######## block 1 ########
### src/rtl/score_keeper_pkg.sv
// Shared types and limits for the tug-of-war match scorer.
package score_pkg;

   typedef enum logic {PLAY, OVER} match_state_t;

   localparam int MAX_PLAYERS = 8;

endpackage

### src/rtl/score_keeper_player_score.sv
// Saturating round-win counter for one player. It clears on clr and stops at WIN_SCORE.
module player_score #(
   parameter int SW        = 3,
   parameter int WIN_SCORE = 7
) (
   input  logic          clk,
   input  logic          reset_n,
   input  logic          clr,
   input  logic          inc,
   output logic          at_target,
   output logic [SW-1:0] score
);

   logic [SW-1:0] score_q, score_d;

   assign at_target = (score_q == SW'(WIN_SCORE));

   always_comb begin
      score_d = score_q;
      if (clr) begin
         score_d = '0;
      end else if (inc && !at_target) begin
         score_d = score_q + 1'b1;
      end
   end

   always_ff @(posedge clk or negedge reset_n) begin
      if (!reset_n) begin
         score_q <= '0;
      end else begin
         score_q <= score_d;
      end
   end

   assign score = score_q;

endmodule

### src/rtl/score_keeper.sv
// Multi-player match scorer: counts rising win edges, latches match-over with winner/tie,
// and reports a combinational leader from the registered scores.
module score_keeper
   import score_pkg::*;
#(
   parameter int NUM_PLAYERS = 2,
   parameter int WIN_SCORE   = 7,
   parameter int SW          = $clog2(WIN_SCORE + 1),
   parameter int PW          = $clog2(NUM_PLAYERS)
) (
   input  logic                      clk,
   input  logic                      reset_n,
   input  logic [NUM_PLAYERS-1:0]    win,
   input  logic                      new_game,
   output logic [NUM_PLAYERS*SW-1:0] score,
   output logic                      game_over,
   output logic [PW-1:0]             winner,
   output logic                      tie,
   output logic [PW-1:0]             leader,
   output logic                      lead_valid
);

   localparam logic [SW-1:0] LAST_STEP = SW'(WIN_SCORE - 1);

   match_state_t           state_q;
   logic [NUM_PLAYERS-1:0] win_q, rise, inc, hit, at_tgt;
   logic                   game_over_q, tie_q, multi_hit, shared;
   logic [PW-1:0]          winner_q, first_hit, lead;
   logic [SW-1:0]          sc [NUM_PLAYERS];
   logic [SW-1:0]          max_v;

   always_ff @(posedge clk or negedge reset_n) begin
      if (!reset_n) begin
         win_q <= '0;
      end else begin
         win_q <= win;
      end
   end

   // new_game wins over any rise on the same edge; that rise is simply lost.
   assign rise = win & ~win_q;
   assign inc  = (state_q == PLAY && !new_game) ? rise : '0;

   for (genvar i = 0; i < NUM_PLAYERS; i++) begin : g_player
      player_score #(
         .SW        (SW),
         .WIN_SCORE (WIN_SCORE)
      ) u_player_score (
         .clk       (clk),
         .reset_n   (reset_n),
         .clr       (new_game),
         .inc       (inc[i]),
         .at_target (at_tgt[i]),
         .score     (sc[i])
      );
      assign score[i*SW +: SW] = sc[i];
      assign hit[i] = inc[i] & ~at_tgt[i] & (sc[i] == LAST_STEP);
   end

   always_comb begin
      first_hit = '0;
      for (int i = NUM_PLAYERS - 1; i >= 0; i--) begin
         if (hit[i]) first_hit = PW'(i);
      end
      multi_hit = ($countones(hit) > 1);
   end

   always_ff @(posedge clk or negedge reset_n) begin
      if (!reset_n) begin
         state_q     <= PLAY;
         game_over_q <= 1'b0;
         winner_q    <= '0;
         tie_q       <= 1'b0;
      end else if (new_game) begin
         state_q     <= PLAY;
         game_over_q <= 1'b0;
         winner_q    <= '0;
         tie_q       <= 1'b0;
      end else if (state_q == PLAY && |hit) begin
         state_q     <= OVER;
         game_over_q <= 1'b1;
         winner_q    <= first_hit;
         tie_q       <= multi_hit;
      end
   end

   // Strict '>' keeps the lowest index on equal scores; any equal max marks the lead shared.
   always_comb begin
      max_v  = sc[0];
      lead   = '0;
      shared = 1'b0;
      for (int i = 1; i < NUM_PLAYERS; i++) begin
         if (sc[i] > max_v) begin
            max_v  = sc[i];
            lead   = PW'(i);
            shared = 1'b0;
         end else if (sc[i] == max_v) begin
            shared = 1'b1;
         end
      end
   end

   assign game_over  = game_over_q;
   assign winner     = winner_q;
   assign tie        = tie_q;
   assign leader     = lead;
   assign lead_valid = ~shared;

endmodule
### config.mk
export PLATFORM = sky130hd
export DESIGN_NAME = score_keeper
export DESIGN_NICKNAME = d
export VERILOG_FILES = /design/src/rtl/score_keeper_pkg.sv /design/src/rtl/score_keeper_player_score.sv /design/src/rtl/score_keeper.sv
export SDC_FILE = /design/constraint.sdc
export NUM_CORES = 1
export LEC_CHECK = 0
export ABC_CLOCK_PERIOD_IN_PS = 3050
export CORE_MARGIN = 3
export CORE_UTILIZATION = 50
export DETAILED_ROUTE_END_ITERATION = 6
export MAX_ROUTING_LAYER = met4
export PLACE_DENSITY = 0.84
export SETUP_SLACK_MARGIN = 0.1
export SYNTH_ARGS = -nofsm -noshare
export SYNTH_HDL_FRONTEND = slang
export SYNTH_HIERARCHICAL = 1
export SYNTH_SLANG_ARGS = --single-unit
### constraint.sdc
create_clock -name clk -period 3.05 [get_ports clk]
set_clock_uncertainty 0.2 [all_clocks]
set_input_delay 0.305 -clock clk [delete_from_list [all_inputs] [get_ports clk]]
set_output_delay 0.305 -clock clk [all_outputs]
set_load 0.03 [all_outputs]
######## block 2 ########
### src/rtl/serial_adder_ctl.sv
// Bit-serial adder controller: shifts operands LSB-first through an external
// XNOR cell and accumulates the sum one bit per clock.
module serial_adder_ctl #(
  parameter int WIDTH = 8
) (
  input  logic             clk,
  input  logic             reset,
  input  logic             start,
  input  logic [WIDTH-1:0] a,
  input  logic [WIDTH-1:0] b,
  input  logic             cin,
  output logic             bit_a,
  output logic             bit_b,
  input  logic             xnor_y,
  output logic             busy,
  output logic             done,
  output logic [WIDTH-1:0] sum,
  output logic             cout
);

  localparam int CW = (WIDTH > 2) ? $clog2(WIDTH) : 1;

  localparam logic [1:0] IDLE  = 2'd0;
  localparam logic [1:0] SHIFT = 2'd1;
  localparam logic [1:0] DONE  = 2'd2;

  logic [1:0]       state;
  logic [WIDTH-1:0] sh_a;
  logic [WIDTH-1:0] sh_b;
  logic [WIDTH-1:0] sum_r;
  logic [CW-1:0]    cnt;
  logic             carry;
  logic             cout_r;
  logic             p;
  logic             in_shift;

  // The propagate term comes only from the external cell, never from a^b here.
  assign p        = ~xnor_y;
  assign in_shift = (state == SHIFT);

  assign bit_a = in_shift & sh_a[0];
  assign bit_b = in_shift & sh_b[0];
  assign busy  = in_shift;
  assign done  = (state == DONE);
  assign sum   = sum_r;
  assign cout  = cout_r;

  // NOTE: sequential state uses non-blocking assignments so every register
  // samples the pre-edge values of the others, regardless of statement order.
  always_ff @(posedge clk) begin
    if (reset) begin
      state  <= IDLE;
      sh_a   <= '0;
      sh_b   <= '0;
      sum_r  <= '0;
      cnt    <= '0;
      carry  <= 1'b0;
      cout_r <= 1'b0;
    end else begin
      case (state)
        IDLE: begin
          if (start) begin
            sh_a  <= a;
            sh_b  <= b;
            carry <= cin;
            cnt   <= '0;
            sum_r <= '0;
            state <= SHIFT;
          end
        end
        SHIFT: begin
          sum_r <= {p ^ carry, sum_r[WIDTH-1:1]};
          carry <= (sh_a[0] & sh_b[0]) | (carry & p);
          sh_a  <= {1'b0, sh_a[WIDTH-1:1]};
          sh_b  <= {1'b0, sh_b[WIDTH-1:1]};
          cnt   <= cnt + 1'b1;
          if (cnt == CW'(WIDTH - 1)) begin
            cout_r <= (sh_a[0] & sh_b[0]) | (carry & p);
            state  <= DONE;
          end
        end
        DONE:    state <= IDLE;
        default: state <= IDLE;
      endcase
    end
  end

endmodule

### config.mk
export PLATFORM = sky130hd
export DESIGN_NAME = serial_adder_ctl
export DESIGN_NICKNAME = d
export VERILOG_FILES = /design/src/rtl/serial_adder_ctl.sv
export SDC_FILE = /design/constraint.sdc
export NUM_CORES = 1
export LEC_CHECK = 0
export CAP_MARGIN = 20
export CORE_MARGIN = 1
export CORE_UTILIZATION = 48
export CTS_CLUSTER_DIAMETER = 100
export CTS_CLUSTER_SIZE = 28
export DETAILED_ROUTE_END_ITERATION = 10
export GPL_TIMING_DRIVEN = 0
export PLACE_DENSITY = 0.78
export SETUP_SLACK_MARGIN = 0.5
export SYNTH_ARGS = -nofsm -noshare
export SYNTH_HDL_FRONTEND = slang
export SYNTH_SLANG_ARGS = --single-unit
### constraint.sdc
create_clock -name clk -period 1.5 [get_ports clk]
set_input_delay 0.3 -clock clk [delete_from_list [all_inputs] [get_ports clk]]
set_output_delay 0.3 -clock clk [all_outputs]
set_load 0.03 [all_outputs]
######## block 3 ########
## config.mk

```make
export PLATFORM = sky130hd
export DESIGN_NAME = decode3_8bits_flat
export DESIGN_NICKNAME = d
export VERILOG_FILES = /design/src/rtl/decode3_8bits_if.sv /design/src/rtl/decode3_8bits.sv /design/src/flat_wrapper.sv
export SDC_FILE = /design/constraint.sdc
export NUM_CORES = 1
export LEC_CHECK = 0
export ABC_CLOCK_PERIOD_IN_PS = 800
export CORE_AREA = 2 2 39 41
export CTS_CLUSTER_DIAMETER = 40
export CTS_CLUSTER_SIZE = 8
export DETAILED_ROUTE_END_ITERATION = 6
export DIE_AREA = 0 0 41 43
export PLACE_DENSITY_LB_ADDON = 0.08
export SETUP_SLACK_MARGIN = 0.05
export SYNTH_ARGS = -nofsm -noshare
export SYNTH_HDL_FRONTEND = slang
export SYNTH_SLANG_ARGS = --single-unit
```

## constraint.sdc

```tcl
create_clock -name Clock -period 0.8 [get_ports Clock]
set_input_delay 0.12 -clock Clock [delete_from_list [all_inputs] [get_ports Clock]]
set_output_delay 0.12 -clock Clock [all_outputs]
set_load 0.1 [all_outputs]
```

## src/rtl/decode3_8bits_if.sv

```systemverilog
// Bus bundle for decode3_8bits.
//   W     : 3-bit code to decode (master -> slave)
//   En    : decoder enable, active-high (master -> slave)
//   Y     : combinational one-hot decode (slave -> master)
//   Yq    : registered copy of Y (slave -> master)
//   Valid : registered En, qualifies Yq (slave -> master)
interface decode3_8bits_if;
  logic [2:0] W;
  logic       En;
  logic [7:0] Y;
  logic [7:0] Yq;
  logic       Valid;

  modport master (
    output W,
    output En,
    input  Y,
    input  Yq,
    input  Valid
  );

  modport slave (
    input  W,
    input  En,
    output Y,
    output Yq,
    output Valid
  );
endinterface

```

## src/rtl/decode3_8bits.sv

```systemverilog
// 3-to-8 one-hot decoder with an enable, a combinational output and a
// one-cycle registered copy.
//   MSB_FIRST : 1 -> code 0 drives Y[7]; 0 -> code 0 drives Y[0]
//   Clock     : rising-edge system clock
//   Resetn    : asynchronous active-low reset of Yq/Valid
//   bus       : decode3_8bits_if slave (W, En in; Y, Yq, Valid out)
module decode3_8bits #(
  parameter bit MSB_FIRST = 1'b1
) (
  input  logic           Clock,
  input  logic           Resetn,
  decode3_8bits_if.slave bus
);

  localparam int unsigned OUT_W = 8;

  logic [OUT_W-1:0] w_onehot_lsb;
  logic [OUT_W-1:0] w_y;
  logic [OUT_W-1:0] r_yq;
  logic             r_valid;

  // LSB-first decode; an unknown code or a disabled decoder yields all-zero.
  always_comb begin
    w_onehot_lsb = '0;
    if (bus.En) begin
      case (bus.W)
        3'd0:    w_onehot_lsb = 8'b0000_0001;
        3'd1:    w_onehot_lsb = 8'b0000_0010;
        3'd2:    w_onehot_lsb = 8'b0000_0100;
        3'd3:    w_onehot_lsb = 8'b0000_1000;
        3'd4:    w_onehot_lsb = 8'b0001_0000;
        3'd5:    w_onehot_lsb = 8'b0010_0000;
        3'd6:    w_onehot_lsb = 8'b0100_0000;
        3'd7:    w_onehot_lsb = 8'b1000_0000;
        default: w_onehot_lsb = '0;
      endcase
    end
  end

  // Output bit ordering, fixed at elaboration.
  for (genvar gi = 0; gi < OUT_W; gi++) begin : g_order
    if (MSB_FIRST) begin : g_msb
      assign w_y[gi] = w_onehot_lsb[OUT_W-1-gi];
    end else begin : g_lsb
      assign w_y[gi] = w_onehot_lsb[gi];
    end
  end

  // Registered copy; reset discards any held code.
  always_ff @(posedge Clock or negedge Resetn) begin
    if (!Resetn) begin
      r_yq    <= '0;
      r_valid <= 1'b0;
    end else begin
      r_yq    <= w_y;
      r_valid <= bus.En;
    end
  end

  assign bus.Y     = w_y;
  assign bus.Yq    = r_yq;
  assign bus.Valid = r_valid;

endmodule

```

## src/flat_wrapper.sv

```systemverilog
// flat-port wrapper written by rule: the top's interface ports become plain ports
module decode3_8bits_flat 
#(
  parameter bit MSB_FIRST = 1'b1
)
  (Clock, Resetn, bus_W, bus_En, bus_Y, bus_Yq, bus_Valid);
  decode3_8bits_if bus_i ();
  input  logic Clock;
  input  logic Resetn;
  input wire logic [$bits(bus_i.W)-1:0] bus_W;
  input wire logic [$bits(bus_i.En)-1:0] bus_En;
  output wire logic [$bits(bus_i.Y)-1:0] bus_Y;
  output wire logic [$bits(bus_i.Yq)-1:0] bus_Yq;
  output wire logic [$bits(bus_i.Valid)-1:0] bus_Valid;
  assign bus_i.W = bus_W;
  assign bus_i.En = bus_En;
  assign bus_Y = bus_i.Y;
  assign bus_Yq = bus_i.Yq;
  assign bus_Valid = bus_i.Valid;
  decode3_8bits #(.MSB_FIRST(MSB_FIRST)) u_core (.Clock(Clock), .Resetn(Resetn), .bus(bus_i));
endmodule
```

######## block 4 ########
$ cat config.mk
export PLATFORM = sky130hd
export DESIGN_NAME = mem_port_arbiter
export DESIGN_NICKNAME = d
export VERILOG_FILES = /design/src/rtl/mem_port_arbiter_pkg.sv /design/src/rtl/mem_port_arbiter_pick.sv /design/src/rtl/mem_port_arbiter.sv
export SDC_FILE = /design/constraint.sdc
export NUM_CORES = 1
export LEC_CHECK = 0
export ABC_AREA = 1
export CAP_MARGIN = 40
export CORE_MARGIN = 8
export CORE_UTILIZATION = 37
export DETAILED_ROUTE_END_ITERATION = 6
export GPL_TIMING_DRIVEN = 0
export PLACE_DENSITY_LB_ADDON = 0.08
export SYNTH_ARGS = -nofsm -noshare
export SYNTH_HDL_FRONTEND = slang
export SYNTH_HIERARCHICAL = 1
export SYNTH_SLANG_ARGS = --single-unit
export TNS_END_PERCENT = 100
$ cat constraint.sdc
create_clock -name clk_i -period 1.6 [get_ports clk_i]
set_input_delay 0.16 -clock clk_i [delete_from_list [all_inputs] [get_ports clk_i]]
set_output_delay 0.16 -clock clk_i [all_outputs]
set_load 0.01 [all_outputs]
$ cat src/rtl/mem_port_arbiter_pkg.sv
// Shared types for the memory port arbiter: FSM state encodings, owner
// encodings (also used by the CPU control unit for stall handling), the
// arbitration result record and a counter-width helper.
package mem_port_arbiter_pkg;

   typedef enum logic [1:0] {
      MARB_IDLE = 2'd0,
      MARB_ACC  = 2'd1,
      MARB_RESP = 2'd2
   } marb_state_e;

   typedef enum logic {
      MARB_OWNER_CPU = 1'b0,
      MARB_OWNER_DMA = 1'b1
   } marb_owner_e;

   typedef struct packed {
      logic        valid;
      marb_owner_e winner;
      logic        lockTake;
      logic        lockClear;
   } marb_pick_t;

   // Bits needed to hold values 0..maxVal, never less than one bit.
   function automatic int marbCntWidth(input int maxVal);
      return (maxVal < 2) ? 1 : $clog2(maxVal + 1);
   endfunction

endpackage

$ cat src/rtl/mem_port_arbiter_pick.sv
// Combinational winner select for the memory port arbiter.
// In the response cycle the request of the access being answered is still
// asserted (requesters hold req until gnt), so it is masked out; only an
// active dma_lock turns the held DMA request into a back-to-back access.
// With MEM_ARB_RR_EN defined, simultaneous requests alternate using the
// last owner; otherwise the CPU always wins a tie.
module mem_port_arbiter_pick
   import mem_port_arbiter_pkg::*;
(
`ifdef MEM_ARB_RR_EN
   input  marb_owner_e last_owner_i,
`endif
   input  logic        cpu_req_i,
   input  logic        dma_req_i,
   input  logic        dma_lock_i,
   input  logic        in_resp_i,
   input  marb_owner_e owner_i,
   input  logic        lock_ok_i,
   output marb_pick_t  pick_o
);

   logic cpuReq;
   logic dmaReq;
   logic lockElig;
   logic lockTake;

   assign cpuReq   = cpu_req_i & ~(in_resp_i & (owner_i == MARB_OWNER_CPU));
   assign dmaReq   = dma_req_i & ~(in_resp_i & (owner_i == MARB_OWNER_DMA));
   assign lockElig = in_resp_i & (owner_i == MARB_OWNER_DMA) & dma_lock_i & dma_req_i;
   assign lockTake = lockElig & lock_ok_i;

   // Pick the winner and decide what happens to the lock counter
   always_comb begin
      pick_o          = '0;
      pick_o.lockTake = lockTake;
      if (lockTake) begin
         pick_o.valid  = 1'b1;
         pick_o.winner = MARB_OWNER_DMA;
      end else if (cpuReq && dmaReq) begin
         pick_o.valid  = 1'b1;
`ifdef MEM_ARB_RR_EN
         pick_o.winner = (last_owner_i == MARB_OWNER_CPU) ? MARB_OWNER_DMA : MARB_OWNER_CPU;
`else
         pick_o.winner = MARB_OWNER_CPU;
`endif
      end else if (cpuReq) begin
         pick_o.valid  = 1'b1;
         pick_o.winner = MARB_OWNER_CPU;
      end else if (dmaReq) begin
         pick_o.valid  = 1'b1;
         pick_o.winner = MARB_OWNER_DMA;
      end
      pick_o.lockClear = ~lockTake &
                         (lockElig | (pick_o.valid & (pick_o.winner == MARB_OWNER_CPU)));
   end

endmodule

$ cat src/rtl/mem_port_arbiter.sv
// Shares the single byte-wide memory port between the multicycle CPU
// controller and a DMA/debug loader. Each access runs IDLE -> ACC (MEM_LAT
// strobe cycles) -> RESP (grant pulse); arbitration happens in IDLE and RESP
// so back-to-back accesses lose no cycle. dma_lock keeps the port for up to
// LOCK_MAX consecutive DMA accesses.
// Optional feature macro: MEM_ARB_RR_EN (round-robin tie break, builds the
// last-owner register). Without it the CPU wins every tie.
module mem_port_arbiter
   import mem_port_arbiter_pkg::*;
#(
   parameter int ADDR_WIDTH = 16,
   parameter int DATA_WIDTH = 8,
   parameter int MEM_LAT    = 1,
   parameter int LOCK_MAX   = 8
) (
   input  logic                  clk_i,
   input  logic                  rst_ni,
   input  logic                  cpu_req_i,
   input  logic                  cpu_we_i,
   input  logic [ADDR_WIDTH-1:0] cpu_addr_i,
   input  logic [DATA_WIDTH-1:0] cpu_wdata_i,
   output logic                  cpu_gnt_o,
   output logic                  cpu_rvalid_o,
   output logic [DATA_WIDTH-1:0] cpu_rdata_o,
   output logic                  cpu_stall_o,
   input  logic                  dma_req_i,
   input  logic                  dma_we_i,
   input  logic [ADDR_WIDTH-1:0] dma_addr_i,
   input  logic [DATA_WIDTH-1:0] dma_wdata_i,
   input  logic                  dma_lock_i,
   output logic                  dma_gnt_o,
   output logic                  dma_rvalid_o,
   output logic [DATA_WIDTH-1:0] dma_rdata_o,
   output logic [ADDR_WIDTH-1:0] mem_addr_o,
   output logic [DATA_WIDTH-1:0] mem_wdata_o,
   output logic                  mem_rd_o,
   output logic                  mem_wr_o,
   input  logic [DATA_WIDTH-1:0] mem_rdata_i
);

   localparam int LATW = marbCntWidth(MEM_LAT);
   localparam int LCW  = marbCntWidth(LOCK_MAX);
   localparam logic [LATW-1:0] ACC_LAST   = LATW'(MEM_LAT - 1);
   localparam logic [LCW-1:0]  LOCK_LIMIT = LCW'(LOCK_MAX - 1);
   localparam logic [LCW-1:0]  LOCK_SAT   = {LCW{1'b1}};

   marb_state_e           state_q,    state_d;
   logic [LATW-1:0]       accCnt_q,   accCnt_d;
   marb_owner_e           owner_q,    owner_d;
   logic                  we_q,       we_d;
   logic [ADDR_WIDTH-1:0] memAddr_q,  memAddr_d;
   logic [DATA_WIDTH-1:0] memWdata_q, memWdata_d;
   logic [DATA_WIDTH-1:0] cpuRdata_q, cpuRdata_d;
   logic [DATA_WIDTH-1:0] dmaRdata_q, dmaRdata_d;
   logic [LCW-1:0]        lockCnt_q,  lockCnt_d;
`ifdef MEM_ARB_RR_EN
   marb_owner_e           lastOwner_q, lastOwner_d;
`endif

   marb_pick_t pick;
   logic       arbActive;
   logic       grantNow;
   logic       lastAccCycle;

   assign arbActive    = (state_q == MARB_IDLE) || (state_q == MARB_RESP);
   assign grantNow     = arbActive & pick.valid;
   assign lastAccCycle = (state_q == MARB_ACC) && (accCnt_q == ACC_LAST);

   mem_port_arbiter_pick uPick (
`ifdef MEM_ARB_RR_EN
      .last_owner_i (lastOwner_q),
`endif
      .cpu_req_i    (cpu_req_i),
      .dma_req_i    (dma_req_i),
      .dma_lock_i   (dma_lock_i),
      .in_resp_i    (state_q == MARB_RESP),
      .owner_i      (owner_q),
      .lock_ok_i    (lockCnt_q < LOCK_LIMIT),
      .pick_o       (pick)
   );

   // State register and access-cycle counter; reset aborts any access
   always_ff @(posedge clk_i or negedge rst_ni) begin
      if (!rst_ni) begin
         state_q  <= MARB_IDLE;
         accCnt_q <= '0;
      end else begin
         state_q  <= state_d;
         accCnt_q <= accCnt_d;
      end
   end

   // Next state: hold ACC for MEM_LAT cycles, re-arbitrate from IDLE/RESP
   always_comb begin
      state_d  = state_q;
      accCnt_d = '0;
      case (state_q)
         MARB_IDLE: begin
            if (grantNow) state_d = MARB_ACC;
         end
         MARB_ACC: begin
            if (accCnt_q == ACC_LAST) begin
               state_d = MARB_RESP;
            end else begin
               accCnt_d = accCnt_q + LATW'(1);
            end
         end
         MARB_RESP: begin
            state_d = grantNow ? MARB_ACC : MARB_IDLE;
         end
         default: state_d = MARB_IDLE;
      endcase
   end

   // Strobes and grant pulses are decoded from the registered state
   always_comb begin
      mem_rd_o     = 1'b0;
      mem_wr_o     = 1'b0;
      cpu_gnt_o    = 1'b0;
      cpu_rvalid_o = 1'b0;
      dma_gnt_o    = 1'b0;
      dma_rvalid_o = 1'b0;
      if (state_q == MARB_ACC) begin
         mem_rd_o = ~we_q;
         mem_wr_o = we_q;
      end
      if (state_q == MARB_RESP) begin
         if (owner_q == MARB_OWNER_CPU) begin
            cpu_gnt_o    = 1'b1;
            cpu_rvalid_o = ~we_q;
         end else begin
            dma_gnt_o    = 1'b1;
            dma_rvalid_o = ~we_q;
         end
      end
      cpu_stall_o = cpu_req_i & ~cpu_gnt_o;
   end

   assign mem_addr_o  = memAddr_q;
   assign mem_wdata_o = memWdata_q;
   assign cpu_rdata_o = cpuRdata_q;
   assign dma_rdata_o = dmaRdata_q;

   // Latch the winner's command when a grant is decided
   always_comb begin
      owner_d    = owner_q;
      we_d       = we_q;
      memAddr_d  = memAddr_q;
      memWdata_d = memWdata_q;
      if (grantNow) begin
         owner_d = pick.winner;
         if (pick.winner == MARB_OWNER_CPU) begin
            we_d       = cpu_we_i;
            memAddr_d  = cpu_addr_i;
            memWdata_d = cpu_wdata_i;
         end else begin
            we_d       = dma_we_i;
            memAddr_d  = dma_addr_i;
            memWdata_d = dma_wdata_i;
         end
      end
   end

   // Capture read data in the last strobe cycle for the owning requester
   always_comb begin
      cpuRdata_d = cpuRdata_q;
      dmaRdata_d = dmaRdata_q;
      if (lastAccCycle && !we_q) begin
         if (owner_q == MARB_OWNER_CPU) cpuRdata_d = mem_rdata_i;
         else                           dmaRdata_d = mem_rdata_i;
      end
   end

   // Count locked DMA grants; a CPU grant or the limit clears the count
   always_comb begin
      lockCnt_d = lockCnt_q;
      if (arbActive) begin
         if (pick.lockTake) begin
            if (lockCnt_q != LOCK_SAT) lockCnt_d = lockCnt_q + LCW'(1);
         end else if (pick.lockClear) begin
            lockCnt_d = '0;
         end
      end
   end

   // Command, read-data and lock registers
   always_ff @(posedge clk_i or negedge rst_ni) begin
      if (!rst_ni) begin
         owner_q    <= MARB_OWNER_DMA;
         we_q       <= 1'b0;
         memAddr_q  <= '0;
         memWdata_q <= '0;
         cpuRdata_q <= '0;
         dmaRdata_q <= '0;
         lockCnt_q  <= '0;
      end else begin
         owner_q    <= owner_d;
         we_q       <= we_d;
         memAddr_q  <= memAddr_d;
         memWdata_q <= memWdata_d;
         cpuRdata_q <= cpuRdata_d;
         dmaRdata_q <= dmaRdata_d;
         lockCnt_q  <= lockCnt_d;
      end
   end

`ifdef MEM_ARB_RR_EN
   // Remember who won last so ties alternate
   always_comb begin
      lastOwner_d = grantNow ? pick.winner : lastOwner_q;
   end

   // Last-owner register starts at DMA so the CPU wins the first tie
   always_ff @(posedge clk_i or negedge rst_ni) begin
      if (!rst_ni) lastOwner_q <= MARB_OWNER_DMA;
      else         lastOwner_q <= lastOwner_d;
   end
`endif

endmodule


==> screenshots <==
Port wiring.
shot_01.png
Scale bar: 10 µm.
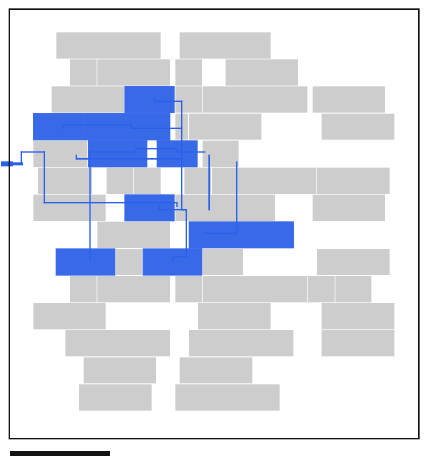
shot_02.png
Scale bar: 10 µm.
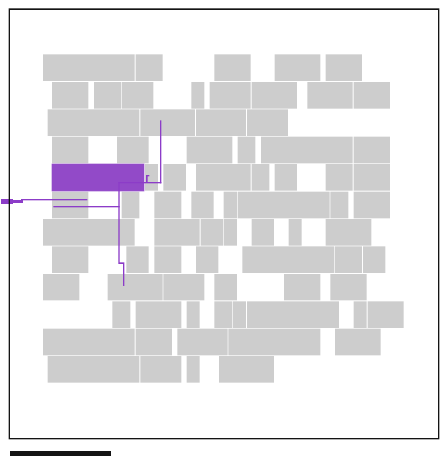
shot_03.png
Scale bar: 20 µm.
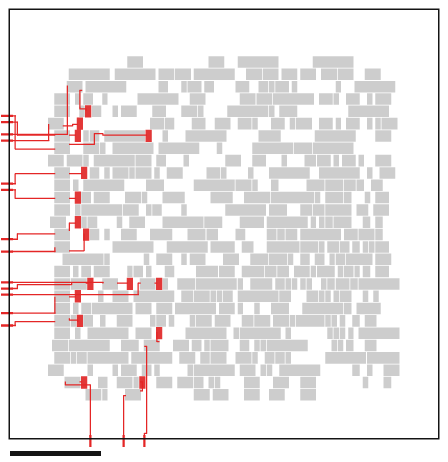
shot_04.png
Scale bar: 20 µm.
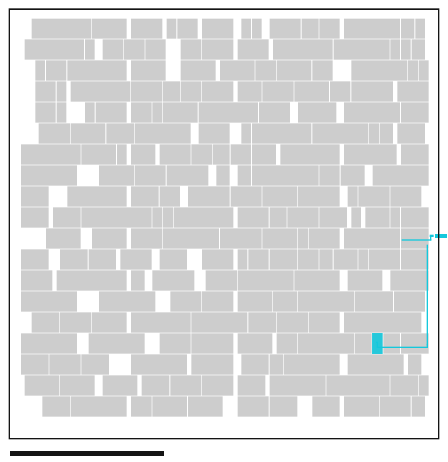
The one with the fewest cells is shot_01.png.
The one with the largest die is shot_03.png.
| picture | from |
|---|---|
| shot_01.png | block 3 |
| shot_03.png | block 4 |
| shot_02.png | block 1 |
| shot_04.png | block 2 |

block_1/layers.png
Only two layers are drawn.
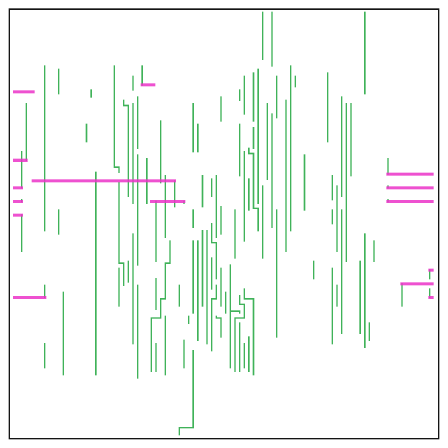
| colour | layer | wire length |
|---|---|---|
| green | M2 | 602 µm |
| magenta | M3 | 42.8 µm |

==> results_dict.tcl, block 1 <==
# implementation run metrics
set metrics [dict create \
    critical_path.top_delay_family "buffers and inverters" \
    pwr-share-seq 0.505 \
    initCoreUtil 0.5673 \
    antenna_found_initial 0 \
    hold_path_class "input port to async pin" \
    slowest_stage "clkdlybuf4s50_1" \
    ys_chip_area_um2 664.4 \
    p_sw_frac 0.2553 \
    crit_type "flip-flop to primary output" \
    clock_latency_ns 0.26 \
    cts_max_level 1 \
    power_leader "sequential cells" \
    logic_area_um2 374.1 \
    yosys.area.top_type "dfrtp_1" \
    place.gp.congestion 0.7491 \
    finalNetCount 89 \
    clk_pin_slew_ns 0.07 \
    clock_sink_count 11 \
    yosys.area.top_type_share 0.4143 \
    ys_top_cells_by_count "dfrtp_1 (11), ha_1 (7), o21ai_1 (5)" \
    cp_common_cell "o21a_1" \
    status "complete, no violations" \
    edf_count 0 \
    ys.flop_type "dfrtp_1" \
    crit_arrival_ns 2.08 \
    logic_gates 42 \
    xor_share 0 \
    grt-ovfl-total 0 \
    inv_count 4 \
    final-nonclk-buf-share 0.1749 \
    dominant_cells "combinational gates" \
    rsz0062_at_grt "no" \
    dp.cells 86 \
    p_clk_frac 0.326 \
]
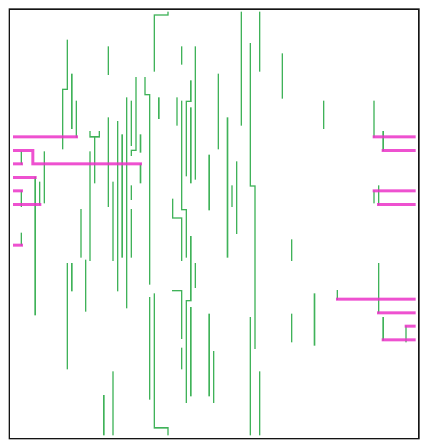
block_3/layers.png
Only two layers are drawn.
| colour | layer | wire length |
|---|---|---|
| green | M2 | 489 µm |
| magenta | M3 | 56.8 µm |
Vias: 304
Total Wirelength: 898 µm
Avg WL per Cell: 13.01 µm
Total GRT Usage: 0.1049

==> results_dict.tcl, block 3 <==
# implementation run metrics
set metrics [dict create \
    clk-power_uw 340 \
    stdcell_count 69 \
    post-place-ws_ns -0.6315 \
    cpPeakStageDelay_ns 0.48 \
    ys_chip_area_um2 321.6 \
    crit_required_ns 0.68 \
    hold_buffers 1 \
    violations "setup timing" \
    setup_tns_ns -2.505 \
    setup_ws_ns -0.2243 \
    critical_path.top_delay_family "flip-flops" \
    place.gp.congestion 0.6369 \
    fin_util 0.6854 \
    end_kind "primary output" \
    die_h_um 43 \
    num_antenna_cells 0 \
    switching_power_uw 394.9 \
    nClkBuffers 4 \
    dp_hpwl_um 600 \
    finalSetupViolCount 17 \
    seq_power_uw 486 \
    route.met2.wl_um 489 \
    yosys.area.top_type_share 0.7004 \
    numCtsBuffers 3 \
    antenna_found_initial 0 \
    ys_top_cells_by_count "dfrtp_1 (9), and4b_2 (3), and4bb_2 (3)" \
    clock_area_frac 0.02770 \
    postCtsSetupRepairBufs 3 \
    p_comb_frac 0.340 \
    grt-ovfl-total 0 \
    crit_chain "buf_12" \
    status "finished, violations left" \
    clock_sink_count 9 \
    grt_max_degree 10 \
    ys_sh_mux 0 \
    ys.warnings.count 0 \
    intPower_uw 854.7 \
]
block_4/m1.png
Scale bar: 20 µm. Supply wires on this layer in grey.
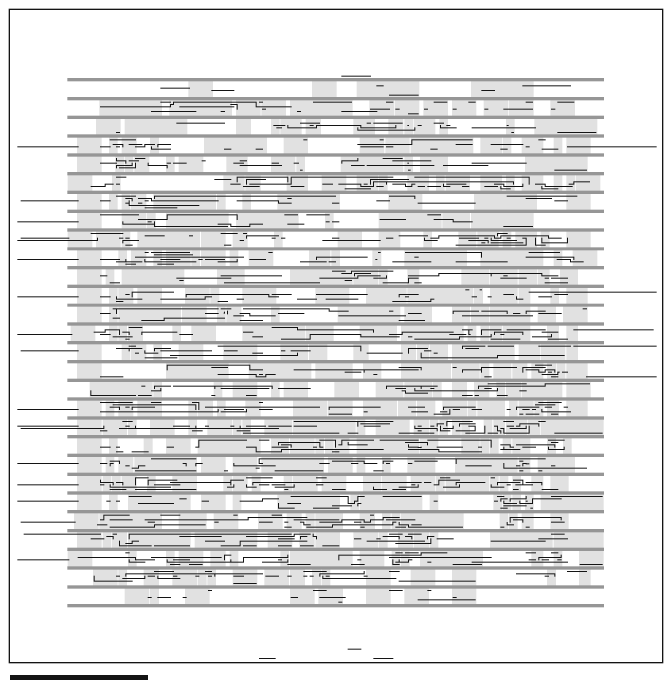
wire length on this layer: 2890 µm
main direction: horizontal
share of all routed wire: 40%
GR Layer Usage met1: 0.1902
Vias: 2294
Total Wirelength: 7.245 mm

block_4/congestion_map.png
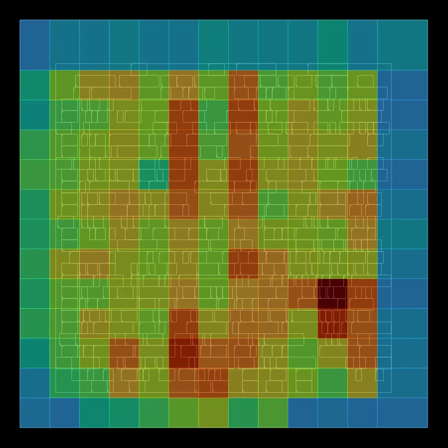
Top Usage Layer GRT: met2
GR Util met3: 0.07619
final design utilization: 0.6697
Avg WL per Cell: 14.91 µm

==> results_dict.tcl, block 4 <==
# implementation run metrics
set metrics [dict create \
    clk-power_uw 758 \
    cpPeakStageDelay_ns 0.40 \
    gr-usage-all-layers 0.1648 \
    status "finished, violations left" \
    post_cts_resized 44 \
    layout.cells.most_common "clkdlybuf4s50_1" \
    grt_max_degree 36 \
    power_combinational_mw 3.79 \
    critical_path.top_delay_family "flip-flops" \
    crit_arrival_ns 1.88 \
    final-hold-violation-count 0 \
    yosys_register_bits 48 \
    power_mw 6.646 \
    wl_met1_mm 2.887 \
    fin_area_mm2 0.003965 \
    crit_chain "ha_2 -> a21oi_4 -> nand3_4 -> buf_4 -> inv_2 -> buf_6 -> nor2_1 -> nor2_1 -> o21ai_2 -> nand2_1 -> o21ai_1" \
    yosysSeqAreaShare 0.5283 \
    dominant_cells "buffers" \
    violations "setup timing" \
    hold_path_class "input port to async pin" \
    tap_cells 75 \
    finalNetCount 474 \
    final-seq-area_mm2 0.001202 \
    p_leak_nw 1.816 \
    inv_count 22 \
    p_per_area_mw_per_mm2 1676 \
    synth.logic.top_family "simple AND/OR/NAND/NOR gates" \
    logic_gates 185 \
    p_sw_frac 0.3702 \
    setup_ws_ns -0.08915 \
    finalSetupViolCount 27 \
    clk_pin_slew_ns 0.09 \
    switching_power_mw 2.460 \
]
block_2/layers.png
Only two layers are drawn.
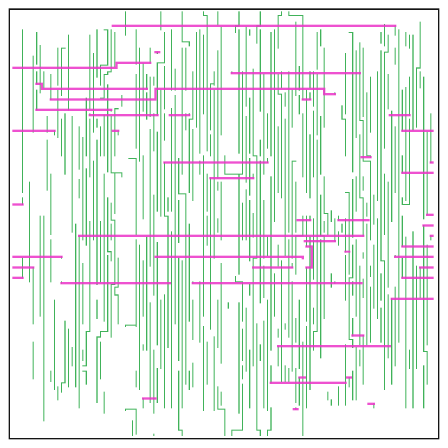
| colour | layer | wire length |
|---|---|---|
| green | M2 | 2850 µm |
| magenta | M3 | 356 µm |
Total Wirelength: 5.642 mm
Vias: 1475
Avg WL per Cell: 22.75 µm
Total GRT Usage: 0.3110

block_2/ff_map.png
Scale bar: 20 µm.
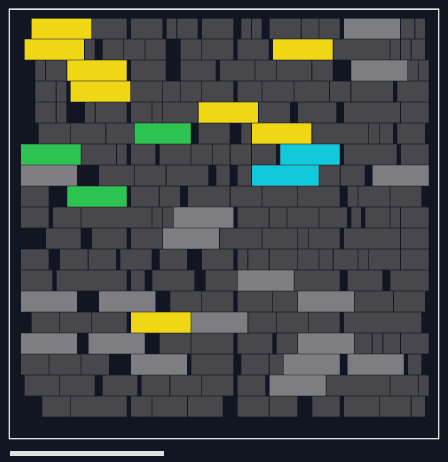
| colour | netlist name | sequential cells |
|---|---|---|
| cyan | state | 2 |
| green | cnt | 3 |
| yellow | sum | 8 |
not coloured: 18
P_seq: 923 µW
register area: 639.4 µm²
flop share of the area: 0.2537
final design utilization: 0.9217

==> results_dict.tcl, block 2 <==
# implementation run metrics
set metrics [dict create \
    cp_num_buf_inv 3 \
    netlist_area_mm2 0.001371 \
    synthCells 147 \
    cts_max_level 2 \
    logic_area_um2 978.4 \
    ys_sh_mux 0.08029 \
    violations "setup timing" \
    viasPerCell 5.948 \
    crit_chain "nand2b_4 -> inv_6 -> buf_8 -> and2_4 -> buf_6" \
    wl_met1_mm 2.227 \
    rr_startpoint "state[0]$_SDFFE_PP0P_" \
    power_leader "sequential cells" \
    inv_count 6 \
    setup_ws_ns -0.1032 \
    finalSetupViolCount 4 \
    warnings 30 \
    ant_nets 0 \
    status "finished, violations left" \
]

######## block 5 ########
block_5/congestion_map.png
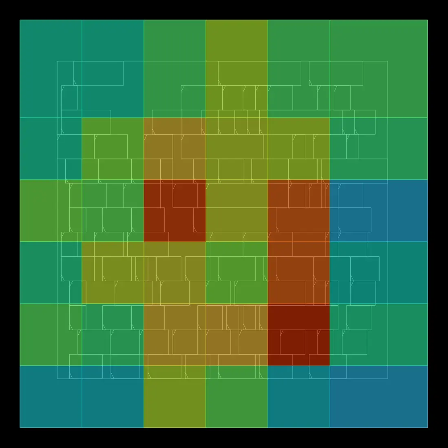

[config.mk]
export PLATFORM = sky130hd
export DESIGN_NAME = pipe_hazard_ctrl_flat
export DESIGN_NICKNAME = d
export VERILOG_FILES = /design/src/rtl/pipe_hazard_ctrl_if.sv /design/src/rtl/pipe_hazard_ctrl.sv /design/src/flat_wrapper.sv
export SDC_FILE = /design/constraint.sdc
export NUM_CORES = 1
export LEC_CHECK = 0
export ABC_CLOCK_PERIOD_IN_PS = 2000
export CAP_MARGIN = 5
export CORE_MARGIN = 4
export CORE_UTILIZATION = 36
export DETAILED_ROUTE_END_ITERATION = 10
export PLACE_DENSITY = 0.79
export SETUP_SLACK_MARGIN = 0.02
export SYNTH_ARGS = -nofsm -noshare
export SYNTH_HDL_FRONTEND = slang
export SYNTH_SLANG_ARGS = --single-unit
[constraint.sdc]
create_clock -name clk -period 2 [get_ports clk]
set_input_delay 0.5 -clock clk [delete_from_list [all_inputs] [get_ports clk]]
set_output_delay 0.5 -clock clk [all_outputs]
set_load 0.03 [all_outputs]
[src/rtl/pipe_hazard_ctrl_if.sv]
// Hazard controller bus: hazard-detect inputs from the pipeline, register enables/clears back to it.
// master = pipeline datapath side, slave = pipe_hazard_ctrl.
interface pipe_hazard_ctrl_if;
    logic [4:0] id_rs;
    logic [4:0] id_rt;
    logic [4:0] ex_rt;
    logic       ex_mem_read;
    logic       ex_mc_start;
    logic       ex_branch_taken;
    logic       ext_stall;

    logic       pc_en;
    logic       ifid_en;
    logic       ifid_clr;
    logic       idex_en;
    logic       idex_clr;
    logic       exmem_en;
    logic       exmem_clr;
    logic       memwb_en;
    logic       mc_busy;

    modport master (
        output id_rs, id_rt, ex_rt, ex_mem_read, ex_mc_start, ex_branch_taken, ext_stall,
        input  pc_en, ifid_en, ifid_clr, idex_en, idex_clr, exmem_en, exmem_clr, memwb_en, mc_busy
    );

    modport slave (
        input  id_rs, id_rt, ex_rt, ex_mem_read, ex_mc_start, ex_branch_taken, ext_stall,
        output pc_en, ifid_en, ifid_clr, idex_en, idex_clr, exmem_en, exmem_clr, memwb_en, mc_busy
    );
endinterface

[src/rtl/pipe_hazard_ctrl.sv]
// Stall/flush controller for the 5-stage MIPS pipe: load-use, EX-resolved branches, multi-cycle EX freeze.
// Optional stall-cycle performance counter enabled by defining HAZ_PERF_CNT_EN.
module pipe_hazard_ctrl #(
    parameter int unsigned MC_LATENCY = 4,
    parameter int unsigned CNT_W      = 4
) (
    input  logic          clk,
    input  logic          rst,
    pipe_hazard_ctrl_if.slave hz
`ifdef HAZ_PERF_CNT_EN
    ,
    output logic [15:0]   stall_cycles
`endif
);

    typedef enum logic {
        RUN     = 1'b0,
        MC_BUSY = 1'b1
    } state_t;

    state_t           state, state_nx;
    logic [CNT_W-1:0] cnt, cnt_nx;

    logic load_use;
    logic mc_freeze;

    logic pc_en_c, ifid_en_c, ifid_clr_c, idex_en_c, idex_clr_c;
    logic exmem_en_c, exmem_clr_c, memwb_en_c, mc_busy_c;

    assign load_use  = hz.ex_mem_read && (hz.ex_rt != 5'd0) &&
                       ((hz.ex_rt == hz.id_rs) || (hz.ex_rt == hz.id_rt));
    assign mc_freeze = (state == MC_BUSY) || hz.ex_mc_start;

    always_ff @(posedge clk or posedge rst) begin
        if (rst) begin
            state <= RUN;
            cnt   <= '0;
        end else begin
            state <= state_nx;
            cnt   <= cnt_nx;
        end
    end

    // The start cycle is the first frozen cycle, so MC_BUSY lasts MC_LATENCY-1 cycles.
    always_comb begin
        state_nx = state;
        cnt_nx   = cnt;
        if (!hz.ext_stall) begin
            unique case (state)
                RUN: begin
                    if (hz.ex_mc_start) begin
                        state_nx = MC_BUSY;
                        cnt_nx   = CNT_W'(MC_LATENCY - 2);
                    end
                end
                MC_BUSY: begin
                    if (cnt != '0) begin
                        cnt_nx = cnt - CNT_W'(1);
                    end else begin
                        state_nx = RUN;
                    end
                end
                default: begin
                    state_nx = RUN;
                    cnt_nx   = '0;
                end
            endcase
        end
    end

    always_comb begin
        pc_en_c     = 1'b1;
        ifid_en_c   = 1'b1;
        ifid_clr_c  = 1'b0;
        idex_en_c   = 1'b1;
        idex_clr_c  = 1'b0;
        exmem_en_c  = 1'b1;
        exmem_clr_c = 1'b0;
        memwb_en_c  = 1'b1;
        mc_busy_c   = 1'b0;
        if (rst) begin
            pc_en_c     = 1'b0;
            ifid_en_c   = 1'b0;
            ifid_clr_c  = 1'b1;
            idex_en_c   = 1'b0;
            idex_clr_c  = 1'b1;
            exmem_en_c  = 1'b0;
            exmem_clr_c = 1'b1;
            memwb_en_c  = 1'b0;
        end else if (hz.ext_stall) begin
            pc_en_c    = 1'b0;
            ifid_en_c  = 1'b0;
            idex_en_c  = 1'b0;
            exmem_en_c = 1'b0;
            memwb_en_c = 1'b0;
            mc_busy_c  = (state == MC_BUSY);
        end else if (mc_freeze) begin
            // Branch and load-use requests are ignored: the multi-cycle op owns EX.
            pc_en_c     = 1'b0;
            ifid_en_c   = 1'b0;
            idex_en_c   = 1'b0;
            exmem_clr_c = 1'b1;
            mc_busy_c   = 1'b1;
        end else if (hz.ex_branch_taken) begin
            ifid_clr_c = 1'b1;
            idex_clr_c = 1'b1;
        end else if (load_use) begin
            pc_en_c    = 1'b0;
            ifid_en_c  = 1'b0;
            idex_clr_c = 1'b1;
        end
    end

    assign hz.pc_en     = pc_en_c;
    assign hz.ifid_en   = ifid_en_c;
    assign hz.ifid_clr  = ifid_clr_c;
    assign hz.idex_en   = idex_en_c;
    assign hz.idex_clr  = idex_clr_c;
    assign hz.exmem_en  = exmem_en_c;
    assign hz.exmem_clr = exmem_clr_c;
    assign hz.memwb_en  = memwb_en_c;
    assign hz.mc_busy   = mc_busy_c;

`ifdef HAZ_PERF_CNT_EN
    always_ff @(posedge clk or posedge rst) begin
        if (rst) begin
            stall_cycles <= '0;
        end else if (!pc_en_c && (stall_cycles != 16'hFFFF)) begin
            stall_cycles <= stall_cycles + 16'd1;
        end
    end
`endif

endmodule
[src/flat_wrapper.sv]
// flat-port wrapper written by rule: the top's interface ports become plain ports
module pipe_hazard_ctrl_flat 
#(
    parameter int unsigned MC_LATENCY = 4,
    parameter int unsigned CNT_W      = 4
)
  (clk, rst, hz_id_rs, hz_id_rt, hz_ex_rt, hz_ex_mem_read, hz_ex_mc_start, hz_ex_branch_taken, hz_ext_stall, hz_pc_en, hz_ifid_en, hz_ifid_clr, hz_idex_en, hz_idex_clr, hz_exmem_en, hz_exmem_clr, hz_memwb_en, hz_mc_busy);
  pipe_hazard_ctrl_if hz_i ();
  input  logic clk;
  input  logic rst;
  input wire logic [$bits(hz_i.id_rs)-1:0] hz_id_rs;
  input wire logic [$bits(hz_i.id_rt)-1:0] hz_id_rt;
  input wire logic [$bits(hz_i.ex_rt)-1:0] hz_ex_rt;
  input wire logic [$bits(hz_i.ex_mem_read)-1:0] hz_ex_mem_read;
  input wire logic [$bits(hz_i.ex_mc_start)-1:0] hz_ex_mc_start;
  input wire logic [$bits(hz_i.ex_branch_taken)-1:0] hz_ex_branch_taken;
  input wire logic [$bits(hz_i.ext_stall)-1:0] hz_ext_stall;
  output wire logic [$bits(hz_i.pc_en)-1:0] hz_pc_en;
  output wire logic [$bits(hz_i.ifid_en)-1:0] hz_ifid_en;
  output wire logic [$bits(hz_i.ifid_clr)-1:0] hz_ifid_clr;
  output wire logic [$bits(hz_i.idex_en)-1:0] hz_idex_en;
  output wire logic [$bits(hz_i.idex_clr)-1:0] hz_idex_clr;
  output wire logic [$bits(hz_i.exmem_en)-1:0] hz_exmem_en;
  output wire logic [$bits(hz_i.exmem_clr)-1:0] hz_exmem_clr;
  output wire logic [$bits(hz_i.memwb_en)-1:0] hz_memwb_en;
  output wire logic [$bits(hz_i.mc_busy)-1:0] hz_mc_busy;
  assign hz_i.id_rs = hz_id_rs;
  assign hz_i.id_rt = hz_id_rt;
  assign hz_i.ex_rt = hz_ex_rt;
  assign hz_i.ex_mem_read = hz_ex_mem_read;
  assign hz_i.ex_mc_start = hz_ex_mc_start;
  assign hz_i.ex_branch_taken = hz_ex_branch_taken;
  assign hz_i.ext_stall = hz_ext_stall;
  assign hz_pc_en = hz_i.pc_en;
  assign hz_ifid_en = hz_i.ifid_en;
  assign hz_ifid_clr = hz_i.ifid_clr;
  assign hz_idex_en = hz_i.idex_en;
  assign hz_idex_clr = hz_i.idex_clr;
  assign hz_exmem_en = hz_i.exmem_en;
  assign hz_exmem_clr = hz_i.exmem_clr;
  assign hz_memwb_en = hz_i.memwb_en;
  assign hz_mc_busy = hz_i.mc_busy;
  pipe_hazard_ctrl #(.MC_LATENCY(MC_LATENCY), .CNT_W(CNT_W)) u_core (.clk(clk), .rst(rst), .hz(hz_i));
endmodule
######## block 6 ########
==> src/rtl/nw_pkg.sv <==
// Shared types and helpers for the Needleman-Wunsch traceback emitter.
package nw_pkg;

   localparam int MATCH_W    = 1;
   localparam int INDEL_W    = -1;
   localparam int MISMATCH_W = -1;

   localparam int MAX_SW = 256;
   localparam int MAX_CW = 8;

   typedef enum logic [1:0] {
      NO_DIR     = 2'd0,
      TOP_DIR    = 2'd1,
      LEFT_DIR   = 2'd2,
      CORNER_DIR = 2'd3
   } dir_e;

   typedef enum logic [2:0] {
      S_IDLE,
      S_FIRST,
      S_RUN,
      S_FLUSH,
      S_DONE,
      S_ERR
   } state_e;

   // Character idx lives at the top of the packed string.
   function automatic logic [MAX_CW-1:0] char_at(
      input logic [MAX_SW-1:0] s,
      input int                idx,
      input int                len,
      input int                cw
   );
      logic [MAX_SW-1:0] t;
      t = s >> ((len - 1 - idx) * cw);
      return t[MAX_CW-1:0] & MAX_CW'((1 << cw) - 1);
   endfunction

endpackage

==> src/rtl/nw_score_acc.sv <==
// Match/mismatch/gap counters and the weighted alignment score.
module nw_score_acc
   import nw_pkg::*;
#(
   parameter int CNT_W    = 9,
   parameter int SWIDTH   = 16,
   parameter int MATCH    = MATCH_W,
   parameter int INDEL    = INDEL_W,
   parameter int MISMATCH = MISMATCH_W
) (
   input  logic                     clk,
   input  logic                     reset,
   input  logic                     clr,
   input  logic                     inc_m,
   input  logic                     inc_mm,
   input  logic                     inc_g,
   output logic signed [SWIDTH-1:0] score
);

   logic [CNT_W-1:0] m_q, m_d;
   logic [CNT_W-1:0] mm_q, mm_d;
   logic [CNT_W-1:0] g_q, g_d;

   logic signed [SWIDTH-1:0] sm, smm, sg;

   always_comb begin
      m_d  = m_q;
      mm_d = mm_q;
      g_d  = g_q;
      if (clr) begin
         m_d  = '0;
         mm_d = '0;
         g_d  = '0;
      end else begin
         if (inc_m)  m_d  = m_q + 1'b1;
         if (inc_mm) mm_d = mm_q + 1'b1;
         if (inc_g)  g_d  = g_q + 1'b1;
      end
   end

   always_ff @(posedge clk or negedge reset) begin
      if (!reset) begin
         m_q  <= '0;
         mm_q <= '0;
         g_q  <= '0;
      end else begin
         m_q  <= m_d;
         mm_q <= mm_d;
         g_q  <= g_d;
      end
   end

   assign sm  = SWIDTH'(m_q);
   assign smm = SWIDTH'(mm_q);
   assign sg  = SWIDTH'(g_q);

   assign score = SWIDTH'(MATCH * sm + MISMATCH * smm + INDEL * sg);

endmodule

==> src/rtl/nw_align_emitter.sv <==
// Turns a NW traceback coordinate stream into aligned columns
// and recomputes the alignment score.
module nw_align_emitter
   import nw_pkg::*;
#(
   parameter int LENGTH      = 10,
   parameter int CWIDTH      = 2,
   parameter int SWIDTH      = 16,
   parameter int CORD_LENGTH = 8,
   parameter int MATCH       = MATCH_W,
   parameter int INDEL       = INDEL_W,
   parameter int MISMATCH    = MISMATCH_W
) (
   input  logic                       clk,
   input  logic                       reset,
   input  logic                       start,
   input  logic [LENGTH*CWIDTH-1:0]   s1,
   input  logic [LENGTH*CWIDTH-1:0]   s2,
   input  logic                       in_valid,
   output logic                       in_ready,
   input  logic [CORD_LENGTH-1:0]     in_x,
   input  logic [CORD_LENGTH-1:0]     in_y,
   output logic                       out_valid,
   input  logic                       out_ready,
   output logic [CWIDTH-1:0]          out_c1,
   output logic [CWIDTH-1:0]          out_c2,
   output logic                       out_gap1,
   output logic                       out_gap2,
   output logic                       out_last,
   output logic                       done,
   output logic signed [SWIDTH-1:0]   score,
   output logic                       err
);

   localparam int SW    = LENGTH * CWIDTH;
   localparam int CNT_W = CORD_LENGTH + 1;
   localparam logic [CORD_LENGTH-1:0] LASTC = CORD_LENGTH'(LENGTH - 1);
   localparam logic [CORD_LENGTH-1:0] ONE   = CORD_LENGTH'(1);

   state_e state_q, state_d;

   logic [SW-1:0]          s1_q, s1_d;
   logic [SW-1:0]          s2_q, s2_d;
   logic [CORD_LENGTH-1:0] px_q, px_d;
   logic [CORD_LENGTH-1:0] py_q, py_d;
   logic                   ov_q, ov_d;
   logic [CWIDTH-1:0]      c1_q, c1_d;
   logic [CWIDTH-1:0]      c2_q, c2_d;
   logic                   g1_q, g1_d;
   logic                   g2_q, g2_d;
   logic                   last_q, last_d;

   logic                   accept;
   logic                   clr, inc_m, inc_mm, inc_g;
   logic [CWIDTH-1:0]      p1, p2, f1, f2;
   logic [CORD_LENGTH-1:0] dx, dy;
   dir_e                   dir;
   logic signed [SWIDTH-1:0] acc_score;

   assign p1 = CWIDTH'(char_at(MAX_SW'(s1_q), int'(py_q), LENGTH, CWIDTH));
   assign p2 = CWIDTH'(char_at(MAX_SW'(s2_q), int'(px_q), LENGTH, CWIDTH));
   assign f1 = CWIDTH'(char_at(MAX_SW'(s1_q), 0, LENGTH, CWIDTH));
   assign f2 = CWIDTH'(char_at(MAX_SW'(s2_q), 0, LENGTH, CWIDTH));

   assign in_ready = (state_q == S_FIRST) || (state_q == S_ERR) ||
                     ((state_q == S_RUN) && (!ov_q || out_ready));
   assign accept   = in_valid && in_ready;

   // Only unit steps toward the origin are legal; guard against wrap.
   always_comb begin
      dx  = px_q - in_x;
      dy  = py_q - in_y;
      dir = NO_DIR;
      if (in_x <= px_q && in_y <= py_q) begin
         if (dx == ONE && dy == ONE)
            dir = CORNER_DIR;
         else if (dx == '0 && dy == ONE)
            dir = TOP_DIR;
         else if (dx == ONE && dy == '0)
            dir = LEFT_DIR;
      end
   end

   always_comb begin
      state_d = state_q;
      s1_d    = s1_q;
      s2_d    = s2_q;
      px_d    = px_q;
      py_d    = py_q;
      ov_d    = ov_q;
      c1_d    = c1_q;
      c2_d    = c2_q;
      g1_d    = g1_q;
      g2_d    = g2_q;
      last_d  = last_q;
      clr     = 1'b0;
      inc_m   = 1'b0;
      inc_mm  = 1'b0;
      inc_g   = 1'b0;

      case (state_q)
         S_FIRST: begin
            if (accept) begin
               if (in_x == LASTC && in_y == LASTC) begin
                  px_d    = in_x;
                  py_d    = in_y;
                  state_d = S_RUN;
               end else begin
                  state_d = S_ERR;
               end
            end
         end
         S_RUN: begin
            if (ov_q && out_ready) ov_d = 1'b0;
            if (accept) begin
               last_d = 1'b0;
               unique case (dir)
                  CORNER_DIR: begin
                     ov_d   = 1'b1;
                     c1_d   = p1;
                     c2_d   = p2;
                     g1_d   = 1'b0;
                     g2_d   = 1'b0;
                     inc_m  = (p1 == p2);
                     inc_mm = (p1 != p2);
                  end
                  TOP_DIR: begin
                     ov_d  = 1'b1;
                     c1_d  = p1;
                     c2_d  = '0;
                     g1_d  = 1'b0;
                     g2_d  = 1'b1;
                     inc_g = 1'b1;
                  end
                  LEFT_DIR: begin
                     ov_d  = 1'b1;
                     c1_d  = '0;
                     c2_d  = p2;
                     g1_d  = 1'b1;
                     g2_d  = 1'b0;
                     inc_g = 1'b1;
                  end
                  default: begin
                     ov_d    = 1'b0;
                     state_d = S_ERR;
                  end
               endcase
               if (dir != NO_DIR) begin
                  px_d = in_x;
                  py_d = in_y;
                  if (in_x == '0 && in_y == '0) state_d = S_FLUSH;
               end
            end
         end
         S_FLUSH: begin
            if (ov_q && last_q) begin
               if (out_ready) begin
                  ov_d    = 1'b0;
                  last_d  = 1'b0;
                  state_d = S_DONE;
               end
            end else if (!ov_q || out_ready) begin
               ov_d   = 1'b1;
               c1_d   = f1;
               c2_d   = f2;
               g1_d   = 1'b0;
               g2_d   = 1'b0;
               last_d = 1'b1;
               inc_m  = (f1 == f2);
               inc_mm = (f1 != f2);
            end
         end
         S_ERR: begin
            ov_d = 1'b0;
         end
         default: ;
      endcase

      if (start) begin
         s1_d    = s1;
         s2_d    = s2;
         clr     = 1'b1;
         inc_m   = 1'b0;
         inc_mm  = 1'b0;
         inc_g   = 1'b0;
         ov_d    = 1'b0;
         last_d  = 1'b0;
         state_d = S_FIRST;
      end
   end

   always_ff @(posedge clk or negedge reset) begin
      if (!reset) begin
         state_q <= S_IDLE;
         s1_q    <= '0;
         s2_q    <= '0;
         px_q    <= '0;
         py_q    <= '0;
         ov_q    <= 1'b0;
         c1_q    <= '0;
         c2_q    <= '0;
         g1_q    <= 1'b0;
         g2_q    <= 1'b0;
         last_q  <= 1'b0;
      end else begin
         state_q <= state_d;
         s1_q    <= s1_d;
         s2_q    <= s2_d;
         px_q    <= px_d;
         py_q    <= py_d;
         ov_q    <= ov_d;
         c1_q    <= c1_d;
         c2_q    <= c2_d;
         g1_q    <= g1_d;
         g2_q    <= g2_d;
         last_q  <= last_d;
      end
   end

   nw_score_acc #(
      .CNT_W    (CNT_W),
      .SWIDTH   (SWIDTH),
      .MATCH    (MATCH),
      .INDEL    (INDEL),
      .MISMATCH (MISMATCH)
   ) u_acc (
      .clk    (clk),
      .reset  (reset),
      .clr    (clr),
      .inc_m  (inc_m),
      .inc_mm (inc_mm),
      .inc_g  (inc_g),
      .score  (acc_score)
   );

   assign out_valid = ov_q;
   assign out_c1    = c1_q;
   assign out_c2    = c2_q;
   assign out_gap1  = g1_q;
   assign out_gap2  = g2_q;
   assign out_last  = last_q;
   assign done      = (state_q == S_DONE);
   assign err       = (state_q == S_ERR);
   assign score     = done ? acc_score : '0;

endmodule
==> config.mk <==
export PLATFORM = sky130hd
export DESIGN_NAME = nw_align_emitter
export DESIGN_NICKNAME = d
export VERILOG_FILES = /design/src/rtl/nw_pkg.sv /design/src/rtl/nw_score_acc.sv /design/src/rtl/nw_align_emitter.sv
export SDC_FILE = /design/constraint.sdc
export NUM_CORES = 1
export LEC_CHECK = 0
export ABC_AREA = 0
export CAP_MARGIN = 20
export CELL_PAD_IN_SITES_DETAIL_PLACEMENT = 1
export CELL_PAD_IN_SITES_GLOBAL_PLACEMENT = 1
export CORE_MARGIN = 2
export CORE_UTILIZATION = 39
export DETAILED_ROUTE_END_ITERATION = 12
export PLACE_DENSITY_LB_ADDON = 0.1
export SYNTH_ARGS = -nofsm -noshare
export SYNTH_HDL_FRONTEND = slang
export SYNTH_SLANG_ARGS = --single-unit
export TNS_END_PERCENT = 10
==> constraint.sdc <==
create_clock -name clk -period 4.45 [get_ports clk]
set_clock_uncertainty 0.05 [all_clocks]
set_input_delay 0.6675 -clock clk [delete_from_list [all_inputs] [get_ports clk]]
set_output_delay 0.6675 -clock clk [all_outputs]
set_load 0.03 [all_outputs]
######## block 7 ########
### config.mk
export PLATFORM = sky130hd
export DESIGN_NAME = pc_stack
export DESIGN_NICKNAME = d
export VERILOG_FILES = /design/src/rtl/cr16_pkg.sv /design/src/rtl/pc_ras.sv /design/src/rtl/pc_stack.sv
export SDC_FILE = /design/constraint.sdc
export NUM_CORES = 1
export LEC_CHECK = 0
export CAP_MARGIN = 5
export CELL_PAD_IN_SITES_DETAIL_PLACEMENT = 1
export CELL_PAD_IN_SITES_GLOBAL_PLACEMENT = 2
export CORE_MARGIN = 5
export CORE_UTILIZATION = 40
export DETAILED_ROUTE_END_ITERATION = 8
export PLACE_DENSITY_LB_ADDON = 0.2
export SYNTH_ARGS = -nofsm -noshare
export SYNTH_HDL_FRONTEND = slang
export SYNTH_SLANG_ARGS = --single-unit
### constraint.sdc
create_clock -name I_CLK -period 5.7 [get_ports I_CLK]
set_clock_uncertainty 0.15 [all_clocks]
set_input_delay 0.855 -clock I_CLK [delete_from_list [all_inputs] [get_ports I_CLK]]
set_output_delay 0.855 -clock I_CLK [all_outputs]
set_load 0.01 [all_outputs]
### src/rtl/cr16_pkg.sv
// Shared CR16 definitions: program-counter operation modes.
package cr16_pkg;

   localparam int unsigned PC_MODE_WIDTH = 3;

   // Encodings 6 and 7 are reserved and decode as illegal.
   typedef enum logic [PC_MODE_WIDTH-1:0] {
      INCR = 3'd0,
      HOLD = 3'd1,
      JUMP = 3'd2,
      DISP = 3'd3,
      CALL = 3'd4,
      RET  = 3'd5
   } pc_mode_e;

endpackage

### src/rtl/pc_ras.sv
// Circular return-address LIFO; a push when full overwrites the oldest entry.
module pc_ras #(
   parameter int unsigned P_WIDTH = 16,
   parameter int unsigned P_DEPTH = 4
) (
   input  logic               clk,
   input  logic               rst_n,
   input  logic               push,
   input  logic               pop,
   input  logic [P_WIDTH-1:0] push_data,
   output logic [P_WIDTH-1:0] top,
   output logic               full,
   output logic               empty
);

   localparam int unsigned PtrW = $clog2(P_DEPTH);
   localparam int unsigned CntW = $clog2(P_DEPTH + 1);

   logic [P_WIDTH-1:0] mem [P_DEPTH];
   logic [PtrW-1:0]    ptr_q, ptr_d;
   logic [CntW-1:0]    count_q, count_d;

   assign full  = (count_q == CntW'(P_DEPTH));
   assign empty = (count_q == '0);
   assign top   = mem[ptr_q];

   // The pointer always wraps, so a push when full lands on the oldest slot.
   always_comb begin
      ptr_d   = ptr_q;
      count_d = count_q;
      if (push) begin
         ptr_d = ptr_q + PtrW'(1);
         if (!full) begin
            count_d = count_q + CntW'(1);
         end
      end else if (pop && !empty) begin
         ptr_d   = ptr_q - PtrW'(1);
         count_d = count_q - CntW'(1);
      end
   end

   always_ff @(posedge clk or negedge rst_n) begin
      if (!rst_n) begin
         ptr_q   <= '0;
         count_q <= '0;
      end else begin
         ptr_q   <= ptr_d;
         count_q <= count_d;
      end
   end

   always_ff @(posedge clk) begin
      if (push) begin
         mem[ptr_d] <= push_data;
      end
   end

endmodule

### src/rtl/pc_stack.sv
// CR16 program counter with jump, displacement, call/return and sticky fault flags.
module pc_stack
   import cr16_pkg::*;
#(
   parameter int unsigned            P_ADDRESS_WIDTH = 16,
   parameter int unsigned            P_DISP_WIDTH    = 8,
   parameter int unsigned            P_STACK_DEPTH   = 4,
   parameter logic [P_ADDRESS_WIDTH-1:0] P_RESET_ADDRESS = '0
) (
   input  logic                       I_CLK,
   input  logic                       I_NRESET,
   input  logic                       I_ENABLE,
   input  logic [PC_MODE_WIDTH-1:0]   I_MODE,
   input  logic [P_ADDRESS_WIDTH-1:0] I_ADDRESS,
   input  logic [P_DISP_WIDTH-1:0]    I_DISP,
   input  logic                       I_FAULT_CLEAR,
   output logic [P_ADDRESS_WIDTH-1:0] O_ADDRESS,
   output logic                       O_STACK_EMPTY,
   output logic                       O_STACK_FULL,
   output logic                       O_OVERFLOW,
   output logic                       O_UNDERFLOW,
   output logic                       O_ILLEGAL
);

   logic [P_ADDRESS_WIDTH-1:0] pc_q, pc_d, pc_inc, disp_ext, ras_top;
   logic ovf_q, und_q, ilg_q;
   logic ovf_set, und_set, ilg_set;
   logic push, pop, ras_full, ras_empty;

   assign pc_inc   = pc_q + P_ADDRESS_WIDTH'(1);
   assign disp_ext = {{(P_ADDRESS_WIDTH - P_DISP_WIDTH){I_DISP[P_DISP_WIDTH-1]}}, I_DISP};

   always_comb begin
      pc_d    = pc_q;
      push    = 1'b0;
      pop     = 1'b0;
      ovf_set = 1'b0;
      und_set = 1'b0;
      ilg_set = 1'b0;
      if (I_ENABLE) begin
         case (I_MODE)
            INCR: pc_d = pc_inc;
            HOLD: pc_d = pc_q;
            JUMP: pc_d = I_ADDRESS;
            DISP: pc_d = pc_q + disp_ext;
            CALL: begin
               push    = 1'b1;
               ovf_set = ras_full;
               pc_d    = I_ADDRESS;
            end
            RET: begin
               // Return on an empty stack falls through as a plain increment.
               if (ras_empty) begin
                  und_set = 1'b1;
                  pc_d    = pc_inc;
               end else begin
                  pop  = 1'b1;
                  pc_d = ras_top;
               end
            end
            default: ilg_set = 1'b1;
         endcase
      end
   end

   always_ff @(posedge I_CLK or negedge I_NRESET) begin
      if (!I_NRESET) begin
         pc_q  <= P_RESET_ADDRESS;
         ovf_q <= 1'b0;
         und_q <= 1'b0;
         ilg_q <= 1'b0;
      end else begin
         pc_q  <= pc_d;
         ovf_q <= (ovf_q & ~I_FAULT_CLEAR) | ovf_set;
         und_q <= (und_q & ~I_FAULT_CLEAR) | und_set;
         ilg_q <= (ilg_q & ~I_FAULT_CLEAR) | ilg_set;
      end
   end

   pc_ras #(
      .P_WIDTH (P_ADDRESS_WIDTH),
      .P_DEPTH (P_STACK_DEPTH)
   ) u_ras (
      .clk       (I_CLK),
      .rst_n     (I_NRESET),
      .push      (push),
      .pop       (pop),
      .push_data (pc_inc),
      .top       (ras_top),
      .full      (ras_full),
      .empty     (ras_empty)
   );

   assign O_ADDRESS     = pc_q;
   assign O_STACK_EMPTY = ras_empty;
   assign O_STACK_FULL  = ras_full;
   assign O_OVERFLOW    = ovf_q;
   assign O_UNDERFLOW   = und_q;
   assign O_ILLEGAL     = ilg_q;

endmodule

######## block 8 ########
===== config.mk =====
export PLATFORM = sky130hd
export DESIGN_NAME = alu_issue_ctrl
export DESIGN_NICKNAME = d
export VERILOG_FILES = /design/src/rtl/alu_pkg.sv /design/src/rtl/alu_issue_ctrl.sv
export SDC_FILE = /design/constraint.sdc
export NUM_CORES = 1
export LEC_CHECK = 0
export ABC_AREA = 1
export CAP_MARGIN = 25
export CORE_MARGIN = 4
export CORE_UTILIZATION = 45
export CTS_BUF_LIST = sky130_fd_sc_hd__clkbuf_4
export DETAILED_ROUTE_END_ITERATION = 10
export DONT_BUFFER_PORTS = 1
export PLACE_DENSITY = 0.68
export RECOVER_POWER = 100
export SETUP_SLACK_MARGIN = 0.1
export SLEW_MARGIN = 10
export SYNTH_ARGS = -nofsm -noshare
export SYNTH_HDL_FRONTEND = slang
export SYNTH_SLANG_ARGS = --single-unit

===== constraint.sdc =====
create_clock -name clk -period 1 [get_ports clk]
set_clock_uncertainty 0.05 [all_clocks]
set_input_delay 0.15 -clock clk [delete_from_list [all_inputs] [get_ports clk]]
set_output_delay 0.15 -clock clk [all_outputs]
set_load 0.02 [all_outputs]

===== src/rtl/alu_pkg.sv =====
// Shared definitions for the 4-bit ALU and its issue front-end: default widths,
// opcode constants and the issue controller state encoding.
package alu_pkg;

  localparam int WIDTH_DEF = 4;
  localparam int OPW_DEF   = 3;

  localparam logic [2:0] OP_ADD = 3'b000;
  localparam logic [2:0] OP_SUB = 3'b001;
  localparam logic [2:0] OP_NOT = 3'b010;
  localparam logic [2:0] OP_AND = 3'b011;
  localparam logic [2:0] OP_OR  = 3'b100;
  localparam logic [2:0] OP_XOR = 3'b101;
  localparam logic [2:0] OP_LT  = 3'b110;
  localparam logic [2:0] OP_EQ  = 3'b111;

  typedef enum logic [1:0] {
    IDLE = 2'b00,
    EXEC = 2'b01,
    DONE = 2'b10
  } state_t;

endpackage


===== src/rtl/alu_issue_ctrl.sv =====
// Handshaked command/result wrapper around the combinational ALU: result valid one edge after accept.
// Result is held while out_ready is low; a new command is only taken as the previous result retires.
module alu_issue_ctrl
  import alu_pkg::*;
#(
  parameter int WIDTH = WIDTH_DEF,
  parameter int OPW   = OPW_DEF
) (
  input  logic             clk,
  input  logic             rst,
  input  logic             in_valid,
  output logic             in_ready,
  input  logic [WIDTH-1:0] in_num1,
  input  logic [WIDTH-1:0] in_num2,
  input  logic [OPW-1:0]   in_op,
  input  logic             in_acc,
  output logic [WIDTH-1:0] alu_num1,
  output logic [WIDTH-1:0] alu_num2,
  output logic [OPW-1:0]   alu_op,
  input  logic [WIDTH-1:0] alu_result,
  input  logic             alu_overflow,
  input  logic             alu_cf,
  output logic             out_valid,
  input  logic             out_ready,
  output logic [WIDTH-1:0] out_result,
  output logic             out_overflow,
  output logic             out_cf,
  output logic             busy
);

  state_t           state;
  logic [WIDTH-1:0] acc;
  logic             accept;

  // out_ready feeds in_ready combinationally so a retiring result frees the slot in the same edge.
  assign in_ready  = (state == IDLE) || ((state == DONE) && out_ready);
  assign accept    = in_valid && in_ready;
  assign out_valid = (state == DONE);
  assign busy      = (state != IDLE);

  always_ff @(posedge clk or posedge rst) begin
    if (rst) begin
      state        <= IDLE;
      alu_num1     <= '0;
      alu_num2     <= '0;
      alu_op       <= '0;
      acc          <= '0;
      out_result   <= '0;
      out_overflow <= 1'b0;
      out_cf       <= 1'b0;
    end else begin
      // acc here is the pre-edge value, i.e. the retiring result in the back-to-back case.
      if (accept) begin
        alu_num1 <= in_acc ? acc : in_num1;
        alu_num2 <= in_num2;
        alu_op   <= in_op;
      end
      case (state)
        IDLE: begin
          if (accept) state <= EXEC;
        end
        EXEC: begin
          out_result   <= alu_result;
          out_overflow <= alu_overflow;
          out_cf       <= alu_cf;
          acc          <= alu_result;
          state        <= DONE;
        end
        DONE: begin
          if (out_ready) state <= in_valid ? EXEC : IDLE;
        end
        default: state <= IDLE;
      endcase
    end
  end

endmodule


block_6/m1.png
Scale bar: 50 µm. Supply wires on this layer in grey.
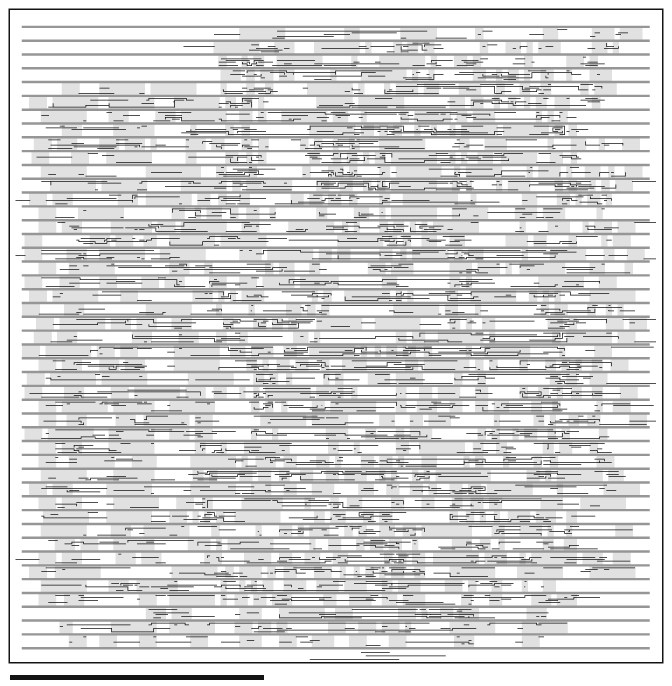
wire length on this layer: 7800 µm
main direction: horizontal
GR Layer Usage met1: 0.2884
Total Wirelength: 16.09 mm
Vias: 4912

==> results_dict.tcl, block 6 <==
# implementation run metrics
set metrics [dict create \
    yosys.area.top_type "dfrtp_1" \
    crit_chain "clkdlybuf4s50_1 -> inv_1 -> ha_1 -> nor2b_1 -> o21ai_1 -> a21boi_0 -> o21a_1 -> nor4_1 -> o22ai_1 -> a2111oi_4 -> buf_4 -> nor2b_4 -> ha_2 -> nand2_2 -> o22a_4 -> clkbuf_2 -> or4_1 -> nand2_1" \
    edf_count 0 \
    vdd_drop_max_mv 0.2182 \
    hold_buffers 0 \
    fillerInstances 1673 \
    sh_seq_area 0.2993 \
    drv_cap 0 \
    clock_area_frac 0.04441 \
    cp-start-kind "input port" \
    postCtsSetupRepairBufs 0 \
    p_sw_frac 0.2312 \
    grt_pass1_vias 5297 \
    layout.cells.most_common "dfrtp_1" \
    cp_num_cells 18 \
    p_leak_nw 3.493 \
    ys_chip_area_mm2 0.006040 \
    place.gp.congestion 0.8617 \
    io_buffers 87 \
    antenna_found_initial 0 \
    worst_pin_slew_ns 0.8234 \
    status "complete, no violations" \
    clk_pin_slew_ns 0.07 \
    netlist_area_mm2 0.006040 \
    crit_required_ns 4.69 \
    period_used_share 0.9666 \
    dp.cells 908 \
    ff_count 94 \
    ys_sh_mux 0.1432 \
    postPlaceCellArea_mm2 0.007410 \
    logic_gates 438 \
    reg_top3 "s1_q x20, s2_q x20" \
    ioPinCount 88 \
    layout_top_cells "dfrtp_1 (94), clkdlybuf4s50_1 (72), inv_1 (56), mux2_2 (52)" \
    crit_arrival_ns 4.54 \
    synth.logic.top_family "simple AND/OR/NAND/NOR gates" \
    power_leader "sequential cells" \
    ys.warnings.count 0 \
    post-route-drc-count 0 \
    fin_util 0.5190 \
    use_met2 0.3395 \
    nClkBuffers 11 \
    hold_path_class "input port to async pin" \
    cp_max_fo 6 \
    numCtsBuffers 9 \
    yosys.area.top_type_share 0.3895 \
    seq_power_uw 922 \
    ys_cells 609 \
    finalNetCount 841 \
    rr_startpoint "px_q[0]$_DFFE_PN0P_" \
    wl_met1_mm 7.801 \
    fmax_mhz 232.5 \
    adder_share 0.1110 \
    row_count 45 \
]
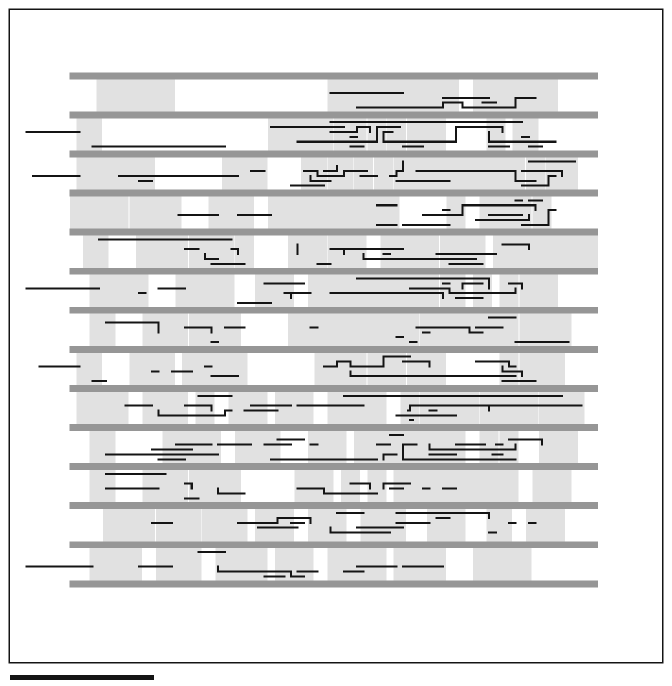
block_5/m1.png
Scale bar: 10 µm. Supply wires on this layer in grey.
main direction: horizontal
longest straight run: 15.2 µm
nets with wire on the layer: 97
Total Wirelength: 1.470 mm
GR Layer Usage met1: 0.1695
Vias: 564

Notes on block_5/congestion_map.png above:
Avg WL per Cell: 12.78 µm
Total GRT Usage: 0.1690
final design utilization: 0.7173

==> results_dict.tcl, block 5 <==
# implementation run metrics
set metrics [dict create \
    status "finished, violations left" \
    violations "setup timing" \
    n_all_buffers 40 \
    warnings 29 \
    grt_pass1_wl_mm 2.463 \
    tap_cells 15 \
    postCtsSetupRepairBufs 0 \
    setup_tns_ns -0.3270 \
    inv_count 4 \
    p_comb_frac 0.526 \
    core_mm2 0.001301 \
    grt-ovfl-total 0 \
    dominant_cells "combinational gates" \
    ys.flop_type "dfrtp_1" \
    intPower_uw 380.0 \
    clock_path_buffers 2 \
    vdd_drop_max_mv 0.3057 \
    clk_pin_slew_ns 0.04 \
    finalSetupViolCount 3 \
    p_per_area_mw_per_mm2 650.8 \
    cp-startpoint "hz_ex_rt[4]" \
    hold_buffers 0 \
    edf_count 0 \
    synthArstFlopShare 1.000 \
    cp-start-kind "input port" \
    ys_sh_simple 0.2761 \
    syn_area_per_cell_um2 8.525 \
    logic_gates 47 \
    adder_share 0.02488 \
    die_h_um 45.38 \
    chip_area_mm2 0.002059 \
    route.met2.wl_um 798 \
    dp_hpwl_mm 1.279 \
    r2r_slack_ns 0.49 \
    highest_layer "met4" \
    final-nonclk-buf-share 0.3954 \
    drv_slew 0 \
    firstDrtPassIters 4 \
    reg_top3 "u_core.cnt x4, u_core.state x1" \
    row_count 13 \
    yosys.area.top_type "dfrtp_1" \
    r2r-end "u_core.cnt[3]$_DFFE_PP0P_" \
    r2r_cells 6 \
    ys_top_cells_by_count "xor2_1 (10), nor2_1 (8), dfrtp_1 (5), nand2_1 (5), inv_1 (4)" \
    fillerInstances 117 \
    ys_types 27 \
    grt_use_met3 0.06324 \
    layout_top_cells "buf_4 (12), xor2_1 (10), buf_6 (9), nor2_1 (8)" \
    ys_sh_aoi 0.1766 \
    setup_ws_ns -0.1205 \
    synth.logic.top_family "simple AND/OR/NAND/NOR gates" \
    crit_type "input port to primary output" \
    endpoint "hz_pc_en" \
    switching_power_uw 227.5 \
    clock_latency_ns 0.23 \
    io_buffers 29 \
    synth.most_common_cell "xor2_1" \
    wl_met1_um 502 \
    seq_power_uw 176 \
    area_growth_pct 85.57 \
    post_cts_resized 73 \
    power_uw 607.4 \
    grt_pass1_vias 589 \
    post-place-ws_ns -0.9048 \
]
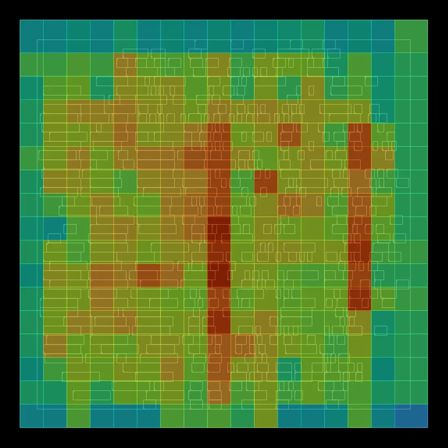
block_7/congestion_map.png
Total GRT Usage: 0.1804
final design utilization: 0.4815

==> results_dict.tcl, block 7 <==
# implementation run metrics
set metrics [dict create \
    grt_pass1_vias 3594 \
    drv_cap 0 \
    sh_seq_area 0.4380 \
    crit_type "input port to flip-flop" \
    core_mm2 0.01196 \
    nClkBuffers 10 \
    status "complete, no violations" \
    power_combinational_uw 869 \
    tritoncts "built" \
    numCtsBuffers 9 \
    netlist_area_mm2 0.004846 \
    synthArstFlopShare 0.2727 \
    dominant_cells "flip-flops and latches" \
    clk-power_uw 527 \
    tap_cells 147 \
    fmax_mhz 296.5 \
    largest_reg_flops 64 \
    n_all_buffers 55 \
    ant_nets 0 \
    final-seq-area_mm2 0.002522 \
    ff_count 88 \
    pwr-share-seq 0.406 \
    post-place-ws_ns 1.991 \
    syn-num-nets 445 \
    post_drt_wl_per_cell_um 20.99 \
    yosysSeqAreaShare 0.5205 \
    post_cts_resized 0 \
    ys_cells 396 \
    switching_power_uw 836.2 \
    synth.logic.top_family "simple AND/OR/NAND/NOR gates" \
    fp.dieW_um 120.1 \
    clock_latency_ns 0.33 \
]
block_8/m1.png
Scale bar: 20 µm. Supply wires on this layer in grey.
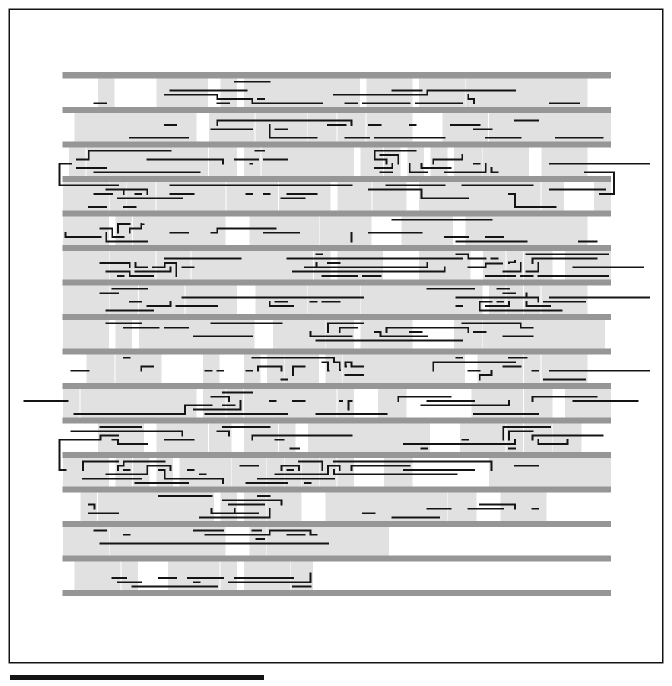
longest straight run: 17.9 µm
wire length on this layer: 879 µm
share of all routed wire: 36%
nets with wire on the layer: 143
Total Wirelength: 2.461 mm
GR Layer Usage met1: 0.2181

==> results_dict.tcl, block 8 <==
# implementation run metrics
set metrics [dict create \
    yosys.area.top_type "dfrtp_1" \
    p_leak_nw 0.6686 \
    grt-ovfl-total 0 \
    dp_hpwl_mm 1.393 \
    r2r-end "alu_op[0]$_DFFE_PP0P_" \
    drt_iter0_markers 11 \
    crit_type "flip-flop to primary output" \
    adder_share 0 \
    nClkBuffers 4 \
    endpoint "in_ready" \
    viasPerCell 5.031 \
    setup_ws_ns -0.2541 \
    switching_power_mw 1.222 \
    ys_cells 101 \
    status "finished, violations left" \
    ys_sh_aoi 0.02363 \
    place.gp.congestion 0.7378 \
    yosysSeqAreaShare 0.5613 \
    cpPeakStageDelay_ns 0.45 \
    ys_types 10 \
    hold_end "state[0]$_DFFE_PP0P_" \
    numCtsBuffers 3 \
    cp-start-kind "flip-flop" \
    warnings 29 \
    netlist_area_um2 847.1 \
    inv_count 9 \
    tap_cells 25 \
    grt_pass1_vias 834 \
    fmax_mhz 797.4 \
    layout_top_cells "nand2_1 (31), dlygate4sd3_1 (17), nand2_2 (15), dfrtp_2 (14), nand3_2 (11)" \
    worst_pin_slew_ns 0.4861 \
    timing.hold.ws_ns 0.01171 \
    sh_seq_area 0.3499 \
    num_antenna_cells 0 \
    dominant_cells "flip-flops and latches" \
    cp_max_fo 3 \
    final-seq-area_um2 493.0 \
    postCtsSetupRepairBufs 5 \
    fin_util 0.7986 \
    finalSetupViolCount 25 \
    postPlaceCellArea_um2 978.4 \
    violations "setup timing" \
    logic_area_um2 469.2 \
    r2r_cells 5 \
    power_combinational_mw 1.15 \
    final-nonclk-buf-share 0.2478 \
    use_met2 0.3369 \
    logic_gates 72 \
    ys_chip_area_um2 847.1 \
]


==> screenshots <==
Track usage over the die.
(a)
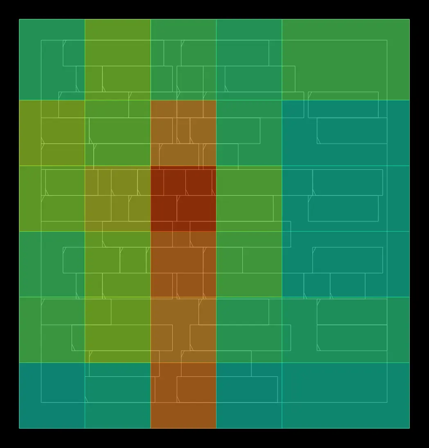
(b)
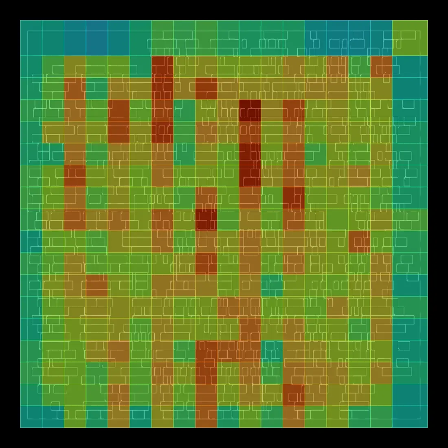
(c)
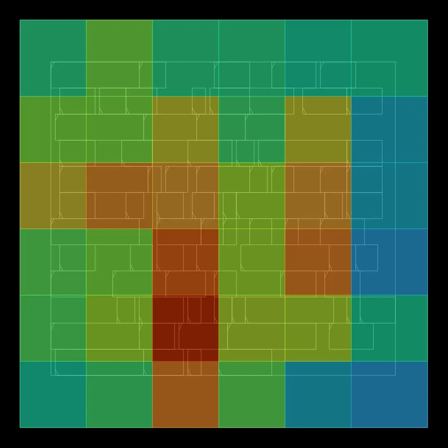
(d)
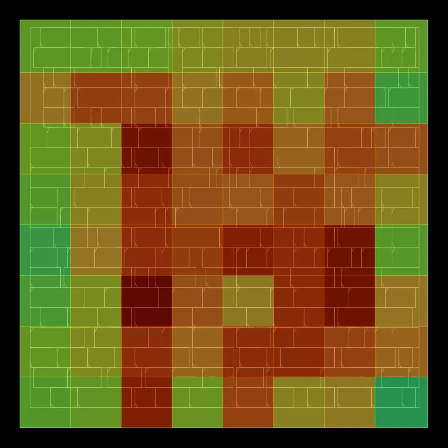
(e)
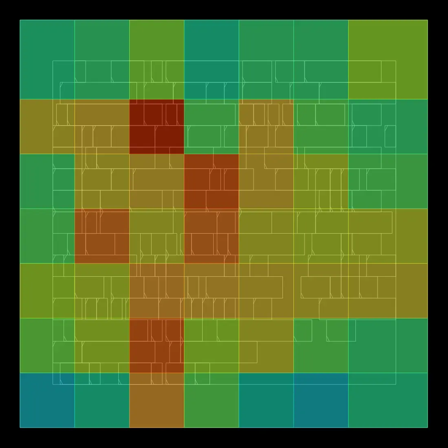
(d) is block 2.
(e) is block 8.
(c) is block 1.
(b) is block 6.
(a) is block 3.
- lowest utilization: (b)
- lowest track usage: (a)


==> screenshots <==
Wiring by layer.
Only two layers are drawn.
panel A
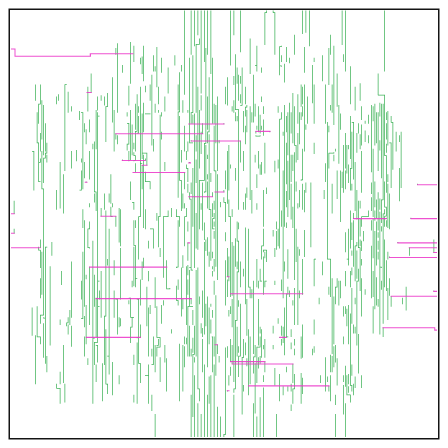
panel B
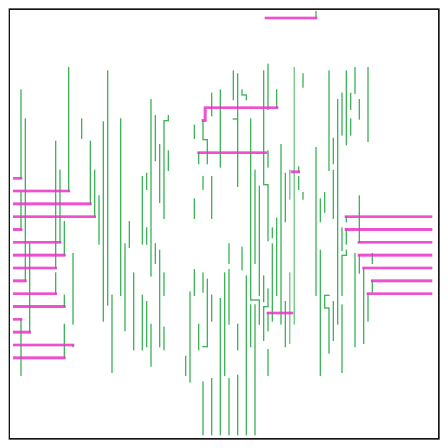
panel C
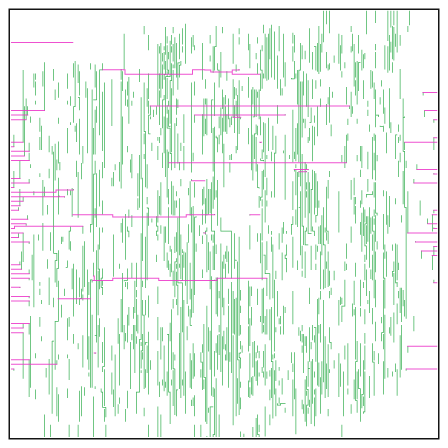
panel D
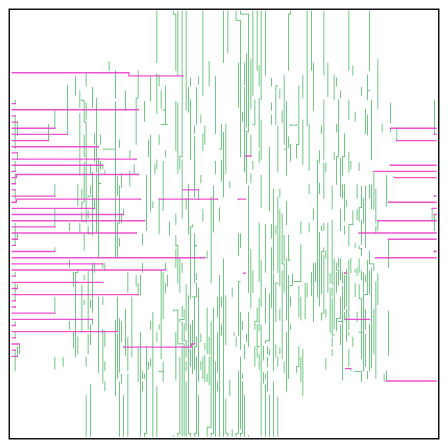
panel E
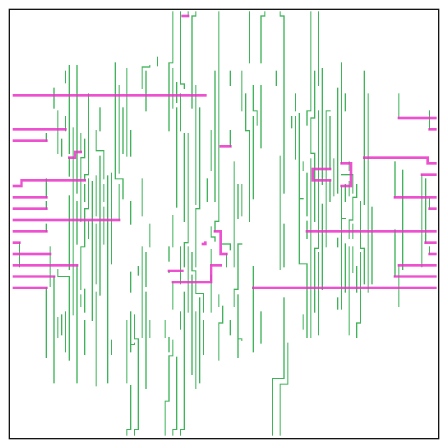
- most wire: panel C
- least wire: panel B
| picture | from |
|---|---|
| panel E | block 8 |
| panel C | block 6 |
| panel A | block 7 |
| panel B | block 5 |
| panel D | block 4 |

Key to panel C:
| colour | layer | wire length |
|---|---|---|
| magenta | M3 | 609 µm |
| green | M2 | 7550 µm |

Power is estimated from default activity; no workload was simulated.
